=== lpc_io_target_flat ===
===== src/rtl/lpc_pkg.sv =====
// Shared types and LAD encodings for the LPC I/O target.
package lpc_pkg;

  typedef enum logic [2:0] {
    IDLE, CYCTYPE, ADDR, WDATA, HTAR, SYNC, RDATA, PTAR
  } lpc_state_e;

  localparam logic [3:0] CYC_IO_RD  = 4'h0;
  localparam logic [3:0] CYC_IO_WR  = 4'h2;
  localparam logic [3:0] SYNC_READY = 4'h0;
  localparam logic [3:0] SYNC_SWAIT = 4'h5;
  localparam logic [3:0] LAD_START  = 4'h0;
  localparam logic [3:0] LAD_IDLE   = 4'hF;

endpackage


===== src/rtl/lpc_io_target_if.sv =====
// LPC pad signals plus the register-file strobe port of the I/O target.
interface lpc_io_target_if;
  logic       LFRAME_N;
  logic [3:0] LadIn;
  logic [3:0] LadOut;
  logic       LadOe;
  logic [7:0] RdData;
  logic [7:0] Addr;
  logic       Wr;
  logic       Rd;
  logic [7:0] DataWrSW;

  modport master (
    output LFRAME_N, LadIn, RdData,
    input  LadOut, LadOe, Addr, Wr, Rd, DataWrSW
  );

  modport slave (
    input  LFRAME_N, LadIn, RdData,
    output LadOut, LadOe, Addr, Wr, Rd, DataWrSW
  );
endinterface


===== src/rtl/lpc_io_target.sv =====
// LPC I/O read/write target decoding a 32-byte window into register-file strobes.
// Optional LPC_SYNC_WAIT_EN inserts WAIT_CYCLES short-wait SYNC nibbles before ready.
module lpc_io_target
  import lpc_pkg::*;
#(
  parameter logic [15:0] BASE_ADDR   = 16'h0800,
  parameter int          WAIT_CYCLES = 2
) (
  input  logic             LpcClock,
  input  logic             PciReset,
  lpc_io_target_if.slave   bus
);

  if (BASE_ADDR[4:0] != 5'd0 || WAIT_CYCLES < 1) begin : g_bad_param
    $error("lpc_io_target: BASE_ADDR must be 32-byte aligned and WAIT_CYCLES >= 1");
  end

  lpc_state_e  state_q, state_d;
  logic [1:0]  cnt_q, cnt_d;
  logic        is_wr_q;
  logic [11:0] addr_sh_q;
  logic [7:0]  addr_q, wdata_q, rd_q;
  logic [15:0] io_addr;
  logic        addr_hit, load_addr, sync_ready;
  logic        wr, rd, lad_oe;
  logic [3:0]  lad_out;

  assign io_addr  = {addr_sh_q, bus.LadIn};
  assign addr_hit = (io_addr[15:5] == BASE_ADDR[15:5]);

`ifdef LPC_SYNC_WAIT_EN
  localparam int WAIT_W = $clog2(WAIT_CYCLES + 1);
  logic [WAIT_W-1:0] wait_q;

  // Cleared whenever SYNC is left, including by abort, so every SYNC starts fresh.
  always_ff @(posedge LpcClock or negedge PciReset) begin
    if (!PciReset)                                 wait_q <= '0;
    else if (state_q == SYNC && state_d == SYNC)   wait_q <= wait_q + 1'b1;
    else                                           wait_q <= '0;
  end
  assign sync_ready = (wait_q == WAIT_W'(WAIT_CYCLES));
`else
  assign sync_ready = 1'b1;
`endif

  // NOTE: every output of this block gets a default first so no latch is inferred.
  always_comb begin
    state_d   = state_q;
    cnt_d     = '0;
    wr        = 1'b0;
    rd        = 1'b0;
    load_addr = 1'b0;
    lad_oe    = 1'b0;
    lad_out   = LAD_IDLE;
    unique case (state_q)
      IDLE: ;
      CYCTYPE:
        state_d = (bus.LadIn == CYC_IO_RD || bus.LadIn == CYC_IO_WR) ? ADDR : IDLE;
      ADDR:
        if (cnt_q == 2'd3) begin
          load_addr = addr_hit;
          state_d   = !addr_hit ? IDLE : (is_wr_q ? WDATA : HTAR);
        end else cnt_d = cnt_q + 2'd1;
      WDATA:
        if (cnt_q == 2'd1) state_d = HTAR; else cnt_d = cnt_q + 2'd1;
      HTAR:
        if (cnt_q == 2'd1) state_d = SYNC; else cnt_d = cnt_q + 2'd1;
      SYNC: begin
        lad_oe  = 1'b1;
        lad_out = sync_ready ? SYNC_READY : SYNC_SWAIT;
        if (sync_ready) begin
          wr      = is_wr_q;
          rd      = !is_wr_q;
          state_d = is_wr_q ? PTAR : RDATA;
        end
      end
      RDATA: begin
        lad_oe  = 1'b1;
        lad_out = cnt_q[0] ? rd_q[7:4] : rd_q[3:0];
        if (cnt_q == 2'd1) state_d = PTAR; else cnt_d = cnt_q + 2'd1;
      end
      PTAR:
        if (cnt_q == 2'd0) begin
          lad_oe = 1'b1;
          cnt_d  = 2'd1;
        end else state_d = IDLE;
      default: state_d = IDLE;
    endcase
    // A framed clock restarts or aborts from any state and suppresses this clock's strobes.
    if (!bus.LFRAME_N) begin
      state_d   = (bus.LadIn == LAD_START) ? CYCTYPE : IDLE;
      cnt_d     = '0;
      wr        = 1'b0;
      rd        = 1'b0;
      load_addr = 1'b0;
    end
  end

  // NOTE: sequential state uses non-blocking assignments; only registers, not memories, are reset.
  always_ff @(posedge LpcClock or negedge PciReset) begin
    if (!PciReset) state_q <= IDLE;
    else           state_q <= state_d;
  end

  always_ff @(posedge LpcClock or negedge PciReset) begin
    if (!PciReset) begin
      cnt_q     <= '0;
      is_wr_q   <= 1'b0;
      addr_sh_q <= '0;
      addr_q    <= '0;
      wdata_q   <= '0;
      rd_q      <= '0;
    end else begin
      cnt_q <= cnt_d;
      if (state_q == CYCTYPE && bus.LFRAME_N) is_wr_q <= (bus.LadIn == CYC_IO_WR);
      if (state_q == ADDR) addr_sh_q <= io_addr[11:0];
      if (load_addr) addr_q <= {3'b000, io_addr[4:0]};
      if (state_q == WDATA && bus.LFRAME_N) begin
        if (cnt_q == 2'd0) wdata_q[3:0] <= bus.LadIn;
        else               wdata_q[7:4] <= bus.LadIn;
      end
      // Captured on the Rd edge so read-to-clear bits return their pre-clear value.
      if (rd) rd_q <= bus.RdData;
    end
  end

  assign bus.LadOut   = lad_out;
  assign bus.LadOe    = lad_oe;
  assign bus.Wr       = wr;
  assign bus.Rd       = rd;
  assign bus.Addr     = addr_q;
  assign bus.DataWrSW = wdata_q;

endmodule


===== src/flat_wrapper.sv =====
// flat-port wrapper written by rule: the top's interface ports become plain ports
module lpc_io_target_flat import lpc_pkg::*;
#(
  parameter logic [15:0] BASE_ADDR   = 16'h0800,
  parameter int          WAIT_CYCLES = 2
)
  (LpcClock, PciReset, bus_LFRAME_N, bus_LadIn, bus_RdData, bus_LadOut, bus_LadOe, bus_Addr, bus_Wr, bus_Rd, bus_DataWrSW);
  lpc_io_target_if bus_i ();
  input  logic LpcClock;
  input  logic PciReset;
  input wire logic [$bits(bus_i.LFRAME_N)-1:0] bus_LFRAME_N;
  input wire logic [$bits(bus_i.LadIn)-1:0] bus_LadIn;
  input wire logic [$bits(bus_i.RdData)-1:0] bus_RdData;
  output wire logic [$bits(bus_i.LadOut)-1:0] bus_LadOut;
  output wire logic [$bits(bus_i.LadOe)-1:0] bus_LadOe;
  output wire logic [$bits(bus_i.Addr)-1:0] bus_Addr;
  output wire logic [$bits(bus_i.Wr)-1:0] bus_Wr;
  output wire logic [$bits(bus_i.Rd)-1:0] bus_Rd;
  output wire logic [$bits(bus_i.DataWrSW)-1:0] bus_DataWrSW;
  assign bus_i.LFRAME_N = bus_LFRAME_N;
  assign bus_i.LadIn = bus_LadIn;
  assign bus_i.RdData = bus_RdData;
  assign bus_LadOut = bus_i.LadOut;
  assign bus_LadOe = bus_i.LadOe;
  assign bus_Addr = bus_i.Addr;
  assign bus_Wr = bus_i.Wr;
  assign bus_Rd = bus_i.Rd;
  assign bus_DataWrSW = bus_i.DataWrSW;
  lpc_io_target #(.BASE_ADDR(BASE_ADDR), .WAIT_CYCLES(WAIT_CYCLES)) u_core (.LpcClock(LpcClock), .PciReset(PciReset), .bus(bus_i));
endmodule

===== config.mk =====
export PLATFORM = sky130hd
export DESIGN_NAME = lpc_io_target_flat
export DESIGN_NICKNAME = d
export VERILOG_FILES = /design/src/rtl/lpc_pkg.sv /design/src/rtl/lpc_io_target_if.sv /design/src/rtl/lpc_io_target.sv /design/src/flat_wrapper.sv
export SDC_FILE = /design/constraint.sdc
export NUM_CORES = 1
export LEC_CHECK = 0
export ABC_AREA = 1
export CORE_MARGIN = 4
export CORE_UTILIZATION = 55
export CTS_CLUSTER_DIAMETER = 120
export CTS_CLUSTER_SIZE = 20
export DETAILED_ROUTE_END_ITERATION = 6
export GPL_TIMING_DRIVEN = 0
export PLACE_DENSITY_LB_ADDON = 0.3
export SLEW_MARGIN = 20
export SYNTH_ARGS = -nofsm -noshare
export SYNTH_HDL_FRONTEND = slang
export SYNTH_SLANG_ARGS = --single-unit
export TNS_END_PERCENT = 10

===== constraint.sdc =====
create_clock -name LpcClock -period 4.12 [get_ports LpcClock]
set_input_delay 0.824 -clock LpcClock [delete_from_list [all_inputs] [get_ports LpcClock]]
set_output_delay 0.824 -clock LpcClock [all_outputs]
set_load 0.02 [all_outputs]

=== input_debouncer_flat ===
File: src/rtl/input_debouncer_if.sv
// Signal bundle between a raw bouncy input source and the debouncer.
//   d_raw   : raw asynchronous input (source -> debouncer)
//   d_clean : debounced level, registered
//   rise    : one-cycle pulse on an accepted 0->1 change
//   fall    : one-cycle pulse on an accepted 1->0 change
//   count   : accepted rising edges, modulo 256
interface input_debouncer_if;
    logic       d_raw;
    logic       d_clean;
    logic       rise;
    logic       fall;
    logic [7:0] count;

    modport master (
        output d_raw,
        input  d_clean,
        input  rise,
        input  fall,
        input  count
    );

    modport slave (
        input  d_raw,
        output d_clean,
        output rise,
        output fall,
        output count
    );
endinterface

File: src/rtl/input_debouncer.sv
// Debounces a raw asynchronous input into a clean clock-synchronous level.
// A two-flop synchronizer feeds a four-state FSM; a change is accepted only
// after STABLE consecutive synchronized samples at the new value.
// Ports:
//   c    : clock, rising edge
//   rn   : asynchronous active-low reset
//   bus  : slave side of input_debouncer_if (d_raw in; d_clean/rise/fall/count out)
module input_debouncer #(
    parameter int unsigned STABLE = 4,
    parameter int unsigned CW     = 8
) (
    input  logic               c,
    input  logic               rn,
    input_debouncer_if.slave   bus
);

    localparam logic [1:0] LOW     = 2'd0;
    localparam logic [1:0] WAIT_HI = 2'd1;
    localparam logic [1:0] HIGH    = 2'd2;
    localparam logic [1:0] WAIT_LO = 2'd3;

    localparam logic [CW-1:0] LAST = CW'(STABLE - 1);

    logic          s1;
    logic          s2;
    logic [1:0]    state_q;
    logic [1:0]    state_d;
    logic [CW-1:0] cnt_q;
    logic [CW-1:0] cnt_d;
    logic          d_clean_q;
    logic          d_clean_d;
    logic          rise_q;
    logic          rise_d;
    logic          fall_q;
    logic          fall_d;
    logic [7:0]    count_q;
    logic [7:0]    count_d;

    // Two-stage synchronizer; only s2 is used by the FSM.
    always_ff @(posedge c or negedge rn) begin
        if (!rn) begin
            s1 <= 1'b0;
            s2 <= 1'b0;
        end else begin
            s1 <= bus.d_raw;
            s2 <= s1;
        end
    end

    // State, stability counter and all output registers.
    always_ff @(posedge c or negedge rn) begin
        if (!rn) begin
            state_q   <= LOW;
            cnt_q     <= '0;
            d_clean_q <= 1'b0;
            rise_q    <= 1'b0;
            fall_q    <= 1'b0;
            count_q   <= '0;
        end else begin
            state_q   <= state_d;
            cnt_q     <= cnt_d;
            d_clean_q <= d_clean_d;
            rise_q    <= rise_d;
            fall_q    <= fall_d;
            count_q   <= count_d;
        end
    end

    // Next-state and next-output logic.
    always_comb begin
        state_d   = state_q;
        cnt_d     = cnt_q;
        d_clean_d = d_clean_q;
        rise_d    = 1'b0;
        fall_d    = 1'b0;
        count_d   = count_q;
        case (state_q)
            LOW: begin
                if (s2) begin
                    state_d = WAIT_HI;
                    cnt_d   = CW'(1);
                end else begin
                    cnt_d   = '0;
                end
            end
            WAIT_HI: begin
                if (!s2) begin
                    state_d = LOW;
                    cnt_d   = '0;
                end else if (cnt_q == LAST) begin
                    state_d   = HIGH;
                    cnt_d     = '0;
                    d_clean_d = 1'b1;
                    rise_d    = 1'b1;
                    count_d   = count_q + 8'd1;
                end else begin
                    cnt_d = cnt_q + CW'(1);
                end
            end
            HIGH: begin
                if (!s2) begin
                    state_d = WAIT_LO;
                    cnt_d   = CW'(1);
                end else begin
                    cnt_d   = '0;
                end
            end
            WAIT_LO: begin
                if (s2) begin
                    state_d = HIGH;
                    cnt_d   = '0;
                end else if (cnt_q == LAST) begin
                    state_d   = LOW;
                    cnt_d     = '0;
                    d_clean_d = 1'b0;
                    fall_d    = 1'b1;
                end else begin
                    cnt_d = cnt_q + CW'(1);
                end
            end
            default: begin
                state_d = LOW;
                cnt_d   = '0;
            end
        endcase
    end

    assign bus.d_clean = d_clean_q;
    assign bus.rise    = rise_q;
    assign bus.fall    = fall_q;
    assign bus.count   = count_q;

endmodule
File: src/flat_wrapper.sv
// flat-port wrapper written by rule: the top's interface ports become plain ports
module input_debouncer_flat 
#(
    parameter int unsigned STABLE = 4,
    parameter int unsigned CW     = 8
)
  (c, rn, bus_d_raw, bus_d_clean, bus_rise, bus_fall, bus_count);
  input_debouncer_if bus_i ();
  input  logic c;
  input  logic rn;
  input wire logic [$bits(bus_i.d_raw)-1:0] bus_d_raw;
  output wire logic [$bits(bus_i.d_clean)-1:0] bus_d_clean;
  output wire logic [$bits(bus_i.rise)-1:0] bus_rise;
  output wire logic [$bits(bus_i.fall)-1:0] bus_fall;
  output wire logic [$bits(bus_i.count)-1:0] bus_count;
  assign bus_i.d_raw = bus_d_raw;
  assign bus_d_clean = bus_i.d_clean;
  assign bus_rise = bus_i.rise;
  assign bus_fall = bus_i.fall;
  assign bus_count = bus_i.count;
  input_debouncer #(.STABLE(STABLE), .CW(CW)) u_core (.c(c), .rn(rn), .bus(bus_i));
endmodule
File: config.mk
export PLATFORM = sky130hd
export DESIGN_NAME = input_debouncer_flat
export DESIGN_NICKNAME = d
export VERILOG_FILES = /design/src/rtl/input_debouncer_if.sv /design/src/rtl/input_debouncer.sv /design/src/flat_wrapper.sv
export SDC_FILE = /design/constraint.sdc
export NUM_CORES = 1
export LEC_CHECK = 0
export CAP_MARGIN = 0
export CORE_UTILIZATION = 40
export DETAILED_ROUTE_END_ITERATION = 7
export SLEW_MARGIN = 15
export SYNTH_ARGS = -nofsm -noshare
export SYNTH_HDL_FRONTEND = slang
export SYNTH_SLANG_ARGS = --single-unit
File: constraint.sdc
create_clock -name c -period 1.6 [get_ports c]
set_input_delay 0.48 -clock c [delete_from_list [all_inputs] [get_ports c]]
set_output_delay 0.48 -clock c [all_outputs]
set_load 0.02 [all_outputs]
=== layer_compositor ===
$ cat src/rtl/layer_compositor_pkg.sv
// Shared types and reset-time constants for the layer compositor.
// Each palette entry is {R,G,B}. Entry i occupies bits [i*3*COLOR_W +: 3*COLOR_W], and the last entry is the background.
package layer_compositor_pkg;

    localparam int COLOR_W        = 4;
    localparam int NUM_LAYERS_DEF = 8;

    typedef struct packed {
        logic [COLOR_W-1:0] r;
        logic [COLOR_W-1:0] g;
        logic [COLOR_W-1:0] b;
    } rgb_t;

    typedef enum logic [1:0] {
        FLASH_IDLE = 2'd0,
        FLASH_ON   = 2'd1,
        FLASH_OFF  = 2'd2
    } flash_state_t;

    // Entries from the background (entry 8) down to layer 0. Layer order is:
    // collider, trigger, border, player, HUD border, health, character, spare.
    localparam logic [(NUM_LAYERS_DEF+1)*3*COLOR_W-1:0] DEFAULT_PALETTE = {
        12'h000, 12'h000, 12'h0F0, 12'hFA8, 12'hFFF,
        12'h00F, 12'hFFF, 12'hF00, 12'h0FF
    };

endpackage

$ cat src/rtl/layer_compositor_flash_ctrl.sv
// Frame-counted damage-flash sequencer: ON/OFF half-cycles of FLASH_PERIOD frames, FLASH_COUNT pairs.
module layer_compositor_flash_ctrl #(
    parameter int NUM_LAYERS   = 8,
    parameter int FLASH_PERIOD = 4,
    parameter int FLASH_COUNT  = 3
) (
    input  logic                          clk,
    input  logic                          reset,
    input  logic                          frame_start,
    input  logic                          flash_req,
    input  logic [$clog2(NUM_LAYERS)-1:0] flash_layer,
    output logic                          flash_on,
    output logic                          flash_active,
    output logic [$clog2(NUM_LAYERS)-1:0] flash_idx
);
    import layer_compositor_pkg::*;

    localparam int FC_W  = $clog2(FLASH_PERIOD + 1);
    localparam int PC_W  = $clog2(FLASH_COUNT + 1);
    localparam int IDX_W = $clog2(NUM_LAYERS);

    flash_state_t     state_r, state_s;
    logic [FC_W-1:0]  frame_cnt_r, frame_cnt_s;
    logic [PC_W-1:0]  pair_cnt_r, pair_cnt_s;
    logic [IDX_W-1:0] idx_r, idx_s;
    logic             period_end_s;

    assign period_end_s = (frame_cnt_r == FC_W'(FLASH_PERIOD - 1));
    assign flash_on     = (state_r == FLASH_ON);
    assign flash_active = (state_r != FLASH_IDLE);
    assign flash_idx    = idx_r;

    // State, counter and latched-layer registers
    always_ff @(posedge clk) begin
        if (!reset) begin
            state_r     <= FLASH_IDLE;
            frame_cnt_r <= '0;
            pair_cnt_r  <= '0;
            idx_r       <= '0;
        end else begin
            state_r     <= state_s;
            frame_cnt_r <= frame_cnt_s;
            pair_cnt_r  <= pair_cnt_s;
            idx_r       <= idx_s;
        end
    end

    // Next state: a request always restarts and swallows a coincident frame_start
    always_comb begin
        state_s     = state_r;
        frame_cnt_s = frame_cnt_r;
        pair_cnt_s  = pair_cnt_r;
        idx_s       = idx_r;
        if (flash_req) begin
            state_s     = FLASH_ON;
            frame_cnt_s = '0;
            pair_cnt_s  = '0;
            idx_s       = flash_layer;
        end else if (frame_start) begin
            case (state_r)
                FLASH_ON: begin
                    if (period_end_s) begin
                        state_s     = FLASH_OFF;
                        frame_cnt_s = '0;
                    end else begin
                        frame_cnt_s = frame_cnt_r + FC_W'(1);
                    end
                end
                FLASH_OFF: begin
                    if (period_end_s) begin
                        frame_cnt_s = '0;
                        if (pair_cnt_r == PC_W'(FLASH_COUNT - 1)) begin
                            state_s = FLASH_IDLE;
                        end else begin
                            state_s    = FLASH_ON;
                            pair_cnt_s = pair_cnt_r + PC_W'(1);
                        end
                    end else begin
                        frame_cnt_s = frame_cnt_r + FC_W'(1);
                    end
                end
                FLASH_IDLE: state_s = FLASH_IDLE;
                default:    state_s = FLASH_IDLE;
            endcase
        end else begin
            state_s = state_r;
        end
    end

endmodule

$ cat src/rtl/layer_compositor.sv
// Two-stage priority layer compositor with a writable palette, clip mask and damage flash.
// Optional background tint: define LAYER_COMPOSITOR_BG_TINT_EN.
module layer_compositor #(
    parameter int                                   NUM_LAYERS      = 8,
    parameter int                                   COLOR_W         = layer_compositor_pkg::COLOR_W,
    parameter logic [NUM_LAYERS-1:0]                CLIP_MASK       = 8'b0000_0011,
    parameter logic [(NUM_LAYERS+1)*3*COLOR_W-1:0]  DEFAULT_PALETTE = layer_compositor_pkg::DEFAULT_PALETTE,
    parameter int                                   FLASH_PERIOD    = 4,
    parameter int                                   FLASH_COUNT     = 3
`ifdef LAYER_COMPOSITOR_BG_TINT_EN
    ,
    parameter logic [3*COLOR_W-1:0]                 TINT_COLOR      = 12'h444
`endif
) (
    input  logic                              clk,
    input  logic                              reset,
    input  logic                              pix_en,
    input  logic                              frame_start,
    input  logic [NUM_LAYERS-1:0]             layer_hit,
    input  logic [NUM_LAYERS-1:0]             layer_en,
    input  logic                              blank,
    input  logic                              outside,
    input  logic                              transparent_outside,
    input  logic                              cfg_we,
    input  logic [$clog2(NUM_LAYERS+1)-1:0]   cfg_addr,
    input  logic [3*COLOR_W-1:0]              cfg_data,
    input  logic                              flash_req,
    input  logic [$clog2(NUM_LAYERS)-1:0]     flash_layer,
`ifdef LAYER_COMPOSITOR_BG_TINT_EN
    input  logic                              bg_tint,
`endif
    output logic                              flash_active,
    output logic [COLOR_W-1:0]                red,
    output logic [COLOR_W-1:0]                green,
    output logic [COLOR_W-1:0]                blue
);
    import layer_compositor_pkg::*;

    localparam int RGB_W  = 3 * COLOR_W;
    localparam int SEL_W  = $clog2(NUM_LAYERS);
    localparam int ADDR_W = $clog2(NUM_LAYERS + 1);

    logic [NUM_LAYERS-1:0] eff_s;
    logic                  clip_s;
    logic [SEL_W-1:0]      sel_s;
    logic                  valid_r, blank_r, any_r;
    logic [SEL_W-1:0]      sel_r;
    logic [RGB_W-1:0]      palette_r [NUM_LAYERS+1];
    logic [RGB_W-1:0]      rgb_s, rgb_r;
    logic                  flash_on_s;
    logic [SEL_W-1:0]      flash_idx_s;
`ifdef LAYER_COMPOSITOR_BG_TINT_EN
    logic                  tint_r;
`endif

    layer_compositor_flash_ctrl #(
        .NUM_LAYERS   (NUM_LAYERS),
        .FLASH_PERIOD (FLASH_PERIOD),
        .FLASH_COUNT  (FLASH_COUNT)
    ) u_flash (
        .clk          (clk),
        .reset        (reset),
        .frame_start  (frame_start),
        .flash_req    (flash_req),
        .flash_layer  (flash_layer),
        .flash_on     (flash_on_s),
        .flash_active (flash_active),
        .flash_idx    (flash_idx_s)
    );

    assign clip_s = outside & ~transparent_outside;
    assign eff_s  = layer_hit & layer_en & ~(CLIP_MASK & {NUM_LAYERS{clip_s}});

    // Priority encoder: the lowest set index wins
    always_comb begin
        sel_s = '0;
        for (int i = NUM_LAYERS - 1; i >= 0; i--) begin
            if (eff_s[i]) begin
                sel_s = SEL_W'(i);
            end else begin
                sel_s = sel_s;
            end
        end
    end

    // Stage 1 registers; valid_r keeps the slot that was in flight at reset black
    always_ff @(posedge clk) begin
        if (!reset) begin
            valid_r <= 1'b0;
            blank_r <= 1'b0;
            any_r   <= 1'b0;
            sel_r   <= '0;
`ifdef LAYER_COMPOSITOR_BG_TINT_EN
            tint_r  <= 1'b0;
`endif
        end else if (pix_en) begin
            valid_r <= 1'b1;
            blank_r <= blank;
            any_r   <= |eff_s;
            sel_r   <= sel_s;
`ifdef LAYER_COMPOSITOR_BG_TINT_EN
            tint_r  <= bg_tint;
`endif
        end
    end

    // Palette storage; a write lands on the edge, so a lookup on that edge still reads the old entry
    always_ff @(posedge clk) begin
        if (!reset) begin
            for (int i = 0; i <= NUM_LAYERS; i++) begin
                palette_r[i] <= DEFAULT_PALETTE[i*RGB_W +: RGB_W];
            end
        end else if (cfg_we && (cfg_addr <= ADDR_W'(NUM_LAYERS))) begin
            palette_r[cfg_addr] <= cfg_data;
        end
    end

    // Stage 2 colour selection
    always_comb begin
        rgb_s = '0;
        if (!valid_r || blank_r) begin
            rgb_s = '0;
        end else if (!any_r) begin
`ifdef LAYER_COMPOSITOR_BG_TINT_EN
            if (tint_r) begin
                rgb_s = TINT_COLOR;
            end else begin
                rgb_s = palette_r[ADDR_W'(NUM_LAYERS)];
            end
`else
            rgb_s = palette_r[ADDR_W'(NUM_LAYERS)];
`endif
        end else if (flash_on_s && (sel_r == flash_idx_s)) begin
            rgb_s = '1;
        end else begin
            rgb_s = palette_r[ADDR_W'(sel_r)];
        end
    end

    // Stage 2 output register, held between pixel ticks
    always_ff @(posedge clk) begin
        if (!reset) begin
            rgb_r <= '0;
        end else if (pix_en) begin
            rgb_r <= rgb_s;
        end
    end

    assign red   = rgb_r[RGB_W-1 -: COLOR_W];
    assign green = rgb_r[2*COLOR_W-1 -: COLOR_W];
    assign blue  = rgb_r[COLOR_W-1:0];

endmodule

$ cat config.mk
export PLATFORM = sky130hd
export DESIGN_NAME = layer_compositor
export DESIGN_NICKNAME = d
export VERILOG_FILES = /design/src/rtl/layer_compositor_pkg.sv /design/src/rtl/layer_compositor_flash_ctrl.sv /design/src/rtl/layer_compositor.sv
export SDC_FILE = /design/constraint.sdc
export NUM_CORES = 1
export LEC_CHECK = 0
export CORE_MARGIN = 3
export CORE_UTILIZATION = 62
export CTS_CLUSTER_DIAMETER = 100
export DETAILED_ROUTE_END_ITERATION = 6
export GPL_ROUTABILITY_DRIVEN = 0
export PLACE_DENSITY_LB_ADDON = 0.12
export REMOVE_ABC_BUFFERS = 1
export SLEW_MARGIN = 20
export SYNTH_ARGS = -nofsm -noshare
export SYNTH_HDL_FRONTEND = slang
export SYNTH_SLANG_ARGS = --single-unit
$ cat constraint.sdc
create_clock -name clk -period 2.75 [get_ports clk]
set_input_delay 0.4125 -clock clk [delete_from_list [all_inputs] [get_ports clk]]
set_output_delay 0.4125 -clock clk [all_outputs]
set_load 0.005 [all_outputs]
==> layer_compositor/met4.png <==
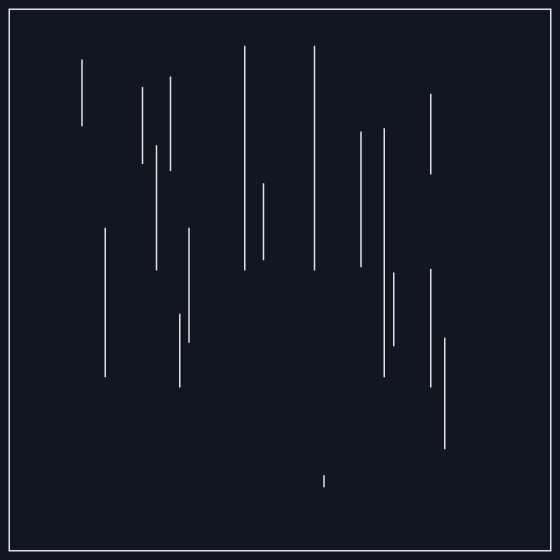
- main direction: vertical
- share of all routed wire: 2.7%
- longest straight run: 49.0 um
- wire length on this layer: 392 um
vias after detailed routing: 4,084
total wire length after detailed routing: 14.5 mm

==> run notes, layer_compositor <==
### Layout
* **registers with the most flip-flops** palette_r x108, rgb_r x12
* **most common logic cell in the routed design** sky130_fd_sc_hd__edfxtp_1
* **number of flip-flops under the largest register name** 108
* **final net count** 584
* **multi-input combinational cell area** 2250 sq um
* **Seq area share** 0.503
* **post-synthesis to final-layout area growth** 21.8%

### Logic synthesis
* **top-count cell post-synth** sky130_fd_sc_hd__edfxtp_1
* **area fraction in and, or, nand and nor cells after synthesis** 0.165
* **Synth top cells by count** sky130_fd_sc_hd__edfxtp_1, sky130_fd_sc_hd__and2_1, sky130_fd_sc_hd__dfxtp_1, sky130_fd_sc_hd__or2_1, sky130_fd_sc_hd__mux4_2
* **Post-Syn Instances** 459
* **sequential fraction of the synthesis area** 0.613
* **proportion of netlist area held by the largest area contributor** 0.514
* **Netlist Area Pre-Place** 6300 sq um
* **per-instance average area after synthesis** 13.7 sq um

### Route
* **Initial DRT Pass Iterations** 5
* **DRT antenna net count** 0
* **initial drt markers** 310
* **WL per Instance** 21.3 um
* **DRC viols** 0

### Place
* **half-perimeter wire length of the detailed placement result** 9.82 mm

### Worst setup path
* **slowest cell on the critical path** sky130_fd_sc_hd__clkdlybuf4s50_1
* **CP endpoint** flash_active
* **ordered list of cells on the worst path** inv_1, ha_1, inv_1, clkdlybuf4s50_1
* **CP peak stage delay** 0.48 ns
* **setup slack of the worst register-to-register path** 0.91 ns
* **family of cells with the greatest summed delay on the critical path** buffers and inverters
* **Worst EP arrival** 1.70 ns
* **Data required, critical path** 2.34 ns

### Final timing
* **Final Slew Violations** 0
* **maximum clock rate** 0.474 GHz

### Run status
* **result of the run** finished clean

### Floorplan
* **core area** 9820 sq um

### GRT
* **total global-route track usage** 0.272
* **global route hottest layer** met2
* **total congestion overflow** 0
* **first-pass GRT wire length** 22.8 mm

### Pwr
* **main power-consuming group** registers
* **Worst IR Drop VDD** 0.560 mV
* **power density cells** 670 nW/um^2

### CTS
* **Clock Root Buffer** sky130_fd_sc_hd__clkbuf_8
* **insertion delay to the later sink of the worst-skew pair** 0.52 ns
* **level count of the clock H-tree** 4
* **clk sink count** 139
* **clock tree from TritonCTS** done

### Run
* **Log Warnings** 28

### Min path
* **hold worst-path end** u_flash.frame_cnt_r[2]$_SDFFE_PP0P_

==> input_debouncer_flat/met2.png <==
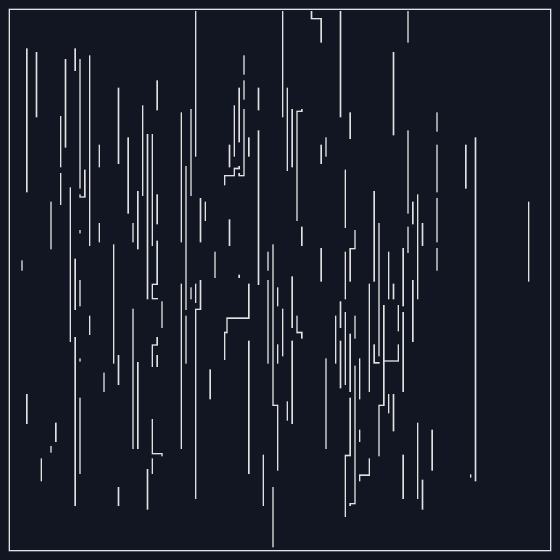
- main direction: vertical
- share of all routed wire: 48%
- longest straight run: 32.6 um
GR met2 Demand/Resource: 0.236
vias after detailed routing: 673

==> input_debouncer_flat/met1.png <==
Bar = 20 um.
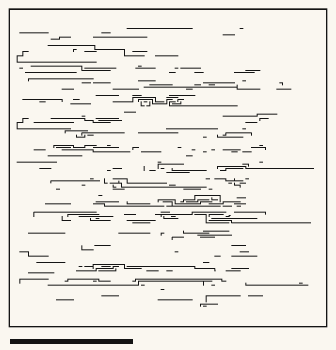
- longest straight run: 15.2 um
- main direction: horizontal
- nets with wire on the layer: 106
- wire length on this layer: 837 um
met1 Resource Use GR: 0.207
total wire length after detailed routing: 1.73 mm

==> run notes, input_debouncer_flat <==
### Route
* **met3 WL** 54 um
* **DRC viols** 0
* **DRT antenna net count** 0

### Final timing
* **tightest hold margin** 0.364 ns
* **setup-violating endpoint count in the final report** 0
* **post-route setup TNS** 0 ns
* **headroom to the max-slew limit** 0.802
* **maximum clock rate** 0.653 GHz
* **Final Slew Violations** 0

### Layout
* **final net count** 117
* **diode insertion count for antenna repair** 0
* **cell class ranked first by area** flip-flops and latches
* **number of sequential storage elements** 23
* **number of fill cells in the layout** 224
* **post-synthesis to final-layout area growth** 28.5%
* **Layout clock area frac** 0.0209
* **layout clock buffer count** 4

### Place
* **placed standard-cell area** 1240 sq um
* **quantity of I/O buffers inserted on ports** 13
* **Placement Setup Slack** 0.0369 ns
* **placed cell count** 135

### Logic synthesis
* **top-count cell post-synth** sky130_fd_sc_hd__dfrtp_1
* **Synth top cells by count** sky130_fd_sc_hd__dfrtp_1, sky130_fd_sc_hd__xor2_1, sky130_fd_sc_hd__nand2_1, sky130_fd_sc_hd__nand3_1, sky130_fd_sc_hd__nor2_1
* **Synthesis Warnings** 0
* **fraction of synthesis flops using an asynchronous set or reset pin** 1.00
* **dominant kind of combinational cell** simple AND/OR/NAND/NOR gates
* **share of the synthesized netlist area taken by xor and xnor gates** 0.116
* **Dominant flop cell** sky130_fd_sc_hd__dfrtp_1
* **number of cell instances after yosys synthesis** 81
* **post-synth net total** 86
* **cell type contributing the most total cell area after synthesis** sky130_fd_sc_hd__dfrtp_1

### Worst setup path
* **CP Class** reg -> out
* **Setup crit start kind** flip-flop
* **buffer-and-inverter tally for the worst setup path** 1
* **worst flop-to-flop path endpoint** u_core.bus.count[1]$_DFFE_PN0P_
* **Data required, critical path** 1.12 ns
* **CP endpoint** bus_count[6]
* **largest driver fanout on the critical path** 3

### CTS
* **number of buffers inserted for hold repair after clock tree synthesis** 0
* **clock slew at reported path FFs** 0.12 ns
* **Clock Root Buffer** sky130_fd_sc_hd__clkbuf_4
* **clk buf depth** 2
* **CTS buffer count** 3

### Floorplan
* **Starting Density** 0.435
* **chip width** 51.5 um
* **tap cells** 28

### GRT
* **global route hottest layer** met2
* **via count of the first global-routing pass** 672
* **antenna violations before repair** 0
* **met3 Track Usage GR** 0.0351

### Run status
* **result of the run** finished clean

### Min path
* **worst hold path cell count** 0

### Pwr
* **power density cells** 1120 nW/um^2
* **internal power** 0.956 mW

==> lpc_io_target_flat/met2.png <==
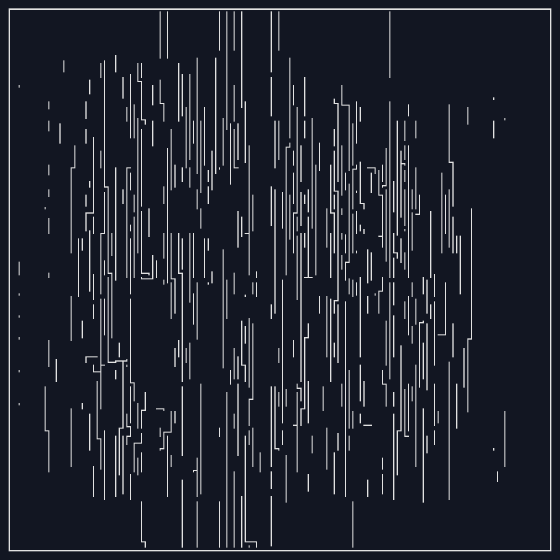
- share of all routed wire: 48%
- nets with wire on the layer: 244
GR met2 Demand/Resource: 0.331
total wire length after detailed routing: 4.06 mm
vias after detailed routing: 1,661

==> run notes, lpc_io_target_flat <==
### Layout
* **final cell area excluding filler cells** 2390 sq um
* **number of flip-flops under the largest register name** 12
* **most frequent logic cells in the routed design** sky130_fd_sc_hd__nand2_1, sky130_fd_sc_hd__dfrtp_1, sky130_fd_sc_hd__o21ai_0
* **layout clock buffer count** 5
* **final net count** 297
* **multi-input gate share of the layout cell area** 0.321
* **number of multi-input combinational cells** 156
* **fraction of cell area in non-clock buffers** 0.170

### CTS
* **level count of the clock H-tree** 2
* **CTS buffer count** 5
* **clk buf depth** 2
* **clk sink count** 39

### Final timing
* **final setup margin** 0.435 ns
* **maximum clock rate** 0.271 GHz
* **Post-Route Skew** 0.0109 ns
* **Final Slew Violations** 0
* **tightest hold margin** 0.297 ns

### Route
* **WL per Instance** 12.5 um
* **DRT antenna net count** 0
* **routed length on met1** 1.81 mm

### Logic synthesis
* **area figure in the yosys stat output** 1920 sq um
* **fraction of synthesis flops using an asynchronous set or reset pin** 1.00
* **cell type contributing the most total cell area after synthesis** sky130_fd_sc_hd__dfrtp_1
* **sequential fraction of the synthesis area** 0.509
* **AO/OA Area Share** 0.138
* **Dominant flop cell** sky130_fd_sc_hd__dfrtp_1

### Floorplan
* **Starting Density** 0.574
* **tap cells** 46
* **io pins** 38
* **chip width** 67.0 um
* **Core Rows** 21

### GRT
* **met3 Track Usage GR** 0.0556
* **global route hottest layer** met2
* **antenna violations before repair** 0
* **first-pass GRT wire length** 6.96 mm
* **maximum number of pins on one net before global-route repair** 32

### Run
* **Log Warnings** 29

### Place
* **quantity of I/O buffers inserted on ports** 34
* **final weighted congestion in routability-driven placement** 0.911

### Worst setup path
* **CP most frequent cell** sky130_fd_sc_hd__clkdlybuf4s50_1
* **path length in cells of the critical path** 5
* **launch instance of the worst register-to-register path** u_core.cnt_q[0]$_DFF_PN0_
* **CP peak stage delay** 0.61 ns
* **buffer-and-inverter tally for the worst setup path** 4
* **Setup crit start kind** input pin
* **slowest cell on the critical path** sky130_fd_sc_hd__clkdlybuf4s50_1

### Min path
* **Hold WC Path Type** in -> async

### Pwr
* **proportion of total power due to net switching** 0.275
* **Logic power comb** 0.0783 mW
* **clock network power consumption** 0.189 mW
* **share of total power in combinational logic** 0.112
* **main power-consuming group** registers

### Run status
* **result of the run** finished clean


=== mult32_seq ===
`config.mk`:
```
export PLATFORM = sky130hd
export DESIGN_NAME = mult32_seq
export DESIGN_NICKNAME = d
export VERILOG_FILES = /design/src/rtl/mult_pkg.sv /design/src/rtl/add32_co.sv /design/src/rtl/mult32_seq.sv
export SDC_FILE = /design/constraint.sdc
export NUM_CORES = 1
export LEC_CHECK = 0
export ABC_AREA = 1
export CAP_MARGIN = 20
export CORE_MARGIN = 8
export CORE_UTILIZATION = 40
export DETAILED_ROUTE_END_ITERATION = 12
export GPL_TIMING_DRIVEN = 0
export SYNTH_ARGS = -nofsm -noshare
export SYNTH_HDL_FRONTEND = slang
export SYNTH_SLANG_ARGS = --single-unit
```
`constraint.sdc`:
```
create_clock -name clk -period 3.8 [get_ports clk]
set_input_delay 0.38 -clock clk [delete_from_list [all_inputs] [get_ports clk]]
set_output_delay 0.38 -clock clk [all_outputs]
set_load 0.02 [all_outputs]
```
`src/rtl/mult_pkg.sv`:
```
// Shared definitions for the sequential MULT/MULTU unit.
//   - state_e      : control state of the iterative multiplier
//   - MULT_WIDTH   : operand width (product is 2*MULT_WIDTH)
//   - MULT_CNT_W   : step counter width, 2**MULT_CNT_W > MULT_WIDTH
//   - MULT_LATENCY : start-accept to done latency, in cycles, with early termination disabled
package mult_pkg;

  localparam int MULT_WIDTH   = 32;
  localparam int MULT_CNT_W   = 6;
  localparam int MULT_LATENCY = MULT_WIDTH + 2;

  typedef enum logic [1:0] {
    IDLE = 2'd0,
    CALC = 2'd1,
    FIX  = 2'd2,
    DONE = 2'd3
  } state_e;

endpackage

```
`src/rtl/add32_co.sv`:
```
// Ripple-free behavioural adder with carry-out, used for the partial-product
// accumulation step of mult32_seq.
// Ports:
//   a, b      : WIDTH-bit addends
//   carry_in  : carry into bit 0
//   sum       : WIDTH-bit sum
//   carry_out : carry out of the top bit (bit WIDTH of the full sum)
module add32_co #(
  parameter int WIDTH = 32
) (
  input  logic [WIDTH-1:0] a,
  input  logic [WIDTH-1:0] b,
  input  logic             carry_in,
  output logic [WIDTH-1:0] sum,
  output logic             carry_out
);

  assign {carry_out, sum} = {1'b0, a} + {1'b0, b} + {{WIDTH{1'b0}}, carry_in};

endmodule

```
`src/rtl/mult32_seq.sv`:
```
// Iterative radix-2 shift-add multiplier for MIPS MULT/MULTU.
// Operands are converted to magnitudes at acceptance, multiplied unsigned one
// bit per cycle, and the 64-bit result is negated in a final fix-up cycle when
// the operand signs differ.
//
// Optional build macro: MULT32_EARLY_TERM_EN
//   When defined, CALC finishes as soon as the unexamined multiplier bits are
//   all zero, shifting the remaining distance in one cycle. Results are
//   identical; only latency shrinks.
//
// Ports:
//   clk, rst_n   : clock, asynchronous active-low reset
//   start        : request a multiply (accepted only in IDLE, flush wins)
//   is_signed    : 1 = MULT, 0 = MULTU; sampled with start
//   src_a, src_b : multiplicand / multiplier; sampled with start
//   flush        : abort current operation, return to IDLE, no done
//   busy         : high while in CALC or FIX
//   done         : one-cycle pulse, hi/lo valid in the same cycle
//   hi, lo       : upper / lower product words, held until next completion
module mult32_seq
  import mult_pkg::*;
#(
  parameter int WIDTH = MULT_WIDTH,
  parameter int CNT_W = MULT_CNT_W
) (
  input  logic             clk,
  input  logic             rst_n,
  input  logic             start,
  input  logic             is_signed,
  input  logic [WIDTH-1:0] src_a,
  input  logic [WIDTH-1:0] src_b,
  input  logic             flush,
  output logic             busy,
  output logic             done,
  output logic [WIDTH-1:0] hi,
  output logic [WIDTH-1:0] lo
);

  localparam logic [CNT_W-1:0] LAST_STEP = CNT_W'(WIDTH - 1);

  state_e             state_q, state_d;
  logic [WIDTH-1:0]   acc_q, acc_d;
  logic [WIDTH-1:0]   mplier_q, mplier_d;
  logic [WIDTH-1:0]   mcand_q, mcand_d;
  logic               neg_q, neg_d;
  logic [CNT_W-1:0]   cnt_q, cnt_d;
  logic [WIDTH-1:0]   hi_q, hi_d;
  logic [WIDTH-1:0]   lo_q, lo_d;

  logic [WIDTH-1:0]   add_b;
  logic [WIDTH-1:0]   add_sum;
  logic               add_co;
  logic [2*WIDTH-1:0] prod_cur;
  logic [2*WIDTH-1:0] prod_fix;

  // Partial product: add the multiplicand only when the current multiplier bit is set.
  assign add_b    = mcand_q & {WIDTH{mplier_q[0]}};
  assign prod_cur = {acc_q, mplier_q};
  assign prod_fix = neg_q ? ('0 - prod_cur) : prod_cur;

  add32_co #(.WIDTH(WIDTH)) u_add (
    .a         (acc_q),
    .b         (add_b),
    .carry_in  (1'b0),
    .sum       (add_sum),
    .carry_out (add_co)
  );

`ifdef MULT32_EARLY_TERM_EN
  // Low (WIDTH-cnt) bits of mplier are still unexamined; shifting left by cnt
  // discards the product bits already shifted in and leaves only those.
  logic [WIDTH-1:0] rem_bits;
  logic [CNT_W:0]   rem_steps;
  assign rem_bits  = mplier_q << cnt_q;
  assign rem_steps = (CNT_W+1)'(WIDTH) - {1'b0, cnt_q};
`endif

  // NOTE: every variable gets its hold value first so no path through the
  // case statement leaves one unassigned, which would infer a latch.
  always_comb begin
    state_d  = state_q;
    acc_d    = acc_q;
    mplier_d = mplier_q;
    mcand_d  = mcand_q;
    neg_d    = neg_q;
    cnt_d    = cnt_q;
    hi_d     = hi_q;
    lo_d     = lo_q;

    unique case (state_q)
      IDLE: begin
        if (start) begin
          mcand_d  = (is_signed && src_a[WIDTH-1]) ? ('0 - src_a) : src_a;
          mplier_d = (is_signed && src_b[WIDTH-1]) ? ('0 - src_b) : src_b;
          neg_d    = is_signed & (src_a[WIDTH-1] ^ src_b[WIDTH-1]);
          acc_d    = '0;
          cnt_d    = '0;
          state_d  = CALC;
        end
      end
      CALC: begin
        // {sum, mplier} >> 1: carry-out becomes the new acc MSB and the sum LSB
        // drops into the vacated multiplier MSB.
        acc_d    = {add_co, add_sum[WIDTH-1:1]};
        mplier_d = {add_sum[0], mplier_q[WIDTH-1:1]};
        cnt_d    = cnt_q + CNT_W'(1);
        if (cnt_q == LAST_STEP) begin
          state_d = FIX;
        end
`ifdef MULT32_EARLY_TERM_EN
        if (rem_bits == '0) begin
          {acc_d, mplier_d} = prod_cur >> rem_steps;
          state_d           = FIX;
        end
`endif
      end
      FIX: begin
        {acc_d, mplier_d} = prod_fix;
        {hi_d, lo_d}      = prod_fix;
        state_d           = DONE;
      end
      DONE: begin
        state_d = IDLE;
      end
      default: begin
        state_d = IDLE;
      end
    endcase

    // Flush overrides everything: drop back to IDLE and leave hi/lo untouched.
    if (flush) begin
      state_d = IDLE;
      hi_d    = hi_q;
      lo_d    = lo_q;
    end
  end

  // NOTE: sequential state uses non-blocking assignments so every flop
  // samples the pre-edge values regardless of statement order.
  always_ff @(posedge clk or negedge rst_n) begin
    if (!rst_n) begin
      state_q  <= IDLE;
      acc_q    <= '0;
      mplier_q <= '0;
      mcand_q  <= '0;
      neg_q    <= 1'b0;
      cnt_q    <= '0;
      hi_q     <= '0;
      lo_q     <= '0;
    end else begin
      state_q  <= state_d;
      acc_q    <= acc_d;
      mplier_q <= mplier_d;
      mcand_q  <= mcand_d;
      neg_q    <= neg_d;
      cnt_q    <= cnt_d;
      hi_q     <= hi_d;
      lo_q     <= lo_d;
    end
  end

  assign busy = (state_q == CALC) || (state_q == FIX);
  assign done = (state_q == DONE);
  assign hi   = hi_q;
  assign lo   = lo_q;

endmodule

```
=== outarb ===
## src/rtl/outarb_pkg.sv

```systemverilog
// Shared widths, flit type codes and FSM state codes for the output arbiter.
// Flit layout: [FLOWBH:FLOWBL] is the flit type, the rest is payload.
package outarb_pkg;

   localparam int PKTW   = 17;
   localparam int FLITW  = PKTW + 1;
   localparam int PORT   = 3;
   localparam int FLOWBH = 17;
   localparam int FLOWBL = 16;

   localparam logic [1:0] HEAD = 2'b01;
   localparam logic [1:0] BODY = 2'b10;
   localparam logic [1:0] TAIL = 2'b11;

   typedef enum logic {
      OA_IDLE = 1'b0,
      OA_BUSY = 1'b1
   } oa_state_t;

   function automatic logic [1:0] onehot_idx(input logic [3:0] oh);
      logic [1:0] idx;
      idx = 2'd0;
      case (oh)
         4'b0010: idx = 2'd1;
         4'b0100: idx = 2'd2;
         4'b1000: idx = 2'd3;
         default: idx = 2'd0;
      endcase
      return idx;
   endfunction

endpackage

```

## src/rtl/rrarb.sv

```systemverilog
// Combinational 4-way arbiter: round-robin from ptr+1 when OUTARB_RR_EN is
// defined, otherwise a fixed-priority encoder with port 0 highest.
module rrarb (
   input  logic [3:0] req,
   input  logic [1:0] ptr,
   output logic [3:0] win
);

`ifdef OUTARB_RR_EN
   logic [1:0] idx;

   always_comb begin
      win = '0;
      idx = '0;
      for (int k = 1; k <= 4; k++) begin
         idx = ptr + 2'(k);
         if (win == '0 && req[idx]) begin
            win[idx] = 1'b1;
         end
      end
   end
`else
   logic unused_ptr;
   assign unused_ptr = ^ptr;

   // Isolate the lowest set bit.
   assign win = req & (~req + 4'd1);
`endif

endmodule

```

## src/rtl/outarb.sv

```systemverilog
// Output-port arbiter and flit forwarder: grants one input per packet and
// streams its flits HEAD..TAIL to a registered output. Define OUTARB_RR_EN for round-robin.
module outarb
   import outarb_pkg::*;
(
   input  logic                    clk,
   input  logic                    rst,
   input  logic [PORT:0]           reqi,
   input  logic [4*(PKTW+1)-1:0]   pkti,
   input  logic [PORT:0]           vldi,
   input  logic                    rdy,
   output logic [PORT:0]           gnt,
   output logic [PORT:0]           deq,
   output logic [PKTW:0]           pkto,
   output logic                    vldo
);

   oa_state_t        state_q, state_d;
   logic [PORT:0]    gnt_q, gnt_d;
   logic [PORT:0]    win;
   logic [PKTW:0]    pkto_q, pkto_d;
   logic             vldo_q, vldo_d;
   logic [PKTW:0]    fwd_flit;
   logic [FLITW-1:0] slice [PORT+1];
   logic [1:0]       ptr_q;
`ifdef OUTARB_RR_EN
   logic [1:0]       ptr_d;
`else
   assign ptr_q = 2'd3;
`endif

   generate
      for (genvar gi = 0; gi <= PORT; gi++) begin : g_slice
         assign slice[gi] = pkti[gi*FLITW +: FLITW];
      end
   endgenerate

   // gnt_q clears asynchronously on rst, so no flit can pop during reset.
   assign deq = gnt_q & vldi & {(PORT+1){rdy}};

   always_comb begin
      fwd_flit = '0;
      for (int i = 0; i <= PORT; i++) begin
         if (deq[i]) begin
            fwd_flit = fwd_flit | slice[i];
         end
      end
   end

   rrarb u_rrarb (
      .req (reqi),
      .ptr (ptr_q),
      .win (win)
   );

   always_comb begin
      state_d = state_q;
      gnt_d   = gnt_q;
      pkto_d  = pkto_q;
      vldo_d  = 1'b0;
`ifdef OUTARB_RR_EN
      ptr_d   = ptr_q;
`endif
      case (state_q)
         OA_IDLE: begin
            if (|reqi) begin
               gnt_d   = win;
               state_d = OA_BUSY;
            end
         end
         OA_BUSY: begin
            if (|deq) begin
               pkto_d = fwd_flit;
               vldo_d = 1'b1;
               if (fwd_flit[FLOWBH:FLOWBL] == TAIL) begin
                  gnt_d   = '0;
                  state_d = OA_IDLE;
`ifdef OUTARB_RR_EN
                  ptr_d   = onehot_idx(gnt_q);
`endif
               end
            end
         end
      endcase
   end

   always_ff @(posedge clk or posedge rst) begin
      if (rst) begin
         state_q <= OA_IDLE;
         gnt_q   <= '0;
         pkto_q  <= '0;
         vldo_q  <= 1'b0;
`ifdef OUTARB_RR_EN
         ptr_q   <= 2'd3;
`endif
      end else begin
         state_q <= state_d;
         gnt_q   <= gnt_d;
         pkto_q  <= pkto_d;
         vldo_q  <= vldo_d;
`ifdef OUTARB_RR_EN
         ptr_q   <= ptr_d;
`endif
      end
   end

   assign gnt  = gnt_q;
   assign pkto = pkto_q;
   assign vldo = vldo_q;

endmodule

```

## config.mk

```make
export PLATFORM = sky130hd
export DESIGN_NAME = outarb
export DESIGN_NICKNAME = d
export VERILOG_FILES = /design/src/rtl/outarb_pkg.sv /design/src/rtl/rrarb.sv /design/src/rtl/outarb.sv
export SDC_FILE = /design/constraint.sdc
export NUM_CORES = 1
export LEC_CHECK = 0
export CAP_MARGIN = 20
export CORE_MARGIN = 2
export CORE_UTILIZATION = 32
export DETAILED_ROUTE_END_ITERATION = 10
export PLACE_DENSITY_LB_ADDON = 0.08
export REMOVE_ABC_BUFFERS = 1
export SETUP_SLACK_MARGIN = 0.3
export SYNTH_ARGS = -nofsm -noshare
export SYNTH_HDL_FRONTEND = slang
export SYNTH_SLANG_ARGS = --single-unit
```

## constraint.sdc

```tcl
create_clock -name clk -period 2.5 [get_ports clk]
set_clock_uncertainty 0.15 [all_clocks]
set_input_delay 0.5 -clock clk [delete_from_list [all_inputs] [get_ports clk]]
set_output_delay 0.5 -clock clk [all_outputs]
set_load 0.02 [all_outputs]
```

=== eth_vlan_parser ===
--- config.mk ---
export PLATFORM = sky130hd
export DESIGN_NAME = eth_vlan_parser
export DESIGN_NICKNAME = d
export VERILOG_FILES = /design/src/rtl/eth_vlan_parser.sv
export SDC_FILE = /design/constraint.sdc
export NUM_CORES = 1
export LEC_CHECK = 0
export ABC_AREA = 1
export CORE_UTILIZATION = 40
export CTS_CLUSTER_DIAMETER = 100
export DETAILED_ROUTE_END_ITERATION = 6
export GPL_TIMING_DRIVEN = 0
export HOLD_SLACK_MARGIN = 0.08
export PLACE_DENSITY = 0.61
export SKIP_LAST_GASP = 1
export SLEW_MARGIN = 40
export SYNTH_ARGS = -nofsm -noshare
export SYNTH_HDL_FRONTEND = slang
export SYNTH_SLANG_ARGS = --single-unit
--- constraint.sdc ---
create_clock -name clk -period 7.99 [get_ports clk]
set_clock_uncertainty 0.05 [all_clocks]
set_input_delay 1.598 -clock clk [delete_from_list [all_inputs] [get_ports clk]]
set_output_delay 1.598 -clock clk [all_outputs]
set_load 0.02 [all_outputs]
--- src/rtl/eth_vlan_parser.sv ---
// Ethernet L2 header parser with 802.1Q / 802.1ad VLAN tag extraction.
// The byte stream is forwarded untouched with one cycle of latency. The
// destination MAC, source MAC, up to MAX_VLAN VLAN IDs, the inner EtherType
// and the L3 header offset are extracted as the bytes go past.
//
// state  | meaning
// S_MAC  | collecting dst MAC (bytes 0-5) then src MAC (bytes 6-11)
// S_TYPE | collecting a 2-byte EtherType / TPID
// S_TAG  | collecting a 2-byte TCI; its low 12 bits are the VLAN ID
// S_DONE | header complete, skipping payload until last
module eth_vlan_parser #(
    parameter int  DATA_WIDTH = 64,
    parameter int  MAX_VLAN   = 2,
    localparam int NB         = DATA_WIDTH / 8,
    localparam int IW         = $clog2(DATA_WIDTH / 8 + 1),
    localparam int VW         = (MAX_VLAN > 0) ? MAX_VLAN : 1
) (
    input  logic                  clk,
    input  logic                  rst_n,
    input  logic [DATA_WIDTH-1:0] tdata_in,
    input  logic [IW-1:0]         idx_in,
    input  logic                  data_valid_in,
    input  logic                  last_flag_in,
    output logic [DATA_WIDTH-1:0] tdata_out,
    output logic [IW-1:0]         idx_out,
    output logic                  data_valid_out,
    output logic                  last_flag_out,
    output logic                  hdr_valid,
    output logic                  hdr_error,
    output logic [47:0]           dst_mac,
    output logic [47:0]           src_mac,
    output logic [15:0]           eth_type,
    output logic [1:0]            vlan_count,
    output logic [12*VW-1:0]      vlan_id,
    output logic [4:0]            l3_offset
);

    typedef enum logic [1:0] {S_MAC, S_TYPE, S_TAG, S_DONE} state_t;

    state_t            state_q, state_d;
    logic [3:0]        cnt_q, cnt_d;
    logic [1:0]        vc_q, vc_d;
    logic [15:0]       sh_q, sh_d;
    logic [47:0]       dst_q, dst_d;
    logic [47:0]       src_q, src_d;
    logic [15:0]       type_q, type_d;
    logic [12*VW-1:0]  vid_q, vid_d;
    logic [4:0]        l3_q, l3_d;
    logic              hv_q, hv_d;
    logic              he_q, he_d;
    logic [7:0]        byte_v;

    logic [DATA_WIDTH-1:0] data_q;
    logic [IW-1:0]         idx_q;
    logic                  dv_q;
    logic                  last_q;

    // Walk every valid byte of the beat through the FSM in wire order.
    // vlan_count is cleared at a frame's first byte rather than at last so
    // the finished frame's fields stay stable while last_flag_out is shown.
    always_comb begin
        state_d = state_q;
        cnt_d   = cnt_q;
        vc_d    = vc_q;
        sh_d    = sh_q;
        dst_d   = dst_q;
        src_d   = src_q;
        type_d  = type_q;
        vid_d   = vid_q;
        l3_d    = l3_q;
        he_d    = 1'b0;
        byte_v  = 8'h00;

        if (data_valid_in) begin
            for (int i = 0; i < NB; i++) begin
                if (i < int'(idx_in)) begin
                    byte_v = tdata_in[i*8 +: 8];
                    if (state_d == S_MAC && cnt_d == 4'd0) begin
                        vc_d = 2'd0;
                    end
                    case (state_d)
                        S_MAC: begin
                            if (cnt_d < 4'd6) begin
                                dst_d = {dst_d[39:0], byte_v};
                            end else begin
                                src_d = {src_d[39:0], byte_v};
                            end
                            if (cnt_d == 4'd11) begin
                                state_d = S_TYPE;
                                cnt_d   = 4'd0;
                            end else begin
                                cnt_d = cnt_d + 4'd1;
                            end
                        end
                        S_TYPE: begin
                            sh_d = {sh_d[7:0], byte_v};
                            if (cnt_d == 4'd1) begin
                                cnt_d = 4'd0;
                                if ((sh_d == 16'h8100 || sh_d == 16'h88A8) &&
                                    int'(vc_d) < MAX_VLAN) begin
                                    state_d = S_TAG;
                                end else begin
                                    type_d  = sh_d;
                                    l3_d    = 5'd14 + {1'b0, vc_d, 2'b00};
                                    state_d = S_DONE;
                                end
                            end else begin
                                cnt_d = cnt_d + 4'd1;
                            end
                        end
                        S_TAG: begin
                            sh_d = {sh_d[7:0], byte_v};
                            if (cnt_d == 4'd1) begin
                                for (int k = 0; k < VW; k++) begin
                                    if (k == int'(vc_d)) begin
                                        vid_d[k*12 +: 12] = sh_d[11:0];
                                    end
                                end
                                vc_d    = vc_d + 2'd1;
                                cnt_d   = 4'd0;
                                state_d = S_TYPE;
                            end else begin
                                cnt_d = cnt_d + 4'd1;
                            end
                        end
                        S_DONE: begin
                            if (cnt_d != 4'hF) begin
                                cnt_d = cnt_d + 4'd1;
                            end
                        end
                        default: state_d = S_MAC;
                    endcase
                end
            end
        end

        // hdr_valid follows the state reached after this beat's bytes; after
        // the last beat the FSM is back in S_MAC so it drops the cycle after.
        hv_d = (state_d == S_DONE);

        if (data_valid_in && last_flag_in) begin
            he_d    = (state_d != S_DONE);
            state_d = S_MAC;
            cnt_d   = 4'd0;
        end
    end

    // Parser state and extracted header fields.
    always_ff @(posedge clk or negedge rst_n) begin
        if (!rst_n) begin
            state_q <= S_MAC;
            cnt_q   <= 4'd0;
            vc_q    <= 2'd0;
            sh_q    <= 16'h0000;
            dst_q   <= 48'h0;
            src_q   <= 48'h0;
            type_q  <= 16'h0000;
            vid_q   <= '0;
            l3_q    <= 5'd0;
            hv_q    <= 1'b0;
            he_q    <= 1'b0;
        end else begin
            state_q <= state_d;
            cnt_q   <= cnt_d;
            vc_q    <= vc_d;
            sh_q    <= sh_d;
            dst_q   <= dst_d;
            src_q   <= src_d;
            type_q  <= type_d;
            vid_q   <= vid_d;
            l3_q    <= l3_d;
            hv_q    <= hv_d;
            he_q    <= he_d;
        end
    end

    // One-cycle stream pass-through, never modified.
    always_ff @(posedge clk or negedge rst_n) begin
        if (!rst_n) begin
            data_q <= '0;
            idx_q  <= '0;
            dv_q   <= 1'b0;
            last_q <= 1'b0;
        end else begin
            data_q <= tdata_in;
            idx_q  <= idx_in;
            dv_q   <= data_valid_in;
            last_q <= last_flag_in & data_valid_in;
        end
    end

    assign tdata_out      = data_q;
    assign idx_out        = idx_q;
    assign data_valid_out = dv_q;
    assign last_flag_out  = last_q;
    assign hdr_valid      = hv_q;
    assign hdr_error      = he_q;
    assign dst_mac        = dst_q;
    assign src_mac        = src_q;
    assign eth_type       = type_q;
    assign vlan_count     = vc_q;
    assign vlan_id        = vid_q;
    assign l3_offset      = l3_q;

endmodule
=== kbd_event_queue ===
### src/rtl/kbd_event_queue_pkg.sv
// Shared definitions for the keyboard event queue: register map, control
// bit positions, IRQ state encoding and the STATUS word packer.
package kbd_event_queue_pkg;

  // Byte address of the DATA register; STATUS sits one 64-bit word above it.
  localparam logic [63:0] KEY_BASE_DEFAULT = 64'h0000_0000_1000_0100;
  localparam logic [63:0] KEY_STAT_OFFSET  = 64'd8;

  // STATUS write control bits.
  localparam int CTRL_CLR_OVF_BIT = 1;
  localparam int CTRL_FLUSH_BIT   = 2;

  // Interrupt request state. The encoding is visible on the debug port.
  typedef enum logic [1:0] {
    IRQ_IDLE    = 2'd0,
    IRQ_PENDING = 2'd1,
    IRQ_SERVICE = 2'd2
  } irq_state_e;

  // STATUS layout: [7:4] occupancy, [1] sticky overflow, [0] data available.
  function automatic logic [63:0] status_word(input logic [3:0] cnt,
                                              input logic       ovf,
                                              input logic       not_empty);
    return {56'd0, cnt, 2'b00, ovf, not_empty};
  endfunction

endpackage

### src/rtl/kbd_event_queue_sync_fifo.sv
// Small synchronous FIFO holding keyboard codes. Flush wins over push and pop.
// A push into a full FIFO is accepted only when a pop frees a slot in the
// same cycle; otherwise it is dropped (the caller tracks overflow).
module kbd_event_queue_sync_fifo #(
  parameter int WIDTH = 8,
  parameter int DEPTH = 8
) (
  input  logic                     clk,
  input  logic                     reset,
  input  logic                     push_i,
  input  logic                     pop_i,
  input  logic                     flush_i,
  input  logic [WIDTH-1:0]         din_i,
  output logic [WIDTH-1:0]         dout_o,
  output logic                     full_o,
  output logic                     empty_o,
  output logic [$clog2(DEPTH):0]   count_o
);

  localparam int AW = $clog2(DEPTH);
  localparam int CW = AW + 1;

  logic [WIDTH-1:0] mem_q [DEPTH];
  logic [AW-1:0]    wr_ptr_q, wr_ptr_d;
  logic [AW-1:0]    rd_ptr_q, rd_ptr_d;
  logic [CW-1:0]    cnt_q, cnt_d;
  logic             do_push, do_pop;

  assign full_o  = (cnt_q == CW'(DEPTH));
  assign empty_o = (cnt_q == '0);
  assign dout_o  = mem_q[rd_ptr_q];
  assign count_o = cnt_q;

  assign do_pop  = pop_i & ~flush_i & ~empty_o;
  assign do_push = push_i & ~flush_i & (~full_o | do_pop);

  // Next pointer and occupancy; pointers wrap naturally modulo DEPTH.
  always_comb begin
    wr_ptr_d = wr_ptr_q;
    rd_ptr_d = rd_ptr_q;
    cnt_d    = cnt_q;
    if (flush_i) begin
      wr_ptr_d = '0;
      rd_ptr_d = '0;
      cnt_d    = '0;
    end else begin
      if (do_push) wr_ptr_d = wr_ptr_q + AW'(1);
      if (do_pop)  rd_ptr_d = rd_ptr_q + AW'(1);
      case ({do_push, do_pop})
        2'b10:   cnt_d = cnt_q + CW'(1);
        2'b01:   cnt_d = cnt_q - CW'(1);
        default: cnt_d = cnt_q;
      endcase
    end
  end

  // Pointer and occupancy registers.
  always_ff @(posedge clk or posedge reset) begin
    if (reset) begin
      wr_ptr_q <= '0;
      rd_ptr_q <= '0;
      cnt_q    <= '0;
    end else begin
      wr_ptr_q <= wr_ptr_d;
      rd_ptr_q <= rd_ptr_d;
      cnt_q    <= cnt_d;
    end
  end

  // Storage array; contents are don't-care while the FIFO is empty.
  always_ff @(posedge clk) begin
    if (do_push) mem_q[wr_ptr_q] <= din_i;
  end

endmodule

### src/rtl/kbd_event_queue.sv
// Keyboard event queue: buffers ps2_decoder codes, exposes DATA (pop on read)
// and STATUS/control registers on the CPU bus, and raises a single interrupt.
// Handshake: a character enters on each rising edge of key_pressed with a
// non-zero code; it leaves on each rising edge of a DATA read strobe, so a
// strobe held for many cycles pops exactly once.
module kbd_event_queue
  import kbd_event_queue_pkg::*;
#(
  parameter int          DEPTH    = 8,
  parameter logic [63:0] KEY_BASE = KEY_BASE_DEFAULT,
  parameter logic [3:0]  IRQ_VEC  = 4'd1
) (
  input  logic        clk,
  input  logic        reset,
  input  logic        key_pressed,
  input  logic [7:0]  ascii_code,
  input  logic [63:0] bus_address,
  input  logic        bus_read_enable,
  input  logic        bus_write_enable,
  input  logic [63:0] bus_write_data,
  output logic [63:0] bus_read_data,
  output logic        rd_hit,
  output logic [3:0]  interrupt_vector,
  input  logic        interrupt_ack,
  output logic        overflow,
  output logic [3:0]  count,
  output logic [1:0]  irq_state_o
);

  localparam int CW = $clog2(DEPTH) + 1;

  logic          key_q, rd_q;
  logic          sel_d, sel_s;
  logic          rd_data_sel, rd_stat_sel, wr_stat;
  logic          push, pop, flush, clr_ovf, ovf_set;
  logic [7:0]    head;
  logic          fifo_full, fifo_empty;
  logic [CW-1:0] fifo_count;
  logic [3:0]    count4;
  logic          overflow_q, overflow_d;
  logic [63:0]   rdata_q, rdata_d;
  logic          hit_q, hit_d;
  irq_state_e    state_q, state_d;
  logic [3:0]    vec_q, vec_d;
  logic          unused_wdata;

  assign sel_d       = (bus_address == KEY_BASE);
  assign sel_s       = (bus_address == (KEY_BASE + KEY_STAT_OFFSET));
  assign rd_data_sel = bus_read_enable & sel_d;
  assign rd_stat_sel = bus_read_enable & sel_s;
  assign wr_stat     = bus_write_enable & sel_s;

  assign push    = key_pressed & ~key_q & (ascii_code != 8'd0);
  assign pop     = rd_data_sel & ~rd_q & ~fifo_empty;
  assign flush   = wr_stat & bus_write_data[CTRL_FLUSH_BIT];
  assign clr_ovf = wr_stat & bus_write_data[CTRL_CLR_OVF_BIT];
  // A push into a full FIFO is lost unless a pop makes room; a flush
  // discards it deliberately, which is not an overflow.
  assign ovf_set = push & fifo_full & ~pop & ~flush;

  assign count4       = 4'(fifo_count);
  assign unused_wdata = ^{bus_write_data[63:3], bus_write_data[0]};

  kbd_event_queue_sync_fifo #(
    .WIDTH (8),
    .DEPTH (DEPTH)
  ) u_fifo (
    .clk     (clk),
    .reset   (reset),
    .push_i  (push),
    .pop_i   (pop),
    .flush_i (flush),
    .din_i   (ascii_code),
    .dout_o  (head),
    .full_o  (fifo_full),
    .empty_o (fifo_empty),
    .count_o (fifo_count)
  );

  // Delayed copies of key_pressed and the DATA read strobe for edge detection.
  always_ff @(posedge clk or posedge reset) begin
    if (reset) begin
      key_q <= 1'b0;
      rd_q  <= 1'b0;
    end else begin
      key_q <= key_pressed;
      rd_q  <= rd_data_sel;
    end
  end

  // Sticky overflow: a new drop wins over a same-cycle clear.
  always_comb begin
    overflow_d = overflow_q;
    if (clr_ovf) overflow_d = 1'b0;
    if (ovf_set) overflow_d = 1'b1;
  end

  // Registered read mux; DATA shows the head as it was before this edge's pop.
  always_comb begin
    rdata_d = rdata_q;
    hit_d   = 1'b0;
    if (rd_data_sel) begin
      hit_d   = 1'b1;
      rdata_d = fifo_empty ? 64'd0 : {56'd0, head};
    end else if (rd_stat_sel) begin
      hit_d   = 1'b1;
      rdata_d = status_word(count4, overflow_q, ~fifo_empty);
    end
  end

  // IRQ next state: raise when data waits, drop on ack, rearm after a pop/flush.
  always_comb begin
    state_d = state_q;
    vec_d   = vec_q;
    case (state_q)
      IRQ_IDLE: begin
        if (fifo_count != '0) begin
          state_d = IRQ_PENDING;
          vec_d   = IRQ_VEC;
        end
      end
      IRQ_PENDING: begin
        if (interrupt_ack) begin
          state_d = IRQ_SERVICE;
          vec_d   = 4'd0;
        end
      end
      IRQ_SERVICE: begin
        if (pop || flush) state_d = IRQ_IDLE;
      end
      default: begin
        state_d = IRQ_IDLE;
        vec_d   = 4'd0;
      end
    endcase
  end

  // Bus-facing, overflow and IRQ registers.
  always_ff @(posedge clk or posedge reset) begin
    if (reset) begin
      overflow_q <= 1'b0;
      rdata_q    <= 64'd0;
      hit_q      <= 1'b0;
      state_q    <= IRQ_IDLE;
      vec_q      <= 4'd0;
    end else begin
      overflow_q <= overflow_d;
      rdata_q    <= rdata_d;
      hit_q      <= hit_d;
      state_q    <= state_d;
      vec_q      <= vec_d;
    end
  end

  assign bus_read_data    = rdata_q;
  assign rd_hit           = hit_q;
  assign overflow         = overflow_q;
  assign count            = count4;
  assign interrupt_vector = vec_q;
  assign irq_state_o      = state_q;

endmodule
### config.mk
export PLATFORM = sky130hd
export DESIGN_NAME = kbd_event_queue
export DESIGN_NICKNAME = d
export VERILOG_FILES = /design/src/rtl/kbd_event_queue_pkg.sv /design/src/rtl/kbd_event_queue_sync_fifo.sv /design/src/rtl/kbd_event_queue.sv
export SDC_FILE = /design/constraint.sdc
export NUM_CORES = 1
export LEC_CHECK = 0
export ABC_AREA = 1
export ABC_CLOCK_PERIOD_IN_PS = 2400
export CORE_ASPECT_RATIO = 2
export CORE_UTILIZATION = 37
export DETAILED_ROUTE_END_ITERATION = 16
export PLACE_DENSITY_LB_ADDON = 0.12
export REMOVE_ABC_BUFFERS = 1
export SYNTH_ARGS = -nofsm -noshare
export SYNTH_HDL_FRONTEND = slang
export SYNTH_SLANG_ARGS = --single-unit
### constraint.sdc
create_clock -name clk -period 2.4 [get_ports clk]
set_clock_uncertainty 0.2 [all_clocks]
set_input_delay 0.24 -clock clk [delete_from_list [all_inputs] [get_ports clk]]
set_output_delay 0.24 -clock clk [all_outputs]
set_load 0.01 [all_outputs]
==> kbd_event_queue/met2.png <==
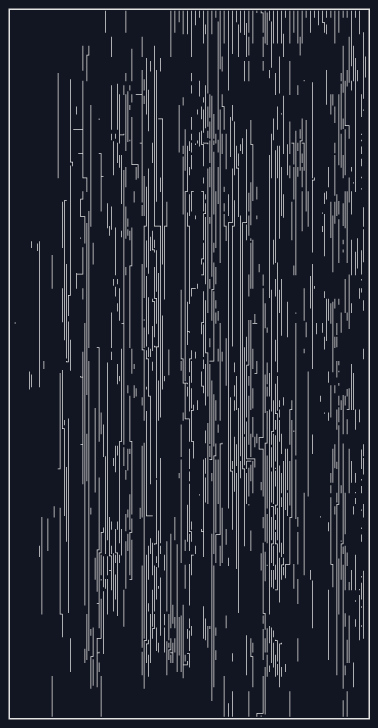
- share of all routed wire: 56%
- main direction: vertical
total wire length after detailed routing: 12.0 mm
vias after detailed routing: 3,610
GR met2 Demand/Resource: 0.351

==> run notes, kbd_event_queue <==
### Run status
* **result of the run** finished clean

### Route
* **routed length on met1** 4.00 mm
* **DRC viols** 0
* **initial drt markers** 132
* **DRT antenna net count** 0

### CTS
* **clock slew at reported path FFs** 0.07 ns
* **cells resized by post-CTS repair** 1

### Worst setup path
* **launch instance of the worst register-to-register path** u_fifo.count_o[2]$_DFFE_PP0P_
* **Crit. End Element** flip-flop
* **buffer-and-inverter tally for the worst setup path** 1

### Layout
* **multi-input combinational cell area** 1730 sq um
* **most frequent logic cells in the routed design** sky130_fd_sc_hd__nor2_1, sky130_fd_sc_hd__clkdlybuf4s50_1, sky130_fd_sc_hd__edfxtp_1
* **final standard cell utilization of the core** 0.527
* **post-synthesis to final-layout area growth** 39.4%
* **number of fill cells in the layout** 1,089
* **number of flip-flops under the largest register name** 64
* **final net count** 753
* **register containing the most flip-flops in the final layout** u_fifo.mem_q
* **diode insertion count for antenna repair** 0

### Logic synthesis
* **post-synthesis cell type count** 37
* **Synth area leaders** sky130_fd_sc_hd__edfxtp_1, sky130_fd_sc_hd__dfrtp_1, sky130_fd_sc_hd__buf_4
* **multiplexer share of the synthesized area** 0
* **sequential fraction of the synthesis area** 0.559
* **Dominant flop cell** sky130_fd_sc_hd__edfxtp_1
* **AO/OA Area Share** 0.107

### GRT
* **met3 Track Usage GR** 0.0374
* **global route hottest layer** met2
* **total congestion overflow** 0

### Min path
* **Hold WC Path Type** in -> async

### Run
* **max-capacitance violation count** 0

### Place
* **placed standard-cell area** 5780 sq um

### Final timing
* **tightest hold margin** 0.0417 ns

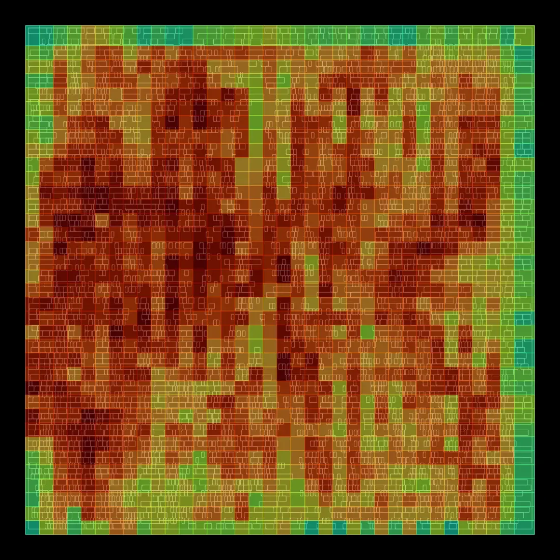
(eth_vlan_parser/final_congestion.png)
final standard cell utilization of the core: 0.585
met1 Resource Use GR: 0.548
global route hottest layer: met2
met3 Track Usage GR: 0.116
GR met2 Demand/Resource: 0.648

==> run notes, eth_vlan_parser <==
### Run status
* **result of the run** finished, violations left
* **violated checks** negative setup slack

### Layout
* **number of multi-input combinational cells** 3,182
* **diode insertion count for antenna repair** 6
* **multi-input combinational cell area** 19,100 sq um
* **cell class ranked first by area** logic gates
* **layout clock buffer count** 39
* **number of flip-flops under the largest register name** 64
* **most frequent logic cells in the routed design** sky130_fd_sc_hd__nand2_1, sky130_fd_sc_hd__o21ai_0, sky130_fd_sc_hd__inv_1
* **final cell area excluding filler cells** 36,100 sq um

### Worst setup path
* **path length in cells of the critical path** 67
* **slowest cell on the critical path** sky130_fd_sc_hd__o21ai_2

### Run
* **max-capacitance violation count** 0
* **Log Warnings** 99

### Logic synthesis
* **multiplexer share of the synthesized area** 0.0354
* **proportion of netlist area held by the largest area contributor** 0.230
* **dominant kind of combinational cell** simple AND/OR/NAND/NOR gates

### Final timing
* **final setup margin** -2.21 ns
* **setup-violating endpoint count in the final report** 159

### GRT
* **total global-route track usage** 0.436
* **maximum number of pins on one net before global-route repair** 70

### Floorplan
* **Starting Density** 0.404

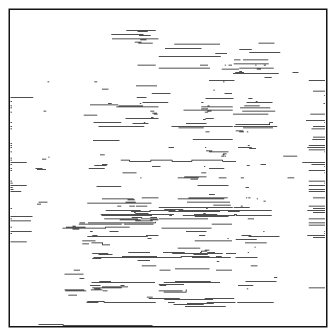
(mult32_seq/met3.png)
- main direction: horizontal
- wire length on this layer: 3,740 um
total wire length after detailed routing: 56.3 mm
met3 Track Usage GR: 0.0340

==> run notes, mult32_seq <==
### Place
* **quantity of I/O buffers inserted on ports** 134

### Floorplan
* **vertical die dimension** 205 um
* **Starting Density** 0.405

### Route
* **DRT antenna net count** 0
* **initial drt markers** 1,262

### Final timing
* **headroom to the max-slew limit** 0.391

### Worst setup path
* **Setup crit start kind** flip-flop
* **slowest cell on the critical path** sky130_fd_sc_hd__clkbuf_1
* **setup slack of the worst register-to-register path** 0.74 ns

### CTS
* **level count of the clock H-tree** 4
* **clk sink count** 169
* **insertion delay to the later sink of the worst-skew pair** 0.46 ns

### Layout
* **layout clock buffer count** 18
* **multi-input combinational cell area** 8740 sq um
* **number of multi-input combinational cells** 1,900
* **most common logic cell in the routed design** sky130_fd_sc_hd__nand2_1

### GRT
* **total global-route track usage** 0.269

### Run status
* **result of the run** finished clean

==> outarb/met2.png <==
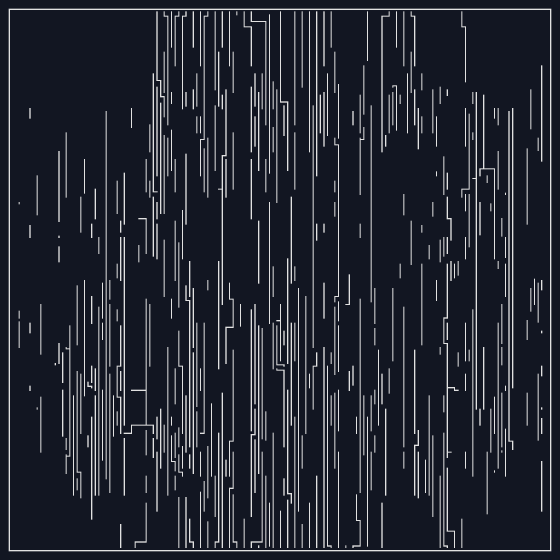
- longest straight run: 46.6 um
- share of all routed wire: 54%
- wire length on this layer: 2,680 um
total wire length after detailed routing: 4.94 mm
vias after detailed routing: 1,586

==> run notes, outarb <==
### Logic synthesis
* **post-synth tally of flip-flops with integrated enable** 0
* **proportion of netlist area held by the largest area contributor** 0.452
* **multiplexer share of the synthesized area** 0
* **cell type contributing the most total cell area after synthesis** sky130_fd_sc_hd__dfrtp_1
* **Synth area leaders** sky130_fd_sc_hd__dfrtp_1, sky130_fd_sc_hd__a22oi_1, sky130_fd_sc_hd__a31oi_1
* **fraction of synthesis flops using an asynchronous set or reset pin** 1.00

### Place
* **final weighted congestion in routability-driven placement** 0.820

### CTS
* **clk sink count** 24
* **clock slew at reported path FFs** 0.09 ns

### Final timing
* **unrepaired setup endpoints after global routing** no
* **Tmin final** 2.17 ns

### Run status
* **result of the run** finished clean

### GRT
* **antenna violations before repair** 0

### Layout
* **number of fill cells in the layout** 326


## Gallery

M1 wires.
image #1
Bar = 20 um.
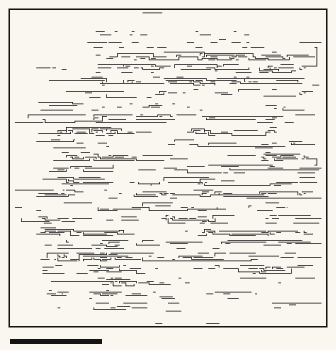
image #2
Bar = 50 um.
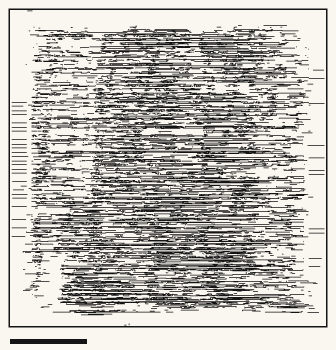
image #3
Bar = 20 um.
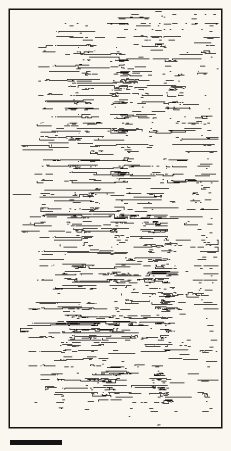
image #4
Bar = 100 um.
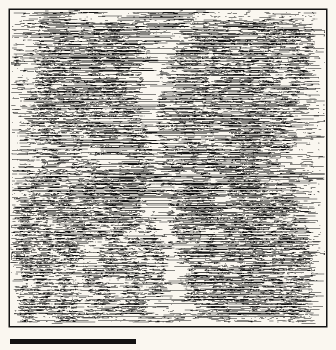
eth_vlan_parser -> image #4
mult32_seq -> image #2
outarb -> image #1
kbd_event_queue -> image #3


=== frame_fetcher ===
==> config.mk <==
export PLATFORM = sky130hd
export DESIGN_NAME = frame_fetcher
export DESIGN_NICKNAME = d
export VERILOG_FILES = /design/src/rtl/frame_fetcher.sv
export SDC_FILE = /design/constraint.sdc
export NUM_CORES = 1
export LEC_CHECK = 0
export CAP_MARGIN = 25
export CORE_MARGIN = 4
export CORE_UTILIZATION = 49
export DETAILED_ROUTE_END_ITERATION = 8
export PLACE_DENSITY = 0.75
export SYNTH_ARGS = -nofsm -noshare
export SYNTH_HDL_FRONTEND = slang
export SYNTH_SLANG_ARGS = --single-unit
==> constraint.sdc <==
create_clock -name clk -period 2.27 [get_ports clk]
set_clock_uncertainty 0.2 [all_clocks]
set_input_delay 0.227 -clock clk [delete_from_list [all_inputs] [get_ports clk]]
set_output_delay 0.227 -clock clk [all_outputs]
set_load 0.02 [all_outputs]
==> src/rtl/frame_fetcher.sv <==
// Fetches LENGTH words from frame memory over one arbiter channel and streams them
// out through a small FIFO on a valid/ready pixel interface.
module frame_fetcher #(
  parameter int ADDRESS_WIDTH = 8,
  parameter int DATA_WIDTH    = 8,
  parameter int FIFO_DEPTH    = 4
) (
  input  logic                     clk,
  input  logic                     rst,
  input  logic                     start,
  input  logic [ADDRESS_WIDTH-1:0] base_addr,
  input  logic [ADDRESS_WIDTH:0]   length,
  output logic                     busy,
  output logic                     done,
  output logic                     data_req,
  output logic [ADDRESS_WIDTH-1:0] data_addr,
  input  logic [DATA_WIDTH-1:0]    data_in,
  input  logic                     data_rdy,
  output logic [DATA_WIDTH-1:0]    pix_data,
  output logic                     pix_valid,
  input  logic                     pix_ready
);

  localparam int PW = (FIFO_DEPTH > 1) ? $clog2(FIFO_DEPTH) : 1;
  localparam int CW = PW + 1;
  localparam int LW = ADDRESS_WIDTH + 1;

  localparam logic [CW-1:0] DEPTH_C  = CW'(FIFO_DEPTH);
  localparam logic [CW-1:0] CNT_ONE  = CW'(1);
  localparam logic [CW-1:0] CNT_ZERO = '0;
  localparam logic [PW-1:0] PTR_ONE  = PW'(1);
  localparam logic [LW-1:0] LEN_ONE  = LW'(1);
  localparam logic [LW-1:0] LEN_ZERO = '0;

  typedef enum logic [2:0] {
    S_IDLE,
    S_ISSUE,
    S_WAIT,
    S_RELEASE,
    S_FINISH,
    S_DONE
  } state_e;

  state_e                   state_q, state_d;
  logic [ADDRESS_WIDTH-1:0] base_q, base_d;
  logic [LW-1:0]            length_q, length_d;
  logic [LW-1:0]            issued_q, issued_d;
  logic                     req_q, req_d;
  logic [ADDRESS_WIDTH-1:0] addr_q, addr_d;

  logic [DATA_WIDTH-1:0]    fifoMem_q [FIFO_DEPTH];
  logic [PW-1:0]            wrPtr_q, rdPtr_q;
  logic [CW-1:0]            count_q;

  logic                     fifoWr;
  logic                     fifoRd;
  logic                     fifoValid;
  logic                     hasRoom;
  logic [ADDRESS_WIDTH-1:0] nextAddr;

  assign fifoValid = (count_q != CNT_ZERO);
  assign fifoRd    = fifoValid && pix_ready;
  assign hasRoom   = (count_q < DEPTH_C);
  assign nextAddr  = base_q + issued_q[ADDRESS_WIDTH-1:0];

  // RELEASE may re-issue directly so an uncontested word costs 4 cycles total
  always_comb begin
    state_d  = state_q;
    base_d   = base_q;
    length_d = length_q;
    issued_d = issued_q;
    req_d    = req_q;
    addr_d   = addr_q;
    fifoWr   = 1'b0;
    case (state_q)
      S_IDLE: begin
        if (start) begin
          base_d   = base_addr;
          length_d = length;
          issued_d = LEN_ZERO;
          state_d  = (length == LEN_ZERO) ? S_FINISH : S_ISSUE;
        end
      end
      S_ISSUE: begin
        if (hasRoom) begin
          req_d   = 1'b1;
          addr_d  = nextAddr;
          state_d = S_WAIT;
        end
      end
      S_WAIT: begin
        if (data_rdy) begin
          fifoWr   = 1'b1;
          issued_d = issued_q + LEN_ONE;
          req_d    = 1'b0;
          state_d  = S_RELEASE;
        end
      end
      S_RELEASE: begin
        if (issued_q == length_q) begin
          state_d = S_FINISH;
        end else if (hasRoom) begin
          req_d   = 1'b1;
          addr_d  = nextAddr;
          state_d = S_WAIT;
        end else begin
          state_d = S_ISSUE;
        end
      end
      S_FINISH: begin
        if (!fifoValid) begin
          state_d = S_DONE;
        end
      end
      S_DONE: begin
        state_d = S_IDLE;
      end
      default: begin
        state_d = S_IDLE;
      end
    endcase
  end

  always_ff @(posedge clk) begin
    if (rst) begin
      state_q  <= S_IDLE;
      base_q   <= '0;
      length_q <= '0;
      issued_q <= '0;
      req_q    <= 1'b0;
      addr_q   <= '0;
    end else begin
      state_q  <= state_d;
      base_q   <= base_d;
      length_q <= length_d;
      issued_q <= issued_d;
      req_q    <= req_d;
      addr_q   <= addr_d;
    end
  end

  // Storage needs no reset: pix_data is gated by pix_valid
  always_ff @(posedge clk) begin
    if (fifoWr) begin
      fifoMem_q[wrPtr_q] <= data_in;
    end
  end

  always_ff @(posedge clk) begin
    if (rst) begin
      wrPtr_q <= '0;
      rdPtr_q <= '0;
      count_q <= '0;
    end else begin
      if (fifoWr) begin
        wrPtr_q <= wrPtr_q + PTR_ONE;
      end
      if (fifoRd) begin
        rdPtr_q <= rdPtr_q + PTR_ONE;
      end
      case ({fifoWr, fifoRd})
        2'b10:   count_q <= count_q + CNT_ONE;
        2'b01:   count_q <= count_q - CNT_ONE;
        default: count_q <= count_q;
      endcase
    end
  end

  assign busy      = (state_q != S_IDLE);
  assign done      = (state_q == S_DONE);
  assign data_req  = req_q;
  assign data_addr = addr_q;
  assign pix_valid = fifoValid;
  assign pix_data  = fifoValid ? fifoMem_q[rdPtr_q] : '0;

endmodule

=== eth_tx_framer ===
[config.mk]
export PLATFORM = sky130hd
export DESIGN_NAME = eth_tx_framer
export DESIGN_NICKNAME = d
export VERILOG_FILES = /design/src/rtl/eth_tx_framer_pkg.sv /design/src/rtl/eth_tx_framer_crc32_byte.sv /design/src/rtl/eth_tx_framer.sv
export SDC_FILE = /design/constraint.sdc
export NUM_CORES = 1
export LEC_CHECK = 0
export ABC_AREA = 0
export ABC_CLOCK_PERIOD_IN_PS = 3360
export CORE_MARGIN = 1.5
export CORE_UTILIZATION = 60
export CTS_CLUSTER_DIAMETER = 200
export CTS_CLUSTER_SIZE = 16
export DETAILED_ROUTE_END_ITERATION = 6
export GPL_TIMING_DRIVEN = 0
export PLACE_DENSITY = 0.81
export SETUP_SLACK_MARGIN = 0.2
export SYNTH_ARGS = -nofsm -noshare
export SYNTH_HDL_FRONTEND = slang
export SYNTH_SLANG_ARGS = --single-unit
[constraint.sdc]
create_clock -name clk -period 3.36 [get_ports clk]
set_clock_uncertainty 0.1 [all_clocks]
set_input_delay 0.672 -clock clk [delete_from_list [all_inputs] [get_ports clk]]
set_output_delay 0.672 -clock clk [all_outputs]
set_load 0.005 [all_outputs]
[src/rtl/eth_tx_framer_pkg.sv]
// Shared constants and state type for the Ethernet TX byte framer.
package eth_tx_framer_pkg;

  localparam int unsigned BYTE_LEN        = 8;
  localparam logic [7:0]  PREAMBLE_BYTE   = 8'h55;
  localparam logic [7:0]  SFD_BYTE        = 8'hD5;
  localparam logic [31:0] CRC32_POLY      = 32'hEDB88320;
  localparam logic [31:0] CRC32_INIT      = 32'hFFFF_FFFF;
  localparam int unsigned ETH_MIN_PAYLOAD = 60;
  localparam int unsigned PREAMBLE_LEN    = 7;
  localparam int unsigned LEN_W           = 11;

  typedef enum logic [2:0] {
    ST_IDLE,
    ST_PRE,
    ST_SFD,
    ST_DATA,
    ST_PAD,
    ST_FCS,
    ST_IPG
  } tx_state_e;

endpackage

[src/rtl/eth_tx_framer_crc32_byte.sv]
// Combinational one-byte step of the reflected IEEE 802.3 CRC-32.
module crc32_byte
  import eth_tx_framer_pkg::*;
(
  input  logic [31:0] i_crc,
  input  logic [7:0]  i_byte,
  output logic [31:0] o_crc
);

  logic [31:0] w_acc;

  // Bit-serial LSB-first division unrolled over the eight data bits.
  always_comb begin
    w_acc = i_crc ^ {24'h00_0000, i_byte};
    for (int unsigned i = 0; i < 8; i++) begin
      w_acc = w_acc[0] ? ((w_acc >> 1) ^ CRC32_POLY) : (w_acc >> 1);
    end
    o_crc = w_acc;
  end

endmodule

[src/rtl/eth_tx_framer.sv]
// Ethernet TX framer: preamble/SFD, payload pull, zero pad, FCS, inter-packet gap.
module eth_tx_framer
  import eth_tx_framer_pkg::*;
#(
  parameter int unsigned MIN_PAYLOAD                = ETH_MIN_PAYLOAD,
  parameter int unsigned IPG_CYCLES                 = 52,
  parameter int unsigned RAM_READ_LATENCY           = 1,
  parameter int unsigned PACKET_BUFFER_READ_LATENCY = 1
) (
  input  logic                clk,
  input  logic                rst,
  input  logic                start,
  output logic                busy,
  output logic                upstream_readclk,
  input  logic                inclk,
  input  logic [BYTE_LEN-1:0] in,
  input  logic                in_done,
  input  logic                downstream_rdy,
  output logic                outclk,
  output logic [BYTE_LEN-1:0] out,
  output logic                done
);

  // The handshake works with any upstream latency of at least one cycle.
  if (RAM_READ_LATENCY < 1 || PACKET_BUFFER_READ_LATENCY < 1) begin : g_bad_latency
    $error("eth_tx_framer: upstream read latency must be at least 1");
  end

  tx_state_e          r_state;
  logic               r_busy;
  logic [2:0]         r_cnt;
  logic [LEN_W-1:0]   r_len;
  logic [31:0]        r_crc;
  logic [7:0]         r_hold;
  logic               r_hold_full;
  logic               r_pending;
  logic               r_last_seen;
  logic [1:0]         r_fcs_idx;
  logic [31:0]        r_ipg_cnt;

  logic               w_emit_ok;
  logic [7:0]         w_out;
  logic [31:0]        w_fcs;
  logic [7:0]         w_crc_byte;
  logic [31:0]        w_crc_next;
  logic [LEN_W-1:0]   w_len_next;
  logic               w_prefetch;

  crc32_byte u_crc (
    .i_crc  (r_crc),
    .i_byte (w_crc_byte),
    .o_crc  (w_crc_next)
  );

  assign w_fcs      = ~r_crc;
  assign w_crc_byte = (r_state == ST_PAD) ? 8'h00 : r_hold;
  assign w_len_next = (r_len == '1) ? r_len : r_len + 1'b1;
  assign w_prefetch = (r_state == ST_PRE || r_state == ST_SFD || r_state == ST_DATA);

  // Output byte mux and per-state emit qualification.
  always_comb begin
    w_emit_ok = 1'b0;
    w_out     = '0;
    unique case (r_state)
      ST_PRE:  begin w_emit_ok = 1'b1;        w_out = PREAMBLE_BYTE; end
      ST_SFD:  begin w_emit_ok = 1'b1;        w_out = SFD_BYTE;      end
      ST_DATA: begin w_emit_ok = r_hold_full; w_out = r_hold;        end
      ST_PAD:  begin w_emit_ok = 1'b1;        w_out = 8'h00;         end
      ST_FCS: begin
        w_emit_ok = 1'b1;
        unique case (r_fcs_idx)
          2'd0:    w_out = w_fcs[7:0];
          2'd1:    w_out = w_fcs[15:8];
          2'd2:    w_out = w_fcs[23:16];
          default: w_out = w_fcs[31:24];
        endcase
      end
      default: begin w_emit_ok = 1'b0; w_out = '0; end
    endcase
  end

  assign outclk           = w_emit_ok & downstream_rdy;
  assign out              = w_out;
  assign done             = outclk & (r_state == ST_FCS) & (r_fcs_idx == 2'd3);
  assign busy             = r_busy;
  assign upstream_readclk = w_prefetch & ~r_hold_full & ~r_pending & ~r_last_seen;

  // Frame sequencer plus hold-register prefetch; an emission empties the hold
  // register before a same-cycle upstream load refills it.
  always_ff @(posedge clk or negedge rst) begin
    if (!rst) begin
      r_state     <= ST_IDLE;
      r_busy      <= 1'b0;
      r_cnt       <= '0;
      r_len       <= '0;
      r_crc       <= CRC32_INIT;
      r_hold      <= '0;
      r_hold_full <= 1'b0;
      r_pending   <= 1'b0;
      r_last_seen <= 1'b0;
      r_fcs_idx   <= '0;
      r_ipg_cnt   <= '0;
    end else begin
      unique case (r_state)
        ST_IDLE: begin
          if (start) begin
            r_state     <= ST_PRE;
            r_busy      <= 1'b1;
            r_cnt       <= '0;
            r_len       <= '0;
            r_crc       <= CRC32_INIT;
            r_fcs_idx   <= '0;
            r_hold_full <= 1'b0;
            r_pending   <= 1'b0;
            r_last_seen <= 1'b0;
          end
        end
        ST_PRE: begin
          if (outclk) begin
            r_cnt <= r_cnt + 1'b1;
            if (r_cnt == 3'(PREAMBLE_LEN - 1)) r_state <= ST_SFD;
          end
        end
        ST_SFD: begin
          if (outclk) r_state <= ST_DATA;
        end
        ST_DATA: begin
          if (outclk) begin
            r_hold_full <= 1'b0;
            r_crc       <= w_crc_next;
            r_len       <= w_len_next;
            if (r_last_seen) begin
              r_state <= (32'(w_len_next) < MIN_PAYLOAD) ? ST_PAD : ST_FCS;
            end
          end
        end
        ST_PAD: begin
          if (outclk) begin
            r_crc <= w_crc_next;
            r_len <= w_len_next;
            if (32'(w_len_next) >= MIN_PAYLOAD) r_state <= ST_FCS;
          end
        end
        ST_FCS: begin
          if (outclk) begin
            r_fcs_idx <= r_fcs_idx + 1'b1;
            if (r_fcs_idx == 2'd3) begin
              r_state   <= ST_IPG;
              r_ipg_cnt <= 32'd1;
            end
          end
        end
        ST_IPG: begin
          if (r_ipg_cnt >= IPG_CYCLES) begin
            r_state <= ST_IDLE;
            r_busy  <= 1'b0;
          end else begin
            r_ipg_cnt <= r_ipg_cnt + 1'b1;
          end
        end
        default: begin
          r_state <= ST_IDLE;
          r_busy  <= 1'b0;
        end
      endcase

      if (upstream_readclk) r_pending <= 1'b1;
      if (inclk && r_pending) begin
        r_pending   <= 1'b0;
        r_hold      <= in;
        r_hold_full <= 1'b1;
        r_last_seen <= in_done;
      end
    end
  end

endmodule

=== mem_port_arbiter ===
$ cat config.mk
export PLATFORM = sky130hd
export DESIGN_NAME = mem_port_arbiter
export DESIGN_NICKNAME = d
export VERILOG_FILES = /design/src/rtl/core_pkg.sv /design/src/rtl/starve_counter.sv /design/src/rtl/mem_port_arbiter.sv
export SDC_FILE = /design/constraint.sdc
export NUM_CORES = 1
export LEC_CHECK = 0
export ABC_AREA = 1
export CAP_MARGIN = 15
export CORE_MARGIN = 8
export CORE_UTILIZATION = 35
export DETAILED_ROUTE_END_ITERATION = 8
export GPL_ROUTABILITY_DRIVEN = 0
export PLACE_DENSITY_LB_ADDON = 0.08
export SETUP_SLACK_MARGIN = 0.5
export SYNTH_ARGS = -nofsm -noshare
export SYNTH_HDL_FRONTEND = slang
export SYNTH_SLANG_ARGS = --single-unit
$ cat constraint.sdc
create_clock -name clk -period 8.2 [get_ports clk]
set_input_delay 1.64 -clock clk [delete_from_list [all_inputs] [get_ports clk]]
set_output_delay 1.64 -clock clk [all_outputs]
set_load 0.005 [all_outputs]
$ cat src/rtl/core_pkg.sv
// core_pkg: shared core constants and the memory-port arbiter state/owner types.
package core_pkg;
    localparam int XLEN         = 32;
    localparam int WORD_OFF     = 2;
    localparam int STARVE_CNT_W = 3;

    typedef enum logic {IDLE, LOCKED} arb_state_t;
    typedef enum logic [1:0] {NONE, I, D} arb_owner_t;
endpackage

$ cat src/rtl/starve_counter.sv
// starve_counter: saturating count of consecutive fetch denials, flagged at LIMIT.
module starve_counter #(
    parameter int LIMIT = 4
) (
    input  logic clk,
    input  logic rst,
    input  logic i_req,
    input  logic i_gnt,
    output logic starve
);
    import core_pkg::*;

    logic [STARVE_CNT_W-1:0] cnt;

    always_ff @(posedge clk or posedge rst) begin
        if (rst) cnt <= '0;
        else if (i_gnt) cnt <= '0;
        else if (i_req && !(&cnt)) cnt <= cnt + 1'b1;
    end

    assign starve = int'(cnt) >= LIMIT;
endmodule

$ cat src/rtl/mem_port_arbiter.sv
// mem_port_arbiter: fetch/data arbiter for the shared single-port RAM with 1-cycle read routing.
// Defining ARB_STARVE_GUARD_EN adds a fetch starvation guard; otherwise data has strict priority.
module mem_port_arbiter #(
    parameter int ADDR_W       = 12,
    parameter int XLEN         = core_pkg::XLEN,
    parameter int STARVE_LIMIT = 4
) (
    input  logic              clk,
    input  logic              rst,
    input  logic              i_req,
    input  logic [ADDR_W-1:0] i_addr,
    output logic              i_gnt,
    output logic              i_rvalid,
    output logic [XLEN-1:0]   i_rdata,
    input  logic              d_req,
    input  logic              d_we,
    input  logic [ADDR_W-1:0] d_addr,
    input  logic [XLEN-1:0]   d_wdata,
    input  logic [3:0]        d_wstrb,
    input  logic              d_lock,
    output logic              d_gnt,
    output logic              d_rvalid,
    output logic [XLEN-1:0]   d_rdata,
    output logic              d_err,
    output logic              mem_en,
    output logic              mem_we,
    output logic [ADDR_W-3:0] mem_addr,
    output logic [XLEN-1:0]   mem_wdata,
    output logic [3:0]        mem_wstrb,
    input  logic [XLEN-1:0]   mem_rdata,
    output logic [31:0]       conflict_cnt
);
    import core_pkg::*;

    arb_state_t state, next_state;
    arb_owner_t owner, next_owner;
    logic       err_q, next_err, guard, d_mis, d_acc;
    logic       unused_bits;

    assign unused_bits = ^{i_addr[WORD_OFF-1:0], STARVE_LIMIT};
    assign d_mis       = d_addr[WORD_OFF-1:0] != '0;

`ifdef ARB_STARVE_GUARD_EN
    logic starve;
    starve_counter #(.LIMIT(STARVE_LIMIT)) u_starve (
        .clk    (clk),
        .rst    (rst),
        .i_req  (i_req),
        .i_gnt  (i_gnt),
        .starve (starve)
    );
    assign guard = starve && state == IDLE;
`else
    assign guard = 1'b0;
`endif

    always_comb begin
        next_state = state;
        i_gnt      = 1'b0;
        d_gnt      = 1'b0;
        if (!rst && state == LOCKED) begin
            d_gnt      = d_req;
            next_state = (d_req && !d_lock) ? IDLE : LOCKED;
        end else if (!rst) begin
            i_gnt      = i_req && (guard || !d_req);
            d_gnt      = d_req && !i_gnt;
            next_state = (d_gnt && d_lock) ? LOCKED : IDLE;
        end
    end

    // Misaligned data grants take the slot but never touch the RAM.
    assign d_acc     = d_gnt && !d_mis;
    assign mem_en    = i_gnt || d_acc;
    assign mem_we    = d_acc && d_we;
    assign mem_addr  = i_gnt ? i_addr[ADDR_W-1:WORD_OFF] : d_acc ? d_addr[ADDR_W-1:WORD_OFF] : '0;
    assign mem_wdata = d_acc ? d_wdata : '0;
    assign mem_wstrb = d_acc ? d_wstrb : '0;

    assign next_owner = i_gnt ? I : (d_gnt && (d_mis || !d_we)) ? D : NONE;
    assign next_err   = d_gnt && d_mis;

    always_ff @(posedge clk or posedge rst) begin
        if (rst) begin
            state        <= IDLE;
            owner        <= NONE;
            err_q        <= 1'b0;
            conflict_cnt <= '0;
        end else begin
            state        <= next_state;
            owner        <= next_owner;
            err_q        <= next_err;
            conflict_cnt <= conflict_cnt + 32'(i_req && d_req);
        end
    end

    assign i_rvalid = owner == I;
    assign i_rdata  = i_rvalid ? mem_rdata : '0;
    assign d_rvalid = owner == D;
    assign d_err    = d_rvalid && err_q;
    assign d_rdata  = (d_rvalid && !err_q) ? mem_rdata : '0;
endmodule

=== prism_sit_bank ===
--- src/rtl/prism_sit_pkg.sv ---
// prism_sit_pkg: shared constants, types and helper functions for the
// PRISM State Information Table (SIT) bank.
//   - debug register addresses (word aligned, 6-bit debug bus)
//   - CTRL / STATUS / CMD bit positions
//   - control FSM state encoding
//   - sit_clog2 / sit_words elaboration helpers
package prism_sit_pkg;

  localparam logic [5:0] SIT_ADDR_CTRL   = 6'h00;
  localparam logic [5:0] SIT_ADDR_STATUS = 6'h04;
  localparam logic [5:0] SIT_ADDR_CMD    = 6'h08;
  localparam logic [5:0] SIT_ADDR_STAGE0 = 6'h10;
  localparam logic [5:0] SIT_ADDR_ENTRY0 = 6'h20;

  localparam int CTRL_AUTOINC_BIT = 8;
  localparam int CTRL_LOCK_BIT    = 31;
  localparam int STAT_ERR_BIT     = 1;
  localparam int CMD_COMMIT_BIT   = 0;
  localparam int CMD_CLEAR_BIT    = 1;

  typedef enum logic [1:0] {
    SIT_IDLE   = 2'd0,
    SIT_COMMIT = 2'd1,
    SIT_CLEAR  = 2'd2
  } sit_state_e;

  // Address bits needed for n entries, never less than one.
  function automatic int sit_clog2(input int n);
    int r;
    r = 32'sd1;
    for (int i = 32'sd1; i < 32'sd31; i++) begin
      if ((32'sd1 << i) < n) begin
        r = i + 32'sd1;
      end else begin
        r = r;
      end
    end
    return r;
  endfunction

  // Number of 32-bit debug words needed to cover w bits.
  function automatic int sit_words(input int w);
    return (w + 32'sd31) / 32'sd32;
  endfunction

endpackage

--- src/rtl/prism_sit_rdport.sv ---
// prism_sit_rdport: one state-indexed read port of the SIT bank.
//   clk, rst : clock and synchronous active-high reset (output register only)
//   mem      : the whole entry array
//   raddr    : entry index; indices at or above DEPTH return zero
//   rdata    : selected entry, combinational (REG_OUT=0) or one cycle late
module prism_sit_rdport
  import prism_sit_pkg::*;
#(
  parameter int WIDTH   = 80,
  parameter int DEPTH   = 8,
  parameter int A_BITS  = 3,
  parameter int REG_OUT = 0
) (
  input  logic              clk,
  input  logic              rst,
  input  logic [WIDTH-1:0]  mem [DEPTH],
  input  logic [A_BITS-1:0] raddr,
  output logic [WIDTH-1:0]  rdata
);

  logic [WIDTH-1:0] rdata_d;

  // Read mux with zero for out-of-range indices.
  always_comb begin
    rdata_d = '0;
    if (32'(raddr) < DEPTH) begin
      rdata_d = mem[raddr];
    end else begin
      rdata_d = '0;
    end
  end

  generate
    if (REG_OUT != 0) begin : g_reg
      logic [WIDTH-1:0] rdata_q;

      // Optional output register, cleared on reset.
      always_ff @(posedge clk) begin
        if (rst) begin
          rdata_q <= '0;
        end else begin
          rdata_q <= rdata_d;
        end
      end

      assign rdata = rdata_q;
    end else begin : g_comb
      assign rdata = rdata_d;
    end
  endgenerate

endmodule

--- src/rtl/prism_sit_bank.sv ---
// prism_sit_bank: flop-based PRISM State Information Table.
//   clk, rst          : clock, synchronous active-high reset
//   debug_addr/wr/wdata : 6-bit debug bus programming interface
//   debug_rdata       : combinational read-back of debug_addr
//   raddr / rdata     : NRD packed state-indexed read ports
//   busy              : commit or clear engine active
// Entries are written only by the commit/clear engine; the host fills the
// staging register and issues commands through CMD.
module prism_sit_bank
  import prism_sit_pkg::*;
#(
  parameter int WIDTH   = 80,
  parameter int DEPTH   = 8,
  parameter int NRD     = 2,
  parameter int REG_OUT = 0,
  parameter int A_BITS  = sit_clog2(DEPTH),
  parameter int WORDS   = sit_words(WIDTH)
) (
  input  logic                    clk,
  input  logic                    rst,
  input  logic [5:0]              debug_addr,
  input  logic                    debug_wr,
  input  logic [31:0]             debug_wdata,
  output logic [31:0]             debug_rdata,
  input  logic [NRD*A_BITS-1:0]   raddr,
  output logic [NRD*WIDTH-1:0]    rdata,
  output logic                    busy
);

  localparam int PAD_W = WORDS * 32;

  logic [WIDTH-1:0]  mem_q [DEPTH];
  logic [WIDTH-1:0]  mem_d [DEPTH];
  logic [WIDTH-1:0]  stage_q, stage_d;
  logic [5:0]        index_q, index_d;
  logic              autoinc_q, autoinc_d;
  logic              lock_q, lock_d;
  logic              err_q, err_d;
  sit_state_e        state_q, state_d;
  logic [A_BITS-1:0] cidx_q, cidx_d;     // index latched when a commit is accepted
  logic              cinc_q, cinc_d;     // auto-increment latched with it
  logic [A_BITS-1:0] clr_cnt_q, clr_cnt_d;

  logic [PAD_W-1:0]  stage_pad;
  logic [PAD_W-1:0]  stage_wr_pad;
  logic [PAD_W-1:0]  entry_pad;
  logic [1:0]        word_sel;
  logic              word_ok;
  logic              is_stage;
  logic              is_entry;
  logic              index_ok;
  logic              cmd_any;
  logic              cmd_reject;

  assign busy     = (state_q != SIT_IDLE);
  assign word_sel = debug_addr[3:2];
  assign word_ok  = (32'(word_sel) < WORDS);
  assign is_stage = (debug_addr[5:4] == SIT_ADDR_STAGE0[5:4]) && (debug_addr[1:0] == 2'b00);
  assign is_entry = (debug_addr[5:4] == SIT_ADDR_ENTRY0[5:4]) && (debug_addr[1:0] == 2'b00);
  assign index_ok = (32'(index_q) < DEPTH);
  assign cmd_any  = debug_wdata[CMD_COMMIT_BIT] | debug_wdata[CMD_CLEAR_BIT];
  // A clear never depends on INDEX; only a commit needs it in range.
  assign cmd_reject = busy || lock_q || (!debug_wdata[CMD_CLEAR_BIT] && !index_ok);

  // Zero-extended views of staging and the INDEX-selected entry for word access.
  always_comb begin
    stage_pad = '0;
    stage_pad[WIDTH-1:0] = stage_q;
    entry_pad = '0;
    if (index_ok) begin
      entry_pad[WIDTH-1:0] = mem_q[index_q[A_BITS-1:0]];
    end else begin
      entry_pad = '0;
    end
  end

  // Host register writes, command acceptance and the commit/clear engine.
  always_comb begin
    mem_d        = mem_q;
    index_d      = index_q;
    autoinc_d    = autoinc_q;
    lock_d       = lock_q;
    err_d        = err_q;
    state_d      = state_q;
    cidx_d       = cidx_q;
    cinc_d       = cinc_q;
    clr_cnt_d    = clr_cnt_q;
    stage_wr_pad = stage_pad;

    if (debug_wr) begin
      if (debug_addr == SIT_ADDR_CTRL) begin
        index_d   = debug_wdata[5:0];
        autoinc_d = debug_wdata[CTRL_AUTOINC_BIT];
        lock_d    = lock_q | debug_wdata[CTRL_LOCK_BIT];
      end else if (debug_addr == SIT_ADDR_STATUS) begin
        if (debug_wdata[STAT_ERR_BIT]) begin
          err_d = 1'b0;
        end else begin
          err_d = err_q;
        end
      end else if (debug_addr == SIT_ADDR_CMD) begin
        if (!cmd_any) begin
          err_d = err_q;
        end else if (cmd_reject) begin
          err_d = 1'b1;
        end else if (debug_wdata[CMD_CLEAR_BIT]) begin
          state_d   = SIT_CLEAR;
          clr_cnt_d = '0;
        end else begin
          state_d = SIT_COMMIT;
          cidx_d  = index_q[A_BITS-1:0];
          cinc_d  = autoinc_q;
        end
      end else if (is_stage) begin
        if (word_ok) begin
          stage_wr_pad[{word_sel, 5'd0} +: 32] = debug_wdata;
        end else begin
          stage_wr_pad = stage_pad;
        end
      end else begin
        err_d = err_q;
      end
    end else begin
      err_d = err_q;
    end

    // The engine runs after the host write so a completing auto-increment
    // overrides an INDEX written in the same cycle.
    case (state_q)
      SIT_COMMIT: begin
        mem_d[cidx_q] = stage_q;
        state_d       = SIT_IDLE;
        if (cinc_q) begin
          if (32'(cidx_q) == DEPTH - 1) begin
            index_d = 6'd0;
          end else begin
            index_d = 6'(cidx_q) + 6'd1;
          end
        end else begin
          index_d = index_d;
        end
      end
      SIT_CLEAR: begin
        mem_d[clr_cnt_q] = '0;
        if (32'(clr_cnt_q) == DEPTH - 1) begin
          state_d = SIT_IDLE;
        end else begin
          clr_cnt_d = clr_cnt_q + 1'b1;
        end
      end
      default: begin
        state_d = state_d;
      end
    endcase

    stage_d = stage_wr_pad[WIDTH-1:0];
  end

  // State registers with synchronous reset.
  always_ff @(posedge clk) begin
    if (rst) begin
      mem_q     <= '{default: '0};
      stage_q   <= '0;
      index_q   <= 6'd0;
      autoinc_q <= 1'b0;
      lock_q    <= 1'b0;
      err_q     <= 1'b0;
      state_q   <= SIT_IDLE;
      cidx_q    <= '0;
      cinc_q    <= 1'b0;
      clr_cnt_q <= '0;
    end else begin
      mem_q     <= mem_d;
      stage_q   <= stage_d;
      index_q   <= index_d;
      autoinc_q <= autoinc_d;
      lock_q    <= lock_d;
      err_q     <= err_d;
      state_q   <= state_d;
      cidx_q    <= cidx_d;
      cinc_q    <= cinc_d;
      clr_cnt_q <= clr_cnt_d;
    end
  end

  // Debug read-back mux; unmapped addresses and absent words read zero.
  always_comb begin
    debug_rdata = 32'd0;
    if (debug_addr == SIT_ADDR_CTRL) begin
      debug_rdata = {lock_q, 22'd0, autoinc_q, 2'd0, index_q};
    end else if (debug_addr == SIT_ADDR_STATUS) begin
      debug_rdata = {29'd0, lock_q, err_q, busy};
    end else if (is_stage && word_ok) begin
      debug_rdata = stage_pad[{word_sel, 5'd0} +: 32];
    end else if (is_entry && word_ok) begin
      debug_rdata = entry_pad[{word_sel, 5'd0} +: 32];
    end else begin
      debug_rdata = 32'd0;
    end
  end

  generate
    for (genvar p = 0; p < NRD; p++) begin : g_port
      prism_sit_rdport #(
        .WIDTH   (WIDTH),
        .DEPTH   (DEPTH),
        .A_BITS  (A_BITS),
        .REG_OUT (REG_OUT)
      ) u_port (
        .clk   (clk),
        .rst   (rst),
        .mem   (mem_q),
        .raddr (raddr[p*A_BITS +: A_BITS]),
        .rdata (rdata[p*WIDTH +: WIDTH])
      );
    end
  endgenerate

endmodule

--- config.mk ---
export PLATFORM = sky130hd
export DESIGN_NAME = prism_sit_bank
export DESIGN_NICKNAME = d
export VERILOG_FILES = /design/src/rtl/prism_sit_pkg.sv /design/src/rtl/prism_sit_rdport.sv /design/src/rtl/prism_sit_bank.sv
export SDC_FILE = /design/constraint.sdc
export NUM_CORES = 2
export LEC_CHECK = 0
export CORE_MARGIN = 5
export CORE_UTILIZATION = 51
export CTS_CLUSTER_SIZE = 12
export DETAILED_ROUTE_END_ITERATION = 7
export PLACE_DENSITY = 0.78
export SETUP_SLACK_MARGIN = 0.2
export SYNTH_ARGS = -nofsm -noshare
export SYNTH_HDL_FRONTEND = slang
export SYNTH_HIERARCHICAL = 1
export SYNTH_SLANG_ARGS = --single-unit
--- constraint.sdc ---
create_clock -name clk -period 3.2 [get_ports clk]
set_input_delay 0.48 -clock clk [delete_from_list [all_inputs] [get_ports clk]]
set_output_delay 0.48 -clock clk [all_outputs]
set_load 0.005 [all_outputs]
==> mem_port_arbiter/met3.png <==
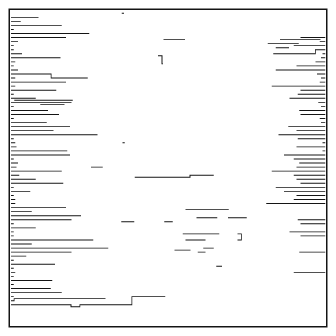
- longest straight run: 32.4 um
- nets with wire on the layer: 136
- wire length on this layer: 1,290 um
vias after detailed routing: 3,498
total wire length after detailed routing: 12.5 mm
met3 Track Usage GR: 0.0835

==> run notes, mem_port_arbiter <==
### Run status
* **result of the run** finished clean

### Logic synthesis
* **Netlist Area Pre-Place** 2850 sq um
* **Synth flops** 36
* **cell type contributing the most total cell area after synthesis** sky130_fd_sc_hd__dfrtp_1
* **post-synth net total** 563

### CTS
* **Clock Root Buffer** sky130_fd_sc_hd__clkbuf_8
* **clk buf depth** 2
* **post-CTS setup-driven buffer insertion count** 0
* **cells resized by post-CTS repair** 0

### GRT
* **GR met2 Demand/Resource** 0.387
* **via count of the first global-routing pass** 3,438
* **met1 Resource Use GR** 0.220
* **first-pass GRT wire length** 18.7 mm

### Layout
* **number of fill cells in the layout** 708
* **final std cells w/o fill** 810
* **multi-input gate share of the layout cell area** 0.279
* **multi-input combinational cell area** 1530 sq um
* **fraction of cell area in non-clock buffers** 0.447

### Worst setup path
* **Worst EP arrival** 4.17 ns
* **setup slack of the worst register-to-register path** 6.64 ns

### Place
* **quantity of I/O buffers inserted on ports** 244

### Route
* **detailed-routed wire length on met2** 6.50 mm
* **met3 WL** 1.29 mm

### Floorplan
* **Starting Density** 0.353

### Pwr
* **Switch Pwr** 0.148 mW
* **standby leakage power** 2.70 nW

### Min path
* **Hold WC Path Type** reg -> reg

### Final timing
* **total count of hold-check failures in the final report** 0

==> frame_fetcher/final_congestion.png <==
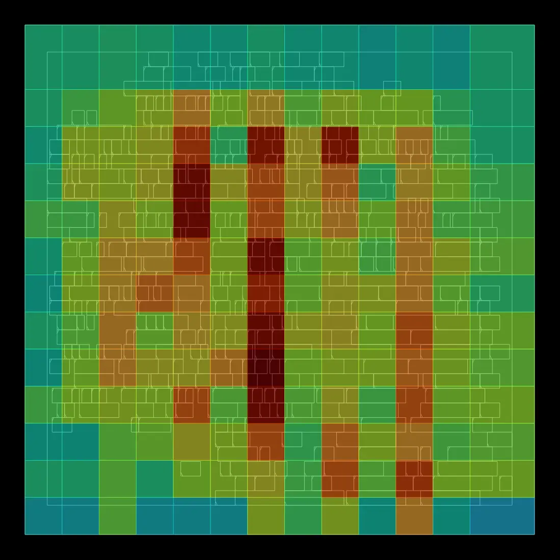
total global-route track usage: 0.186
WL per Instance: 14.9 um
met1 Resource Use GR: 0.211
final standard cell utilization of the core: 0.650

==> run notes, frame_fetcher <==
### Run status
* **result of the run** finished clean

### Floorplan
* **Starting Density** 0.506

### Layout
* **Layout clock area frac** 0.0515
* **register containing the most flip-flops in the final layout** fifoMem_q

### Final timing
* **ratio of final minimum period to clock period** 0.975
* **maximum clock rate** 0.452 GHz

### CTS
* **clock slew at reported path FFs** 0.08 ns
* **clk sink count** 79
* **clk buf depth** 2

### Logic synthesis
* **Netlist Area Pre-Place** 3690 sq um
* **dominant kind of combinational cell** simple AND/OR/NAND/NOR gates

### Run
* **Log Warnings** 29
* **max-capacitance violation count** 0

### Route
* **topmost layer with routed signal wires** met4
* **DRT antenna net count** 0

### Worst setup path
* **Data required, critical path** 1.84 ns
* **slowest cell on the critical path** sky130_fd_sc_hd__mux4_2

==> eth_tx_framer/met2.png <==
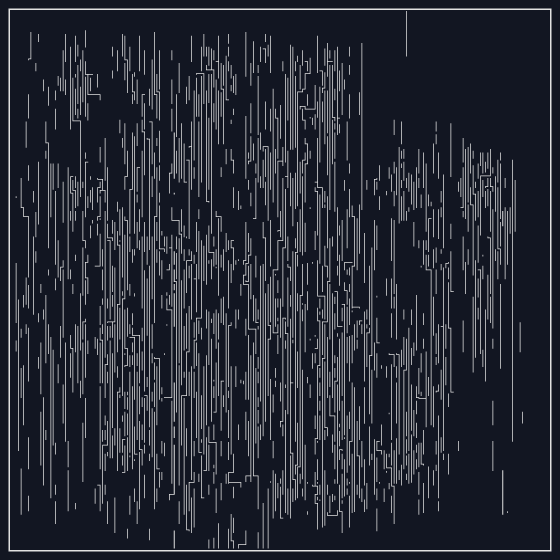
- main direction: vertical
- longest straight run: 52.4 um
vias after detailed routing: 4,683
total wire length after detailed routing: 14.1 mm
GR met2 Demand/Resource: 0.459

==> run notes, eth_tx_framer <==
### Run status
* **result of the run** finished clean

### Final timing
* **Tmin final** 3.16 ns
* **headroom to the max-slew limit** 0.581
* **maximum clock rate** 0.316 GHz
* **setup-violating endpoint count in the final report** 0
* **tightest hold margin** 0.155 ns
* **post-route setup TNS** 0 ns
* **Final Slew Violations** 0
* **total count of hold-check failures in the final report** 0

### Layout
* **final cell area excluding filler cells** 6460 sq um
* **final standard cell utilization of the core** 0.699
* **Non-clock buffers** 67
* **number of multi-input combinational cells** 457
* **share of final-layout standard cells stronger than drive strength 1** 0.172
* **post-synthesis to final-layout area growth** 13.1%
* **Logic inverters** 18
* **multi-input gate share of the layout cell area** 0.483
* **most common logic cell in the routed design** sky130_fd_sc_hd__dfrtp_1
* **final std cells w/o fill** 782
* **Seq area share** 0.375

### Pwr
* **standby leakage power** 2.60 nW
* **part of the total power dissipated in the clock network** 0.100
* **internal power** 4.49 mW
* **main power-consuming group** combinational logic
* **proportion of total power due to net switching** 0.450
* **total power** 8.16 mW
* **seq pwr** 1.97 mW

### Logic synthesis
* **Synth area leaders** sky130_fd_sc_hd__dfrtp_1, sky130_fd_sc_hd__dfstp_2, sky130_fd_sc_hd__xnor2_1
* **area fraction in and, or, nand and nor cells after synthesis** 0.184
* **post-synthesis cell type count** 54
* **area fraction in full adders, half adders and majority gates** 0.0197
* **proportion of netlist area held by the largest area contributor** 0.276
* **Dominant flop cell** sky130_fd_sc_hd__dfrtp_1
* **Synthesis Warnings** 0
* **fraction of synthesis flops using an asynchronous set or reset pin** 1.00
* **Post-Syn Instances** 608
* **post-synth net total** 631
* **share of the synthesized netlist area taken by xor and xnor gates** 0.174
* **top-count cell post-synth** sky130_fd_sc_hd__dfrtp_1
* **cell type contributing the most total cell area after synthesis** sky130_fd_sc_hd__dfrtp_1

### CTS
* **Clock Root Buffer** sky130_fd_sc_hd__clkbuf_8
* **clock tree from TritonCTS** done
* **CTS buffer count** 9
* **clk buf depth** 2
* **post-CTS setup-driven buffer insertion count** 2
* **number of buffers inserted for hold repair after clock tree synthesis** 0

### Floorplan
* **io pins** 26
* **Starting Density** 0.618
* **chip width** 101 um
* **core area** 9240 sq um

### Place
* **half-perimeter wire length of the detailed placement result** 10.0 mm
* **final weighted congestion in routability-driven placement** 0.960

### Route
* **DRC viols** 0
* **DRT antenna net count** 0
* **met3 WL** 1.01 mm

### Worst setup path
* **CP peak stage delay** 0.52 ns
* **critical path startpoint** r_state[0]$_DFFE_PN0P_
* **Worst EP arrival** 2.39 ns
* **CP endpoint** done
* **family of cells with the greatest summed delay on the critical path** buffers and inverters
* **launch instance of the worst register-to-register path** r_state[1]$_DFFE_PN0P_
* **buffer-and-inverter tally for the worst setup path** 5

### GRT
* **total congestion overflow** 0
* **first-pass GRT wire length** 23.1 mm
* **maximum number of pins on one net before global-route repair** 63
* **via count of the first global-routing pass** 4,576

### Run
* **Log Warnings** 34

==> prism_sit_bank/met4.png <==
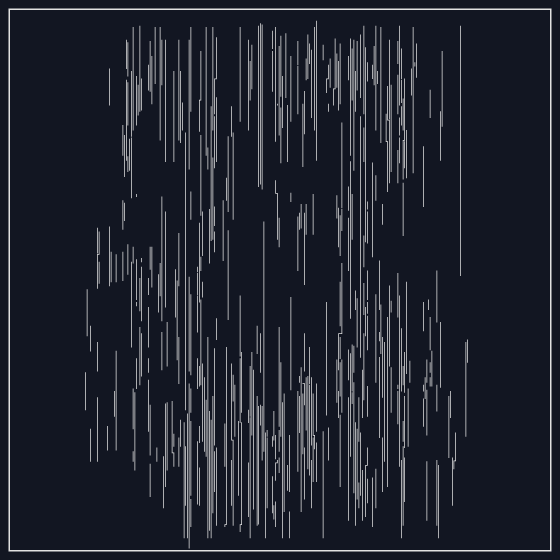
- nets with wire on the layer: 228
- share of all routed wire: 8.1%
- longest straight run: 150 um
total wire length after detailed routing: 152 mm
vias after detailed routing: 36,800

==> prism_sit_bank/met2.png <==
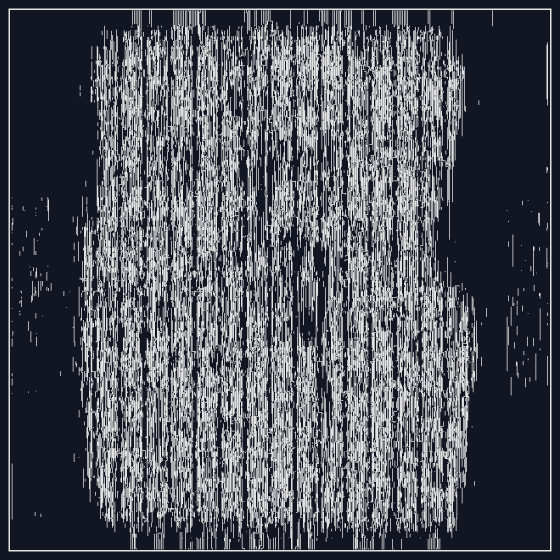
- longest straight run: 64.8 um
- nets with wire on the layer: 3,457
- share of all routed wire: 44%
GR met2 Demand/Resource: 0.504

==> run notes, prism_sit_bank <==
### Worst setup path
* **Crit. End Element** output port
* **setup slack of the worst register-to-register path** 0.43 ns
* **family of cells with the greatest summed delay on the critical path** buffers and inverters
* **CP Class** reg -> out
* **critical path startpoint** index_q[1]$_SDFF_PP0_
* **buffer-and-inverter tally for the worst setup path** 5
* **path length in cells of the critical path** 9

### Route
* **routed length on met1** 50.2 mm
* **WL per Instance** 30.3 um
* **via density per instance** 7.34
* **DRC viols** 1
* **met3 WL** 23.0 mm

### GRT
* **met3 Track Usage GR** 0.104
* **first-pass GRT wire length** 228 mm
* **via count of the first global-routing pass** 36,800

### Floorplan
* **vertical die dimension** 293 um
* **Starting Density** 0.515

### Layout
* **multi-input gate share of the layout cell area** 0.499
* **number of sequential storage elements** 738
* **combined flip-flop and latch cell area** 14,800 sq um
* **diode insertion count for antenna repair** 4
* **final cell area excluding filler cells** 48,900 sq um
* **final std cells w/o fill** 5,012
* **Non-clock buffers** 522
* **most common logic cell in the routed design** sky130_fd_sc_hd__dfxtp_1
* **number of multi-input combinational cells** 2,552
* **fraction of cell area in non-clock buffers** 0.122
* **register containing the most flip-flops in the final layout** mem_q
* **Seq area share** 0.302
* **number of flip-flops under the largest register name** 640

### Pwr
* **seq pwr** 9.19 mW
* **part of the total power dissipated in the clock network** 0.459
* **power density cells** 390 nW/um^2
* **proportion of total power due to net switching** 0.235
* **sequential group share of total power** 0.482
* **Logic power comb** 1.13 mW
* **Worst IR Drop VDD** 0.319 mV
* **internal power** 14.6 mW

### Final timing
* **Post-Route Skew** 0.0276 ns
* **post-route setup TNS** -0.182 ns
* **setup-violating endpoint count in the final report** 7
* **final setup margin** -0.0768 ns
* **ratio of final minimum period to clock period** 1.02
* **unrepaired setup endpoints after global routing** yes

### Run
* **Log Warnings** 43

### Min path
* **HP Start** rst

### Place
* **half-perimeter wire length of the detailed placement result** 87.0 mm
* **quantity of I/O buffers inserted on ports** 239

### Run status
* **violated checks** design-rule violations, negative setup slack
* **result of the run** finished, violations left

### CTS
* **clock tree from TritonCTS** done
* **clk buf depth** 3

### Logic synthesis
* **Netlist Area Pre-Place** 40,700 sq um
* **number of cell instances after yosys synthesis** 3,793
* **dominant kind of combinational cell** multiplexers



==> layout pictures side by side <==
Congestion heat map.
shot_01.png
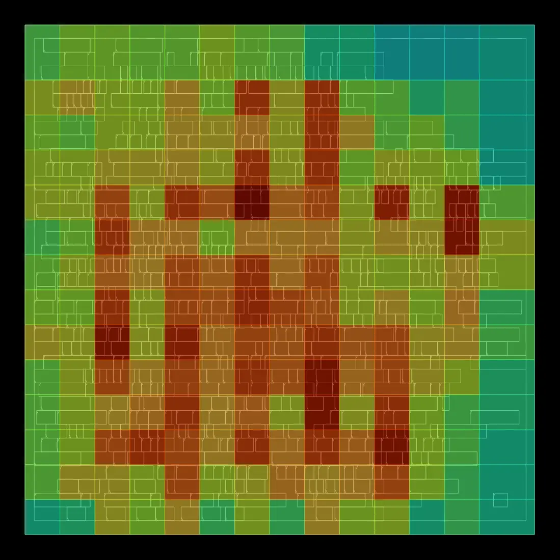
shot_02.png
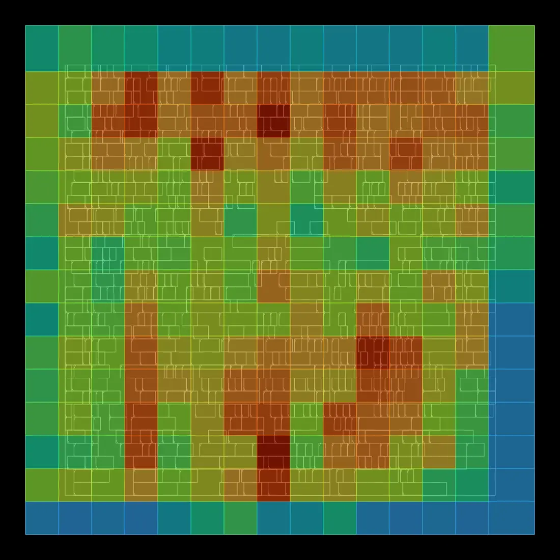
shot_03.png
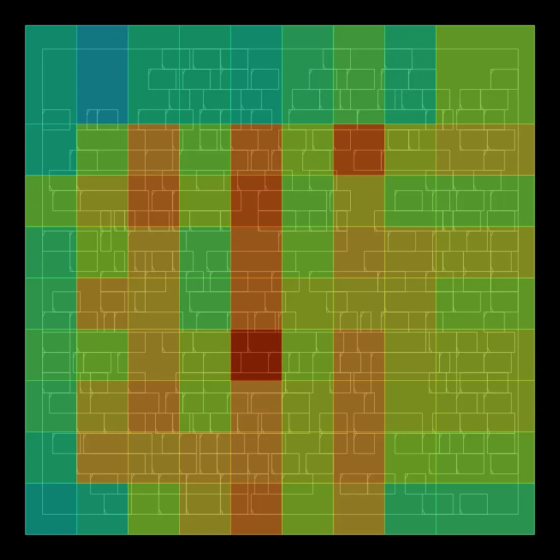
shot_04.png
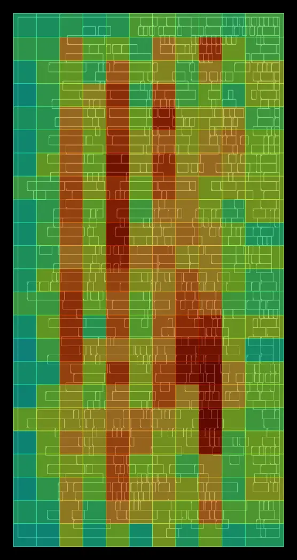
shot_05.png
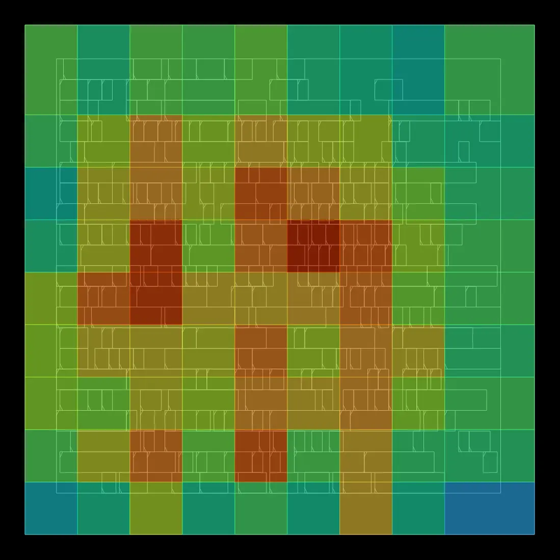
shot_06.png
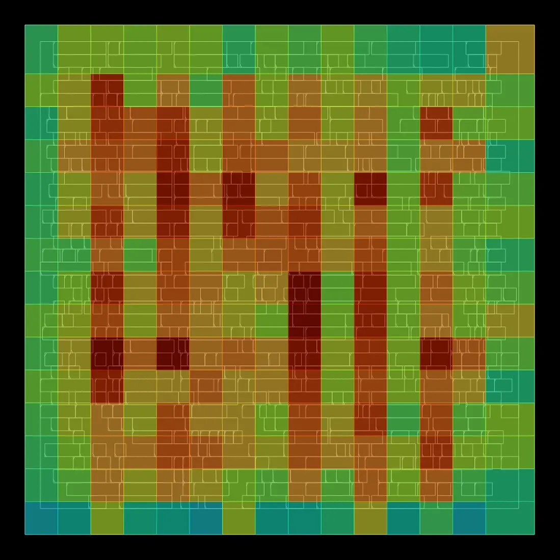
- eth_tx_framer = shot_01.png
- lpc_io_target_flat = shot_05.png
- kbd_event_queue = shot_04.png
- mem_port_arbiter = shot_02.png
- outarb = shot_03.png
- layer_compositor = shot_06.png


==> screenshots <==
The metal 3 layer.
(a)
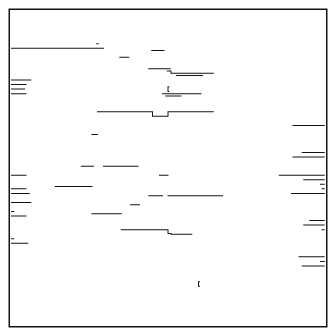
(b)
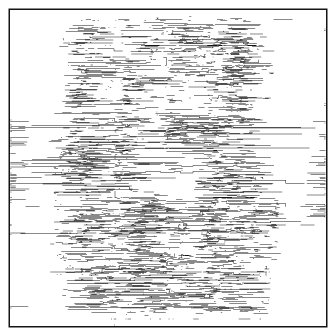
(c)
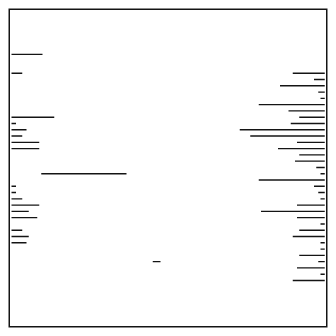
(d)
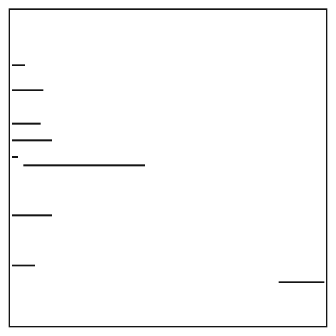
(e)
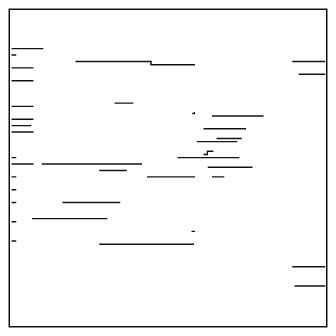
(f)
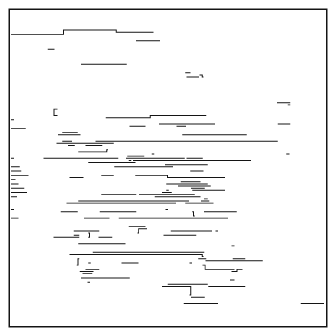
input_debouncer_flat: (d)
lpc_io_target_flat: (e)
frame_fetcher: (a)
outarb: (c)
eth_tx_framer: (f)
prism_sit_bank: (b)

Power is estimated from default activity; no workload was simulated.
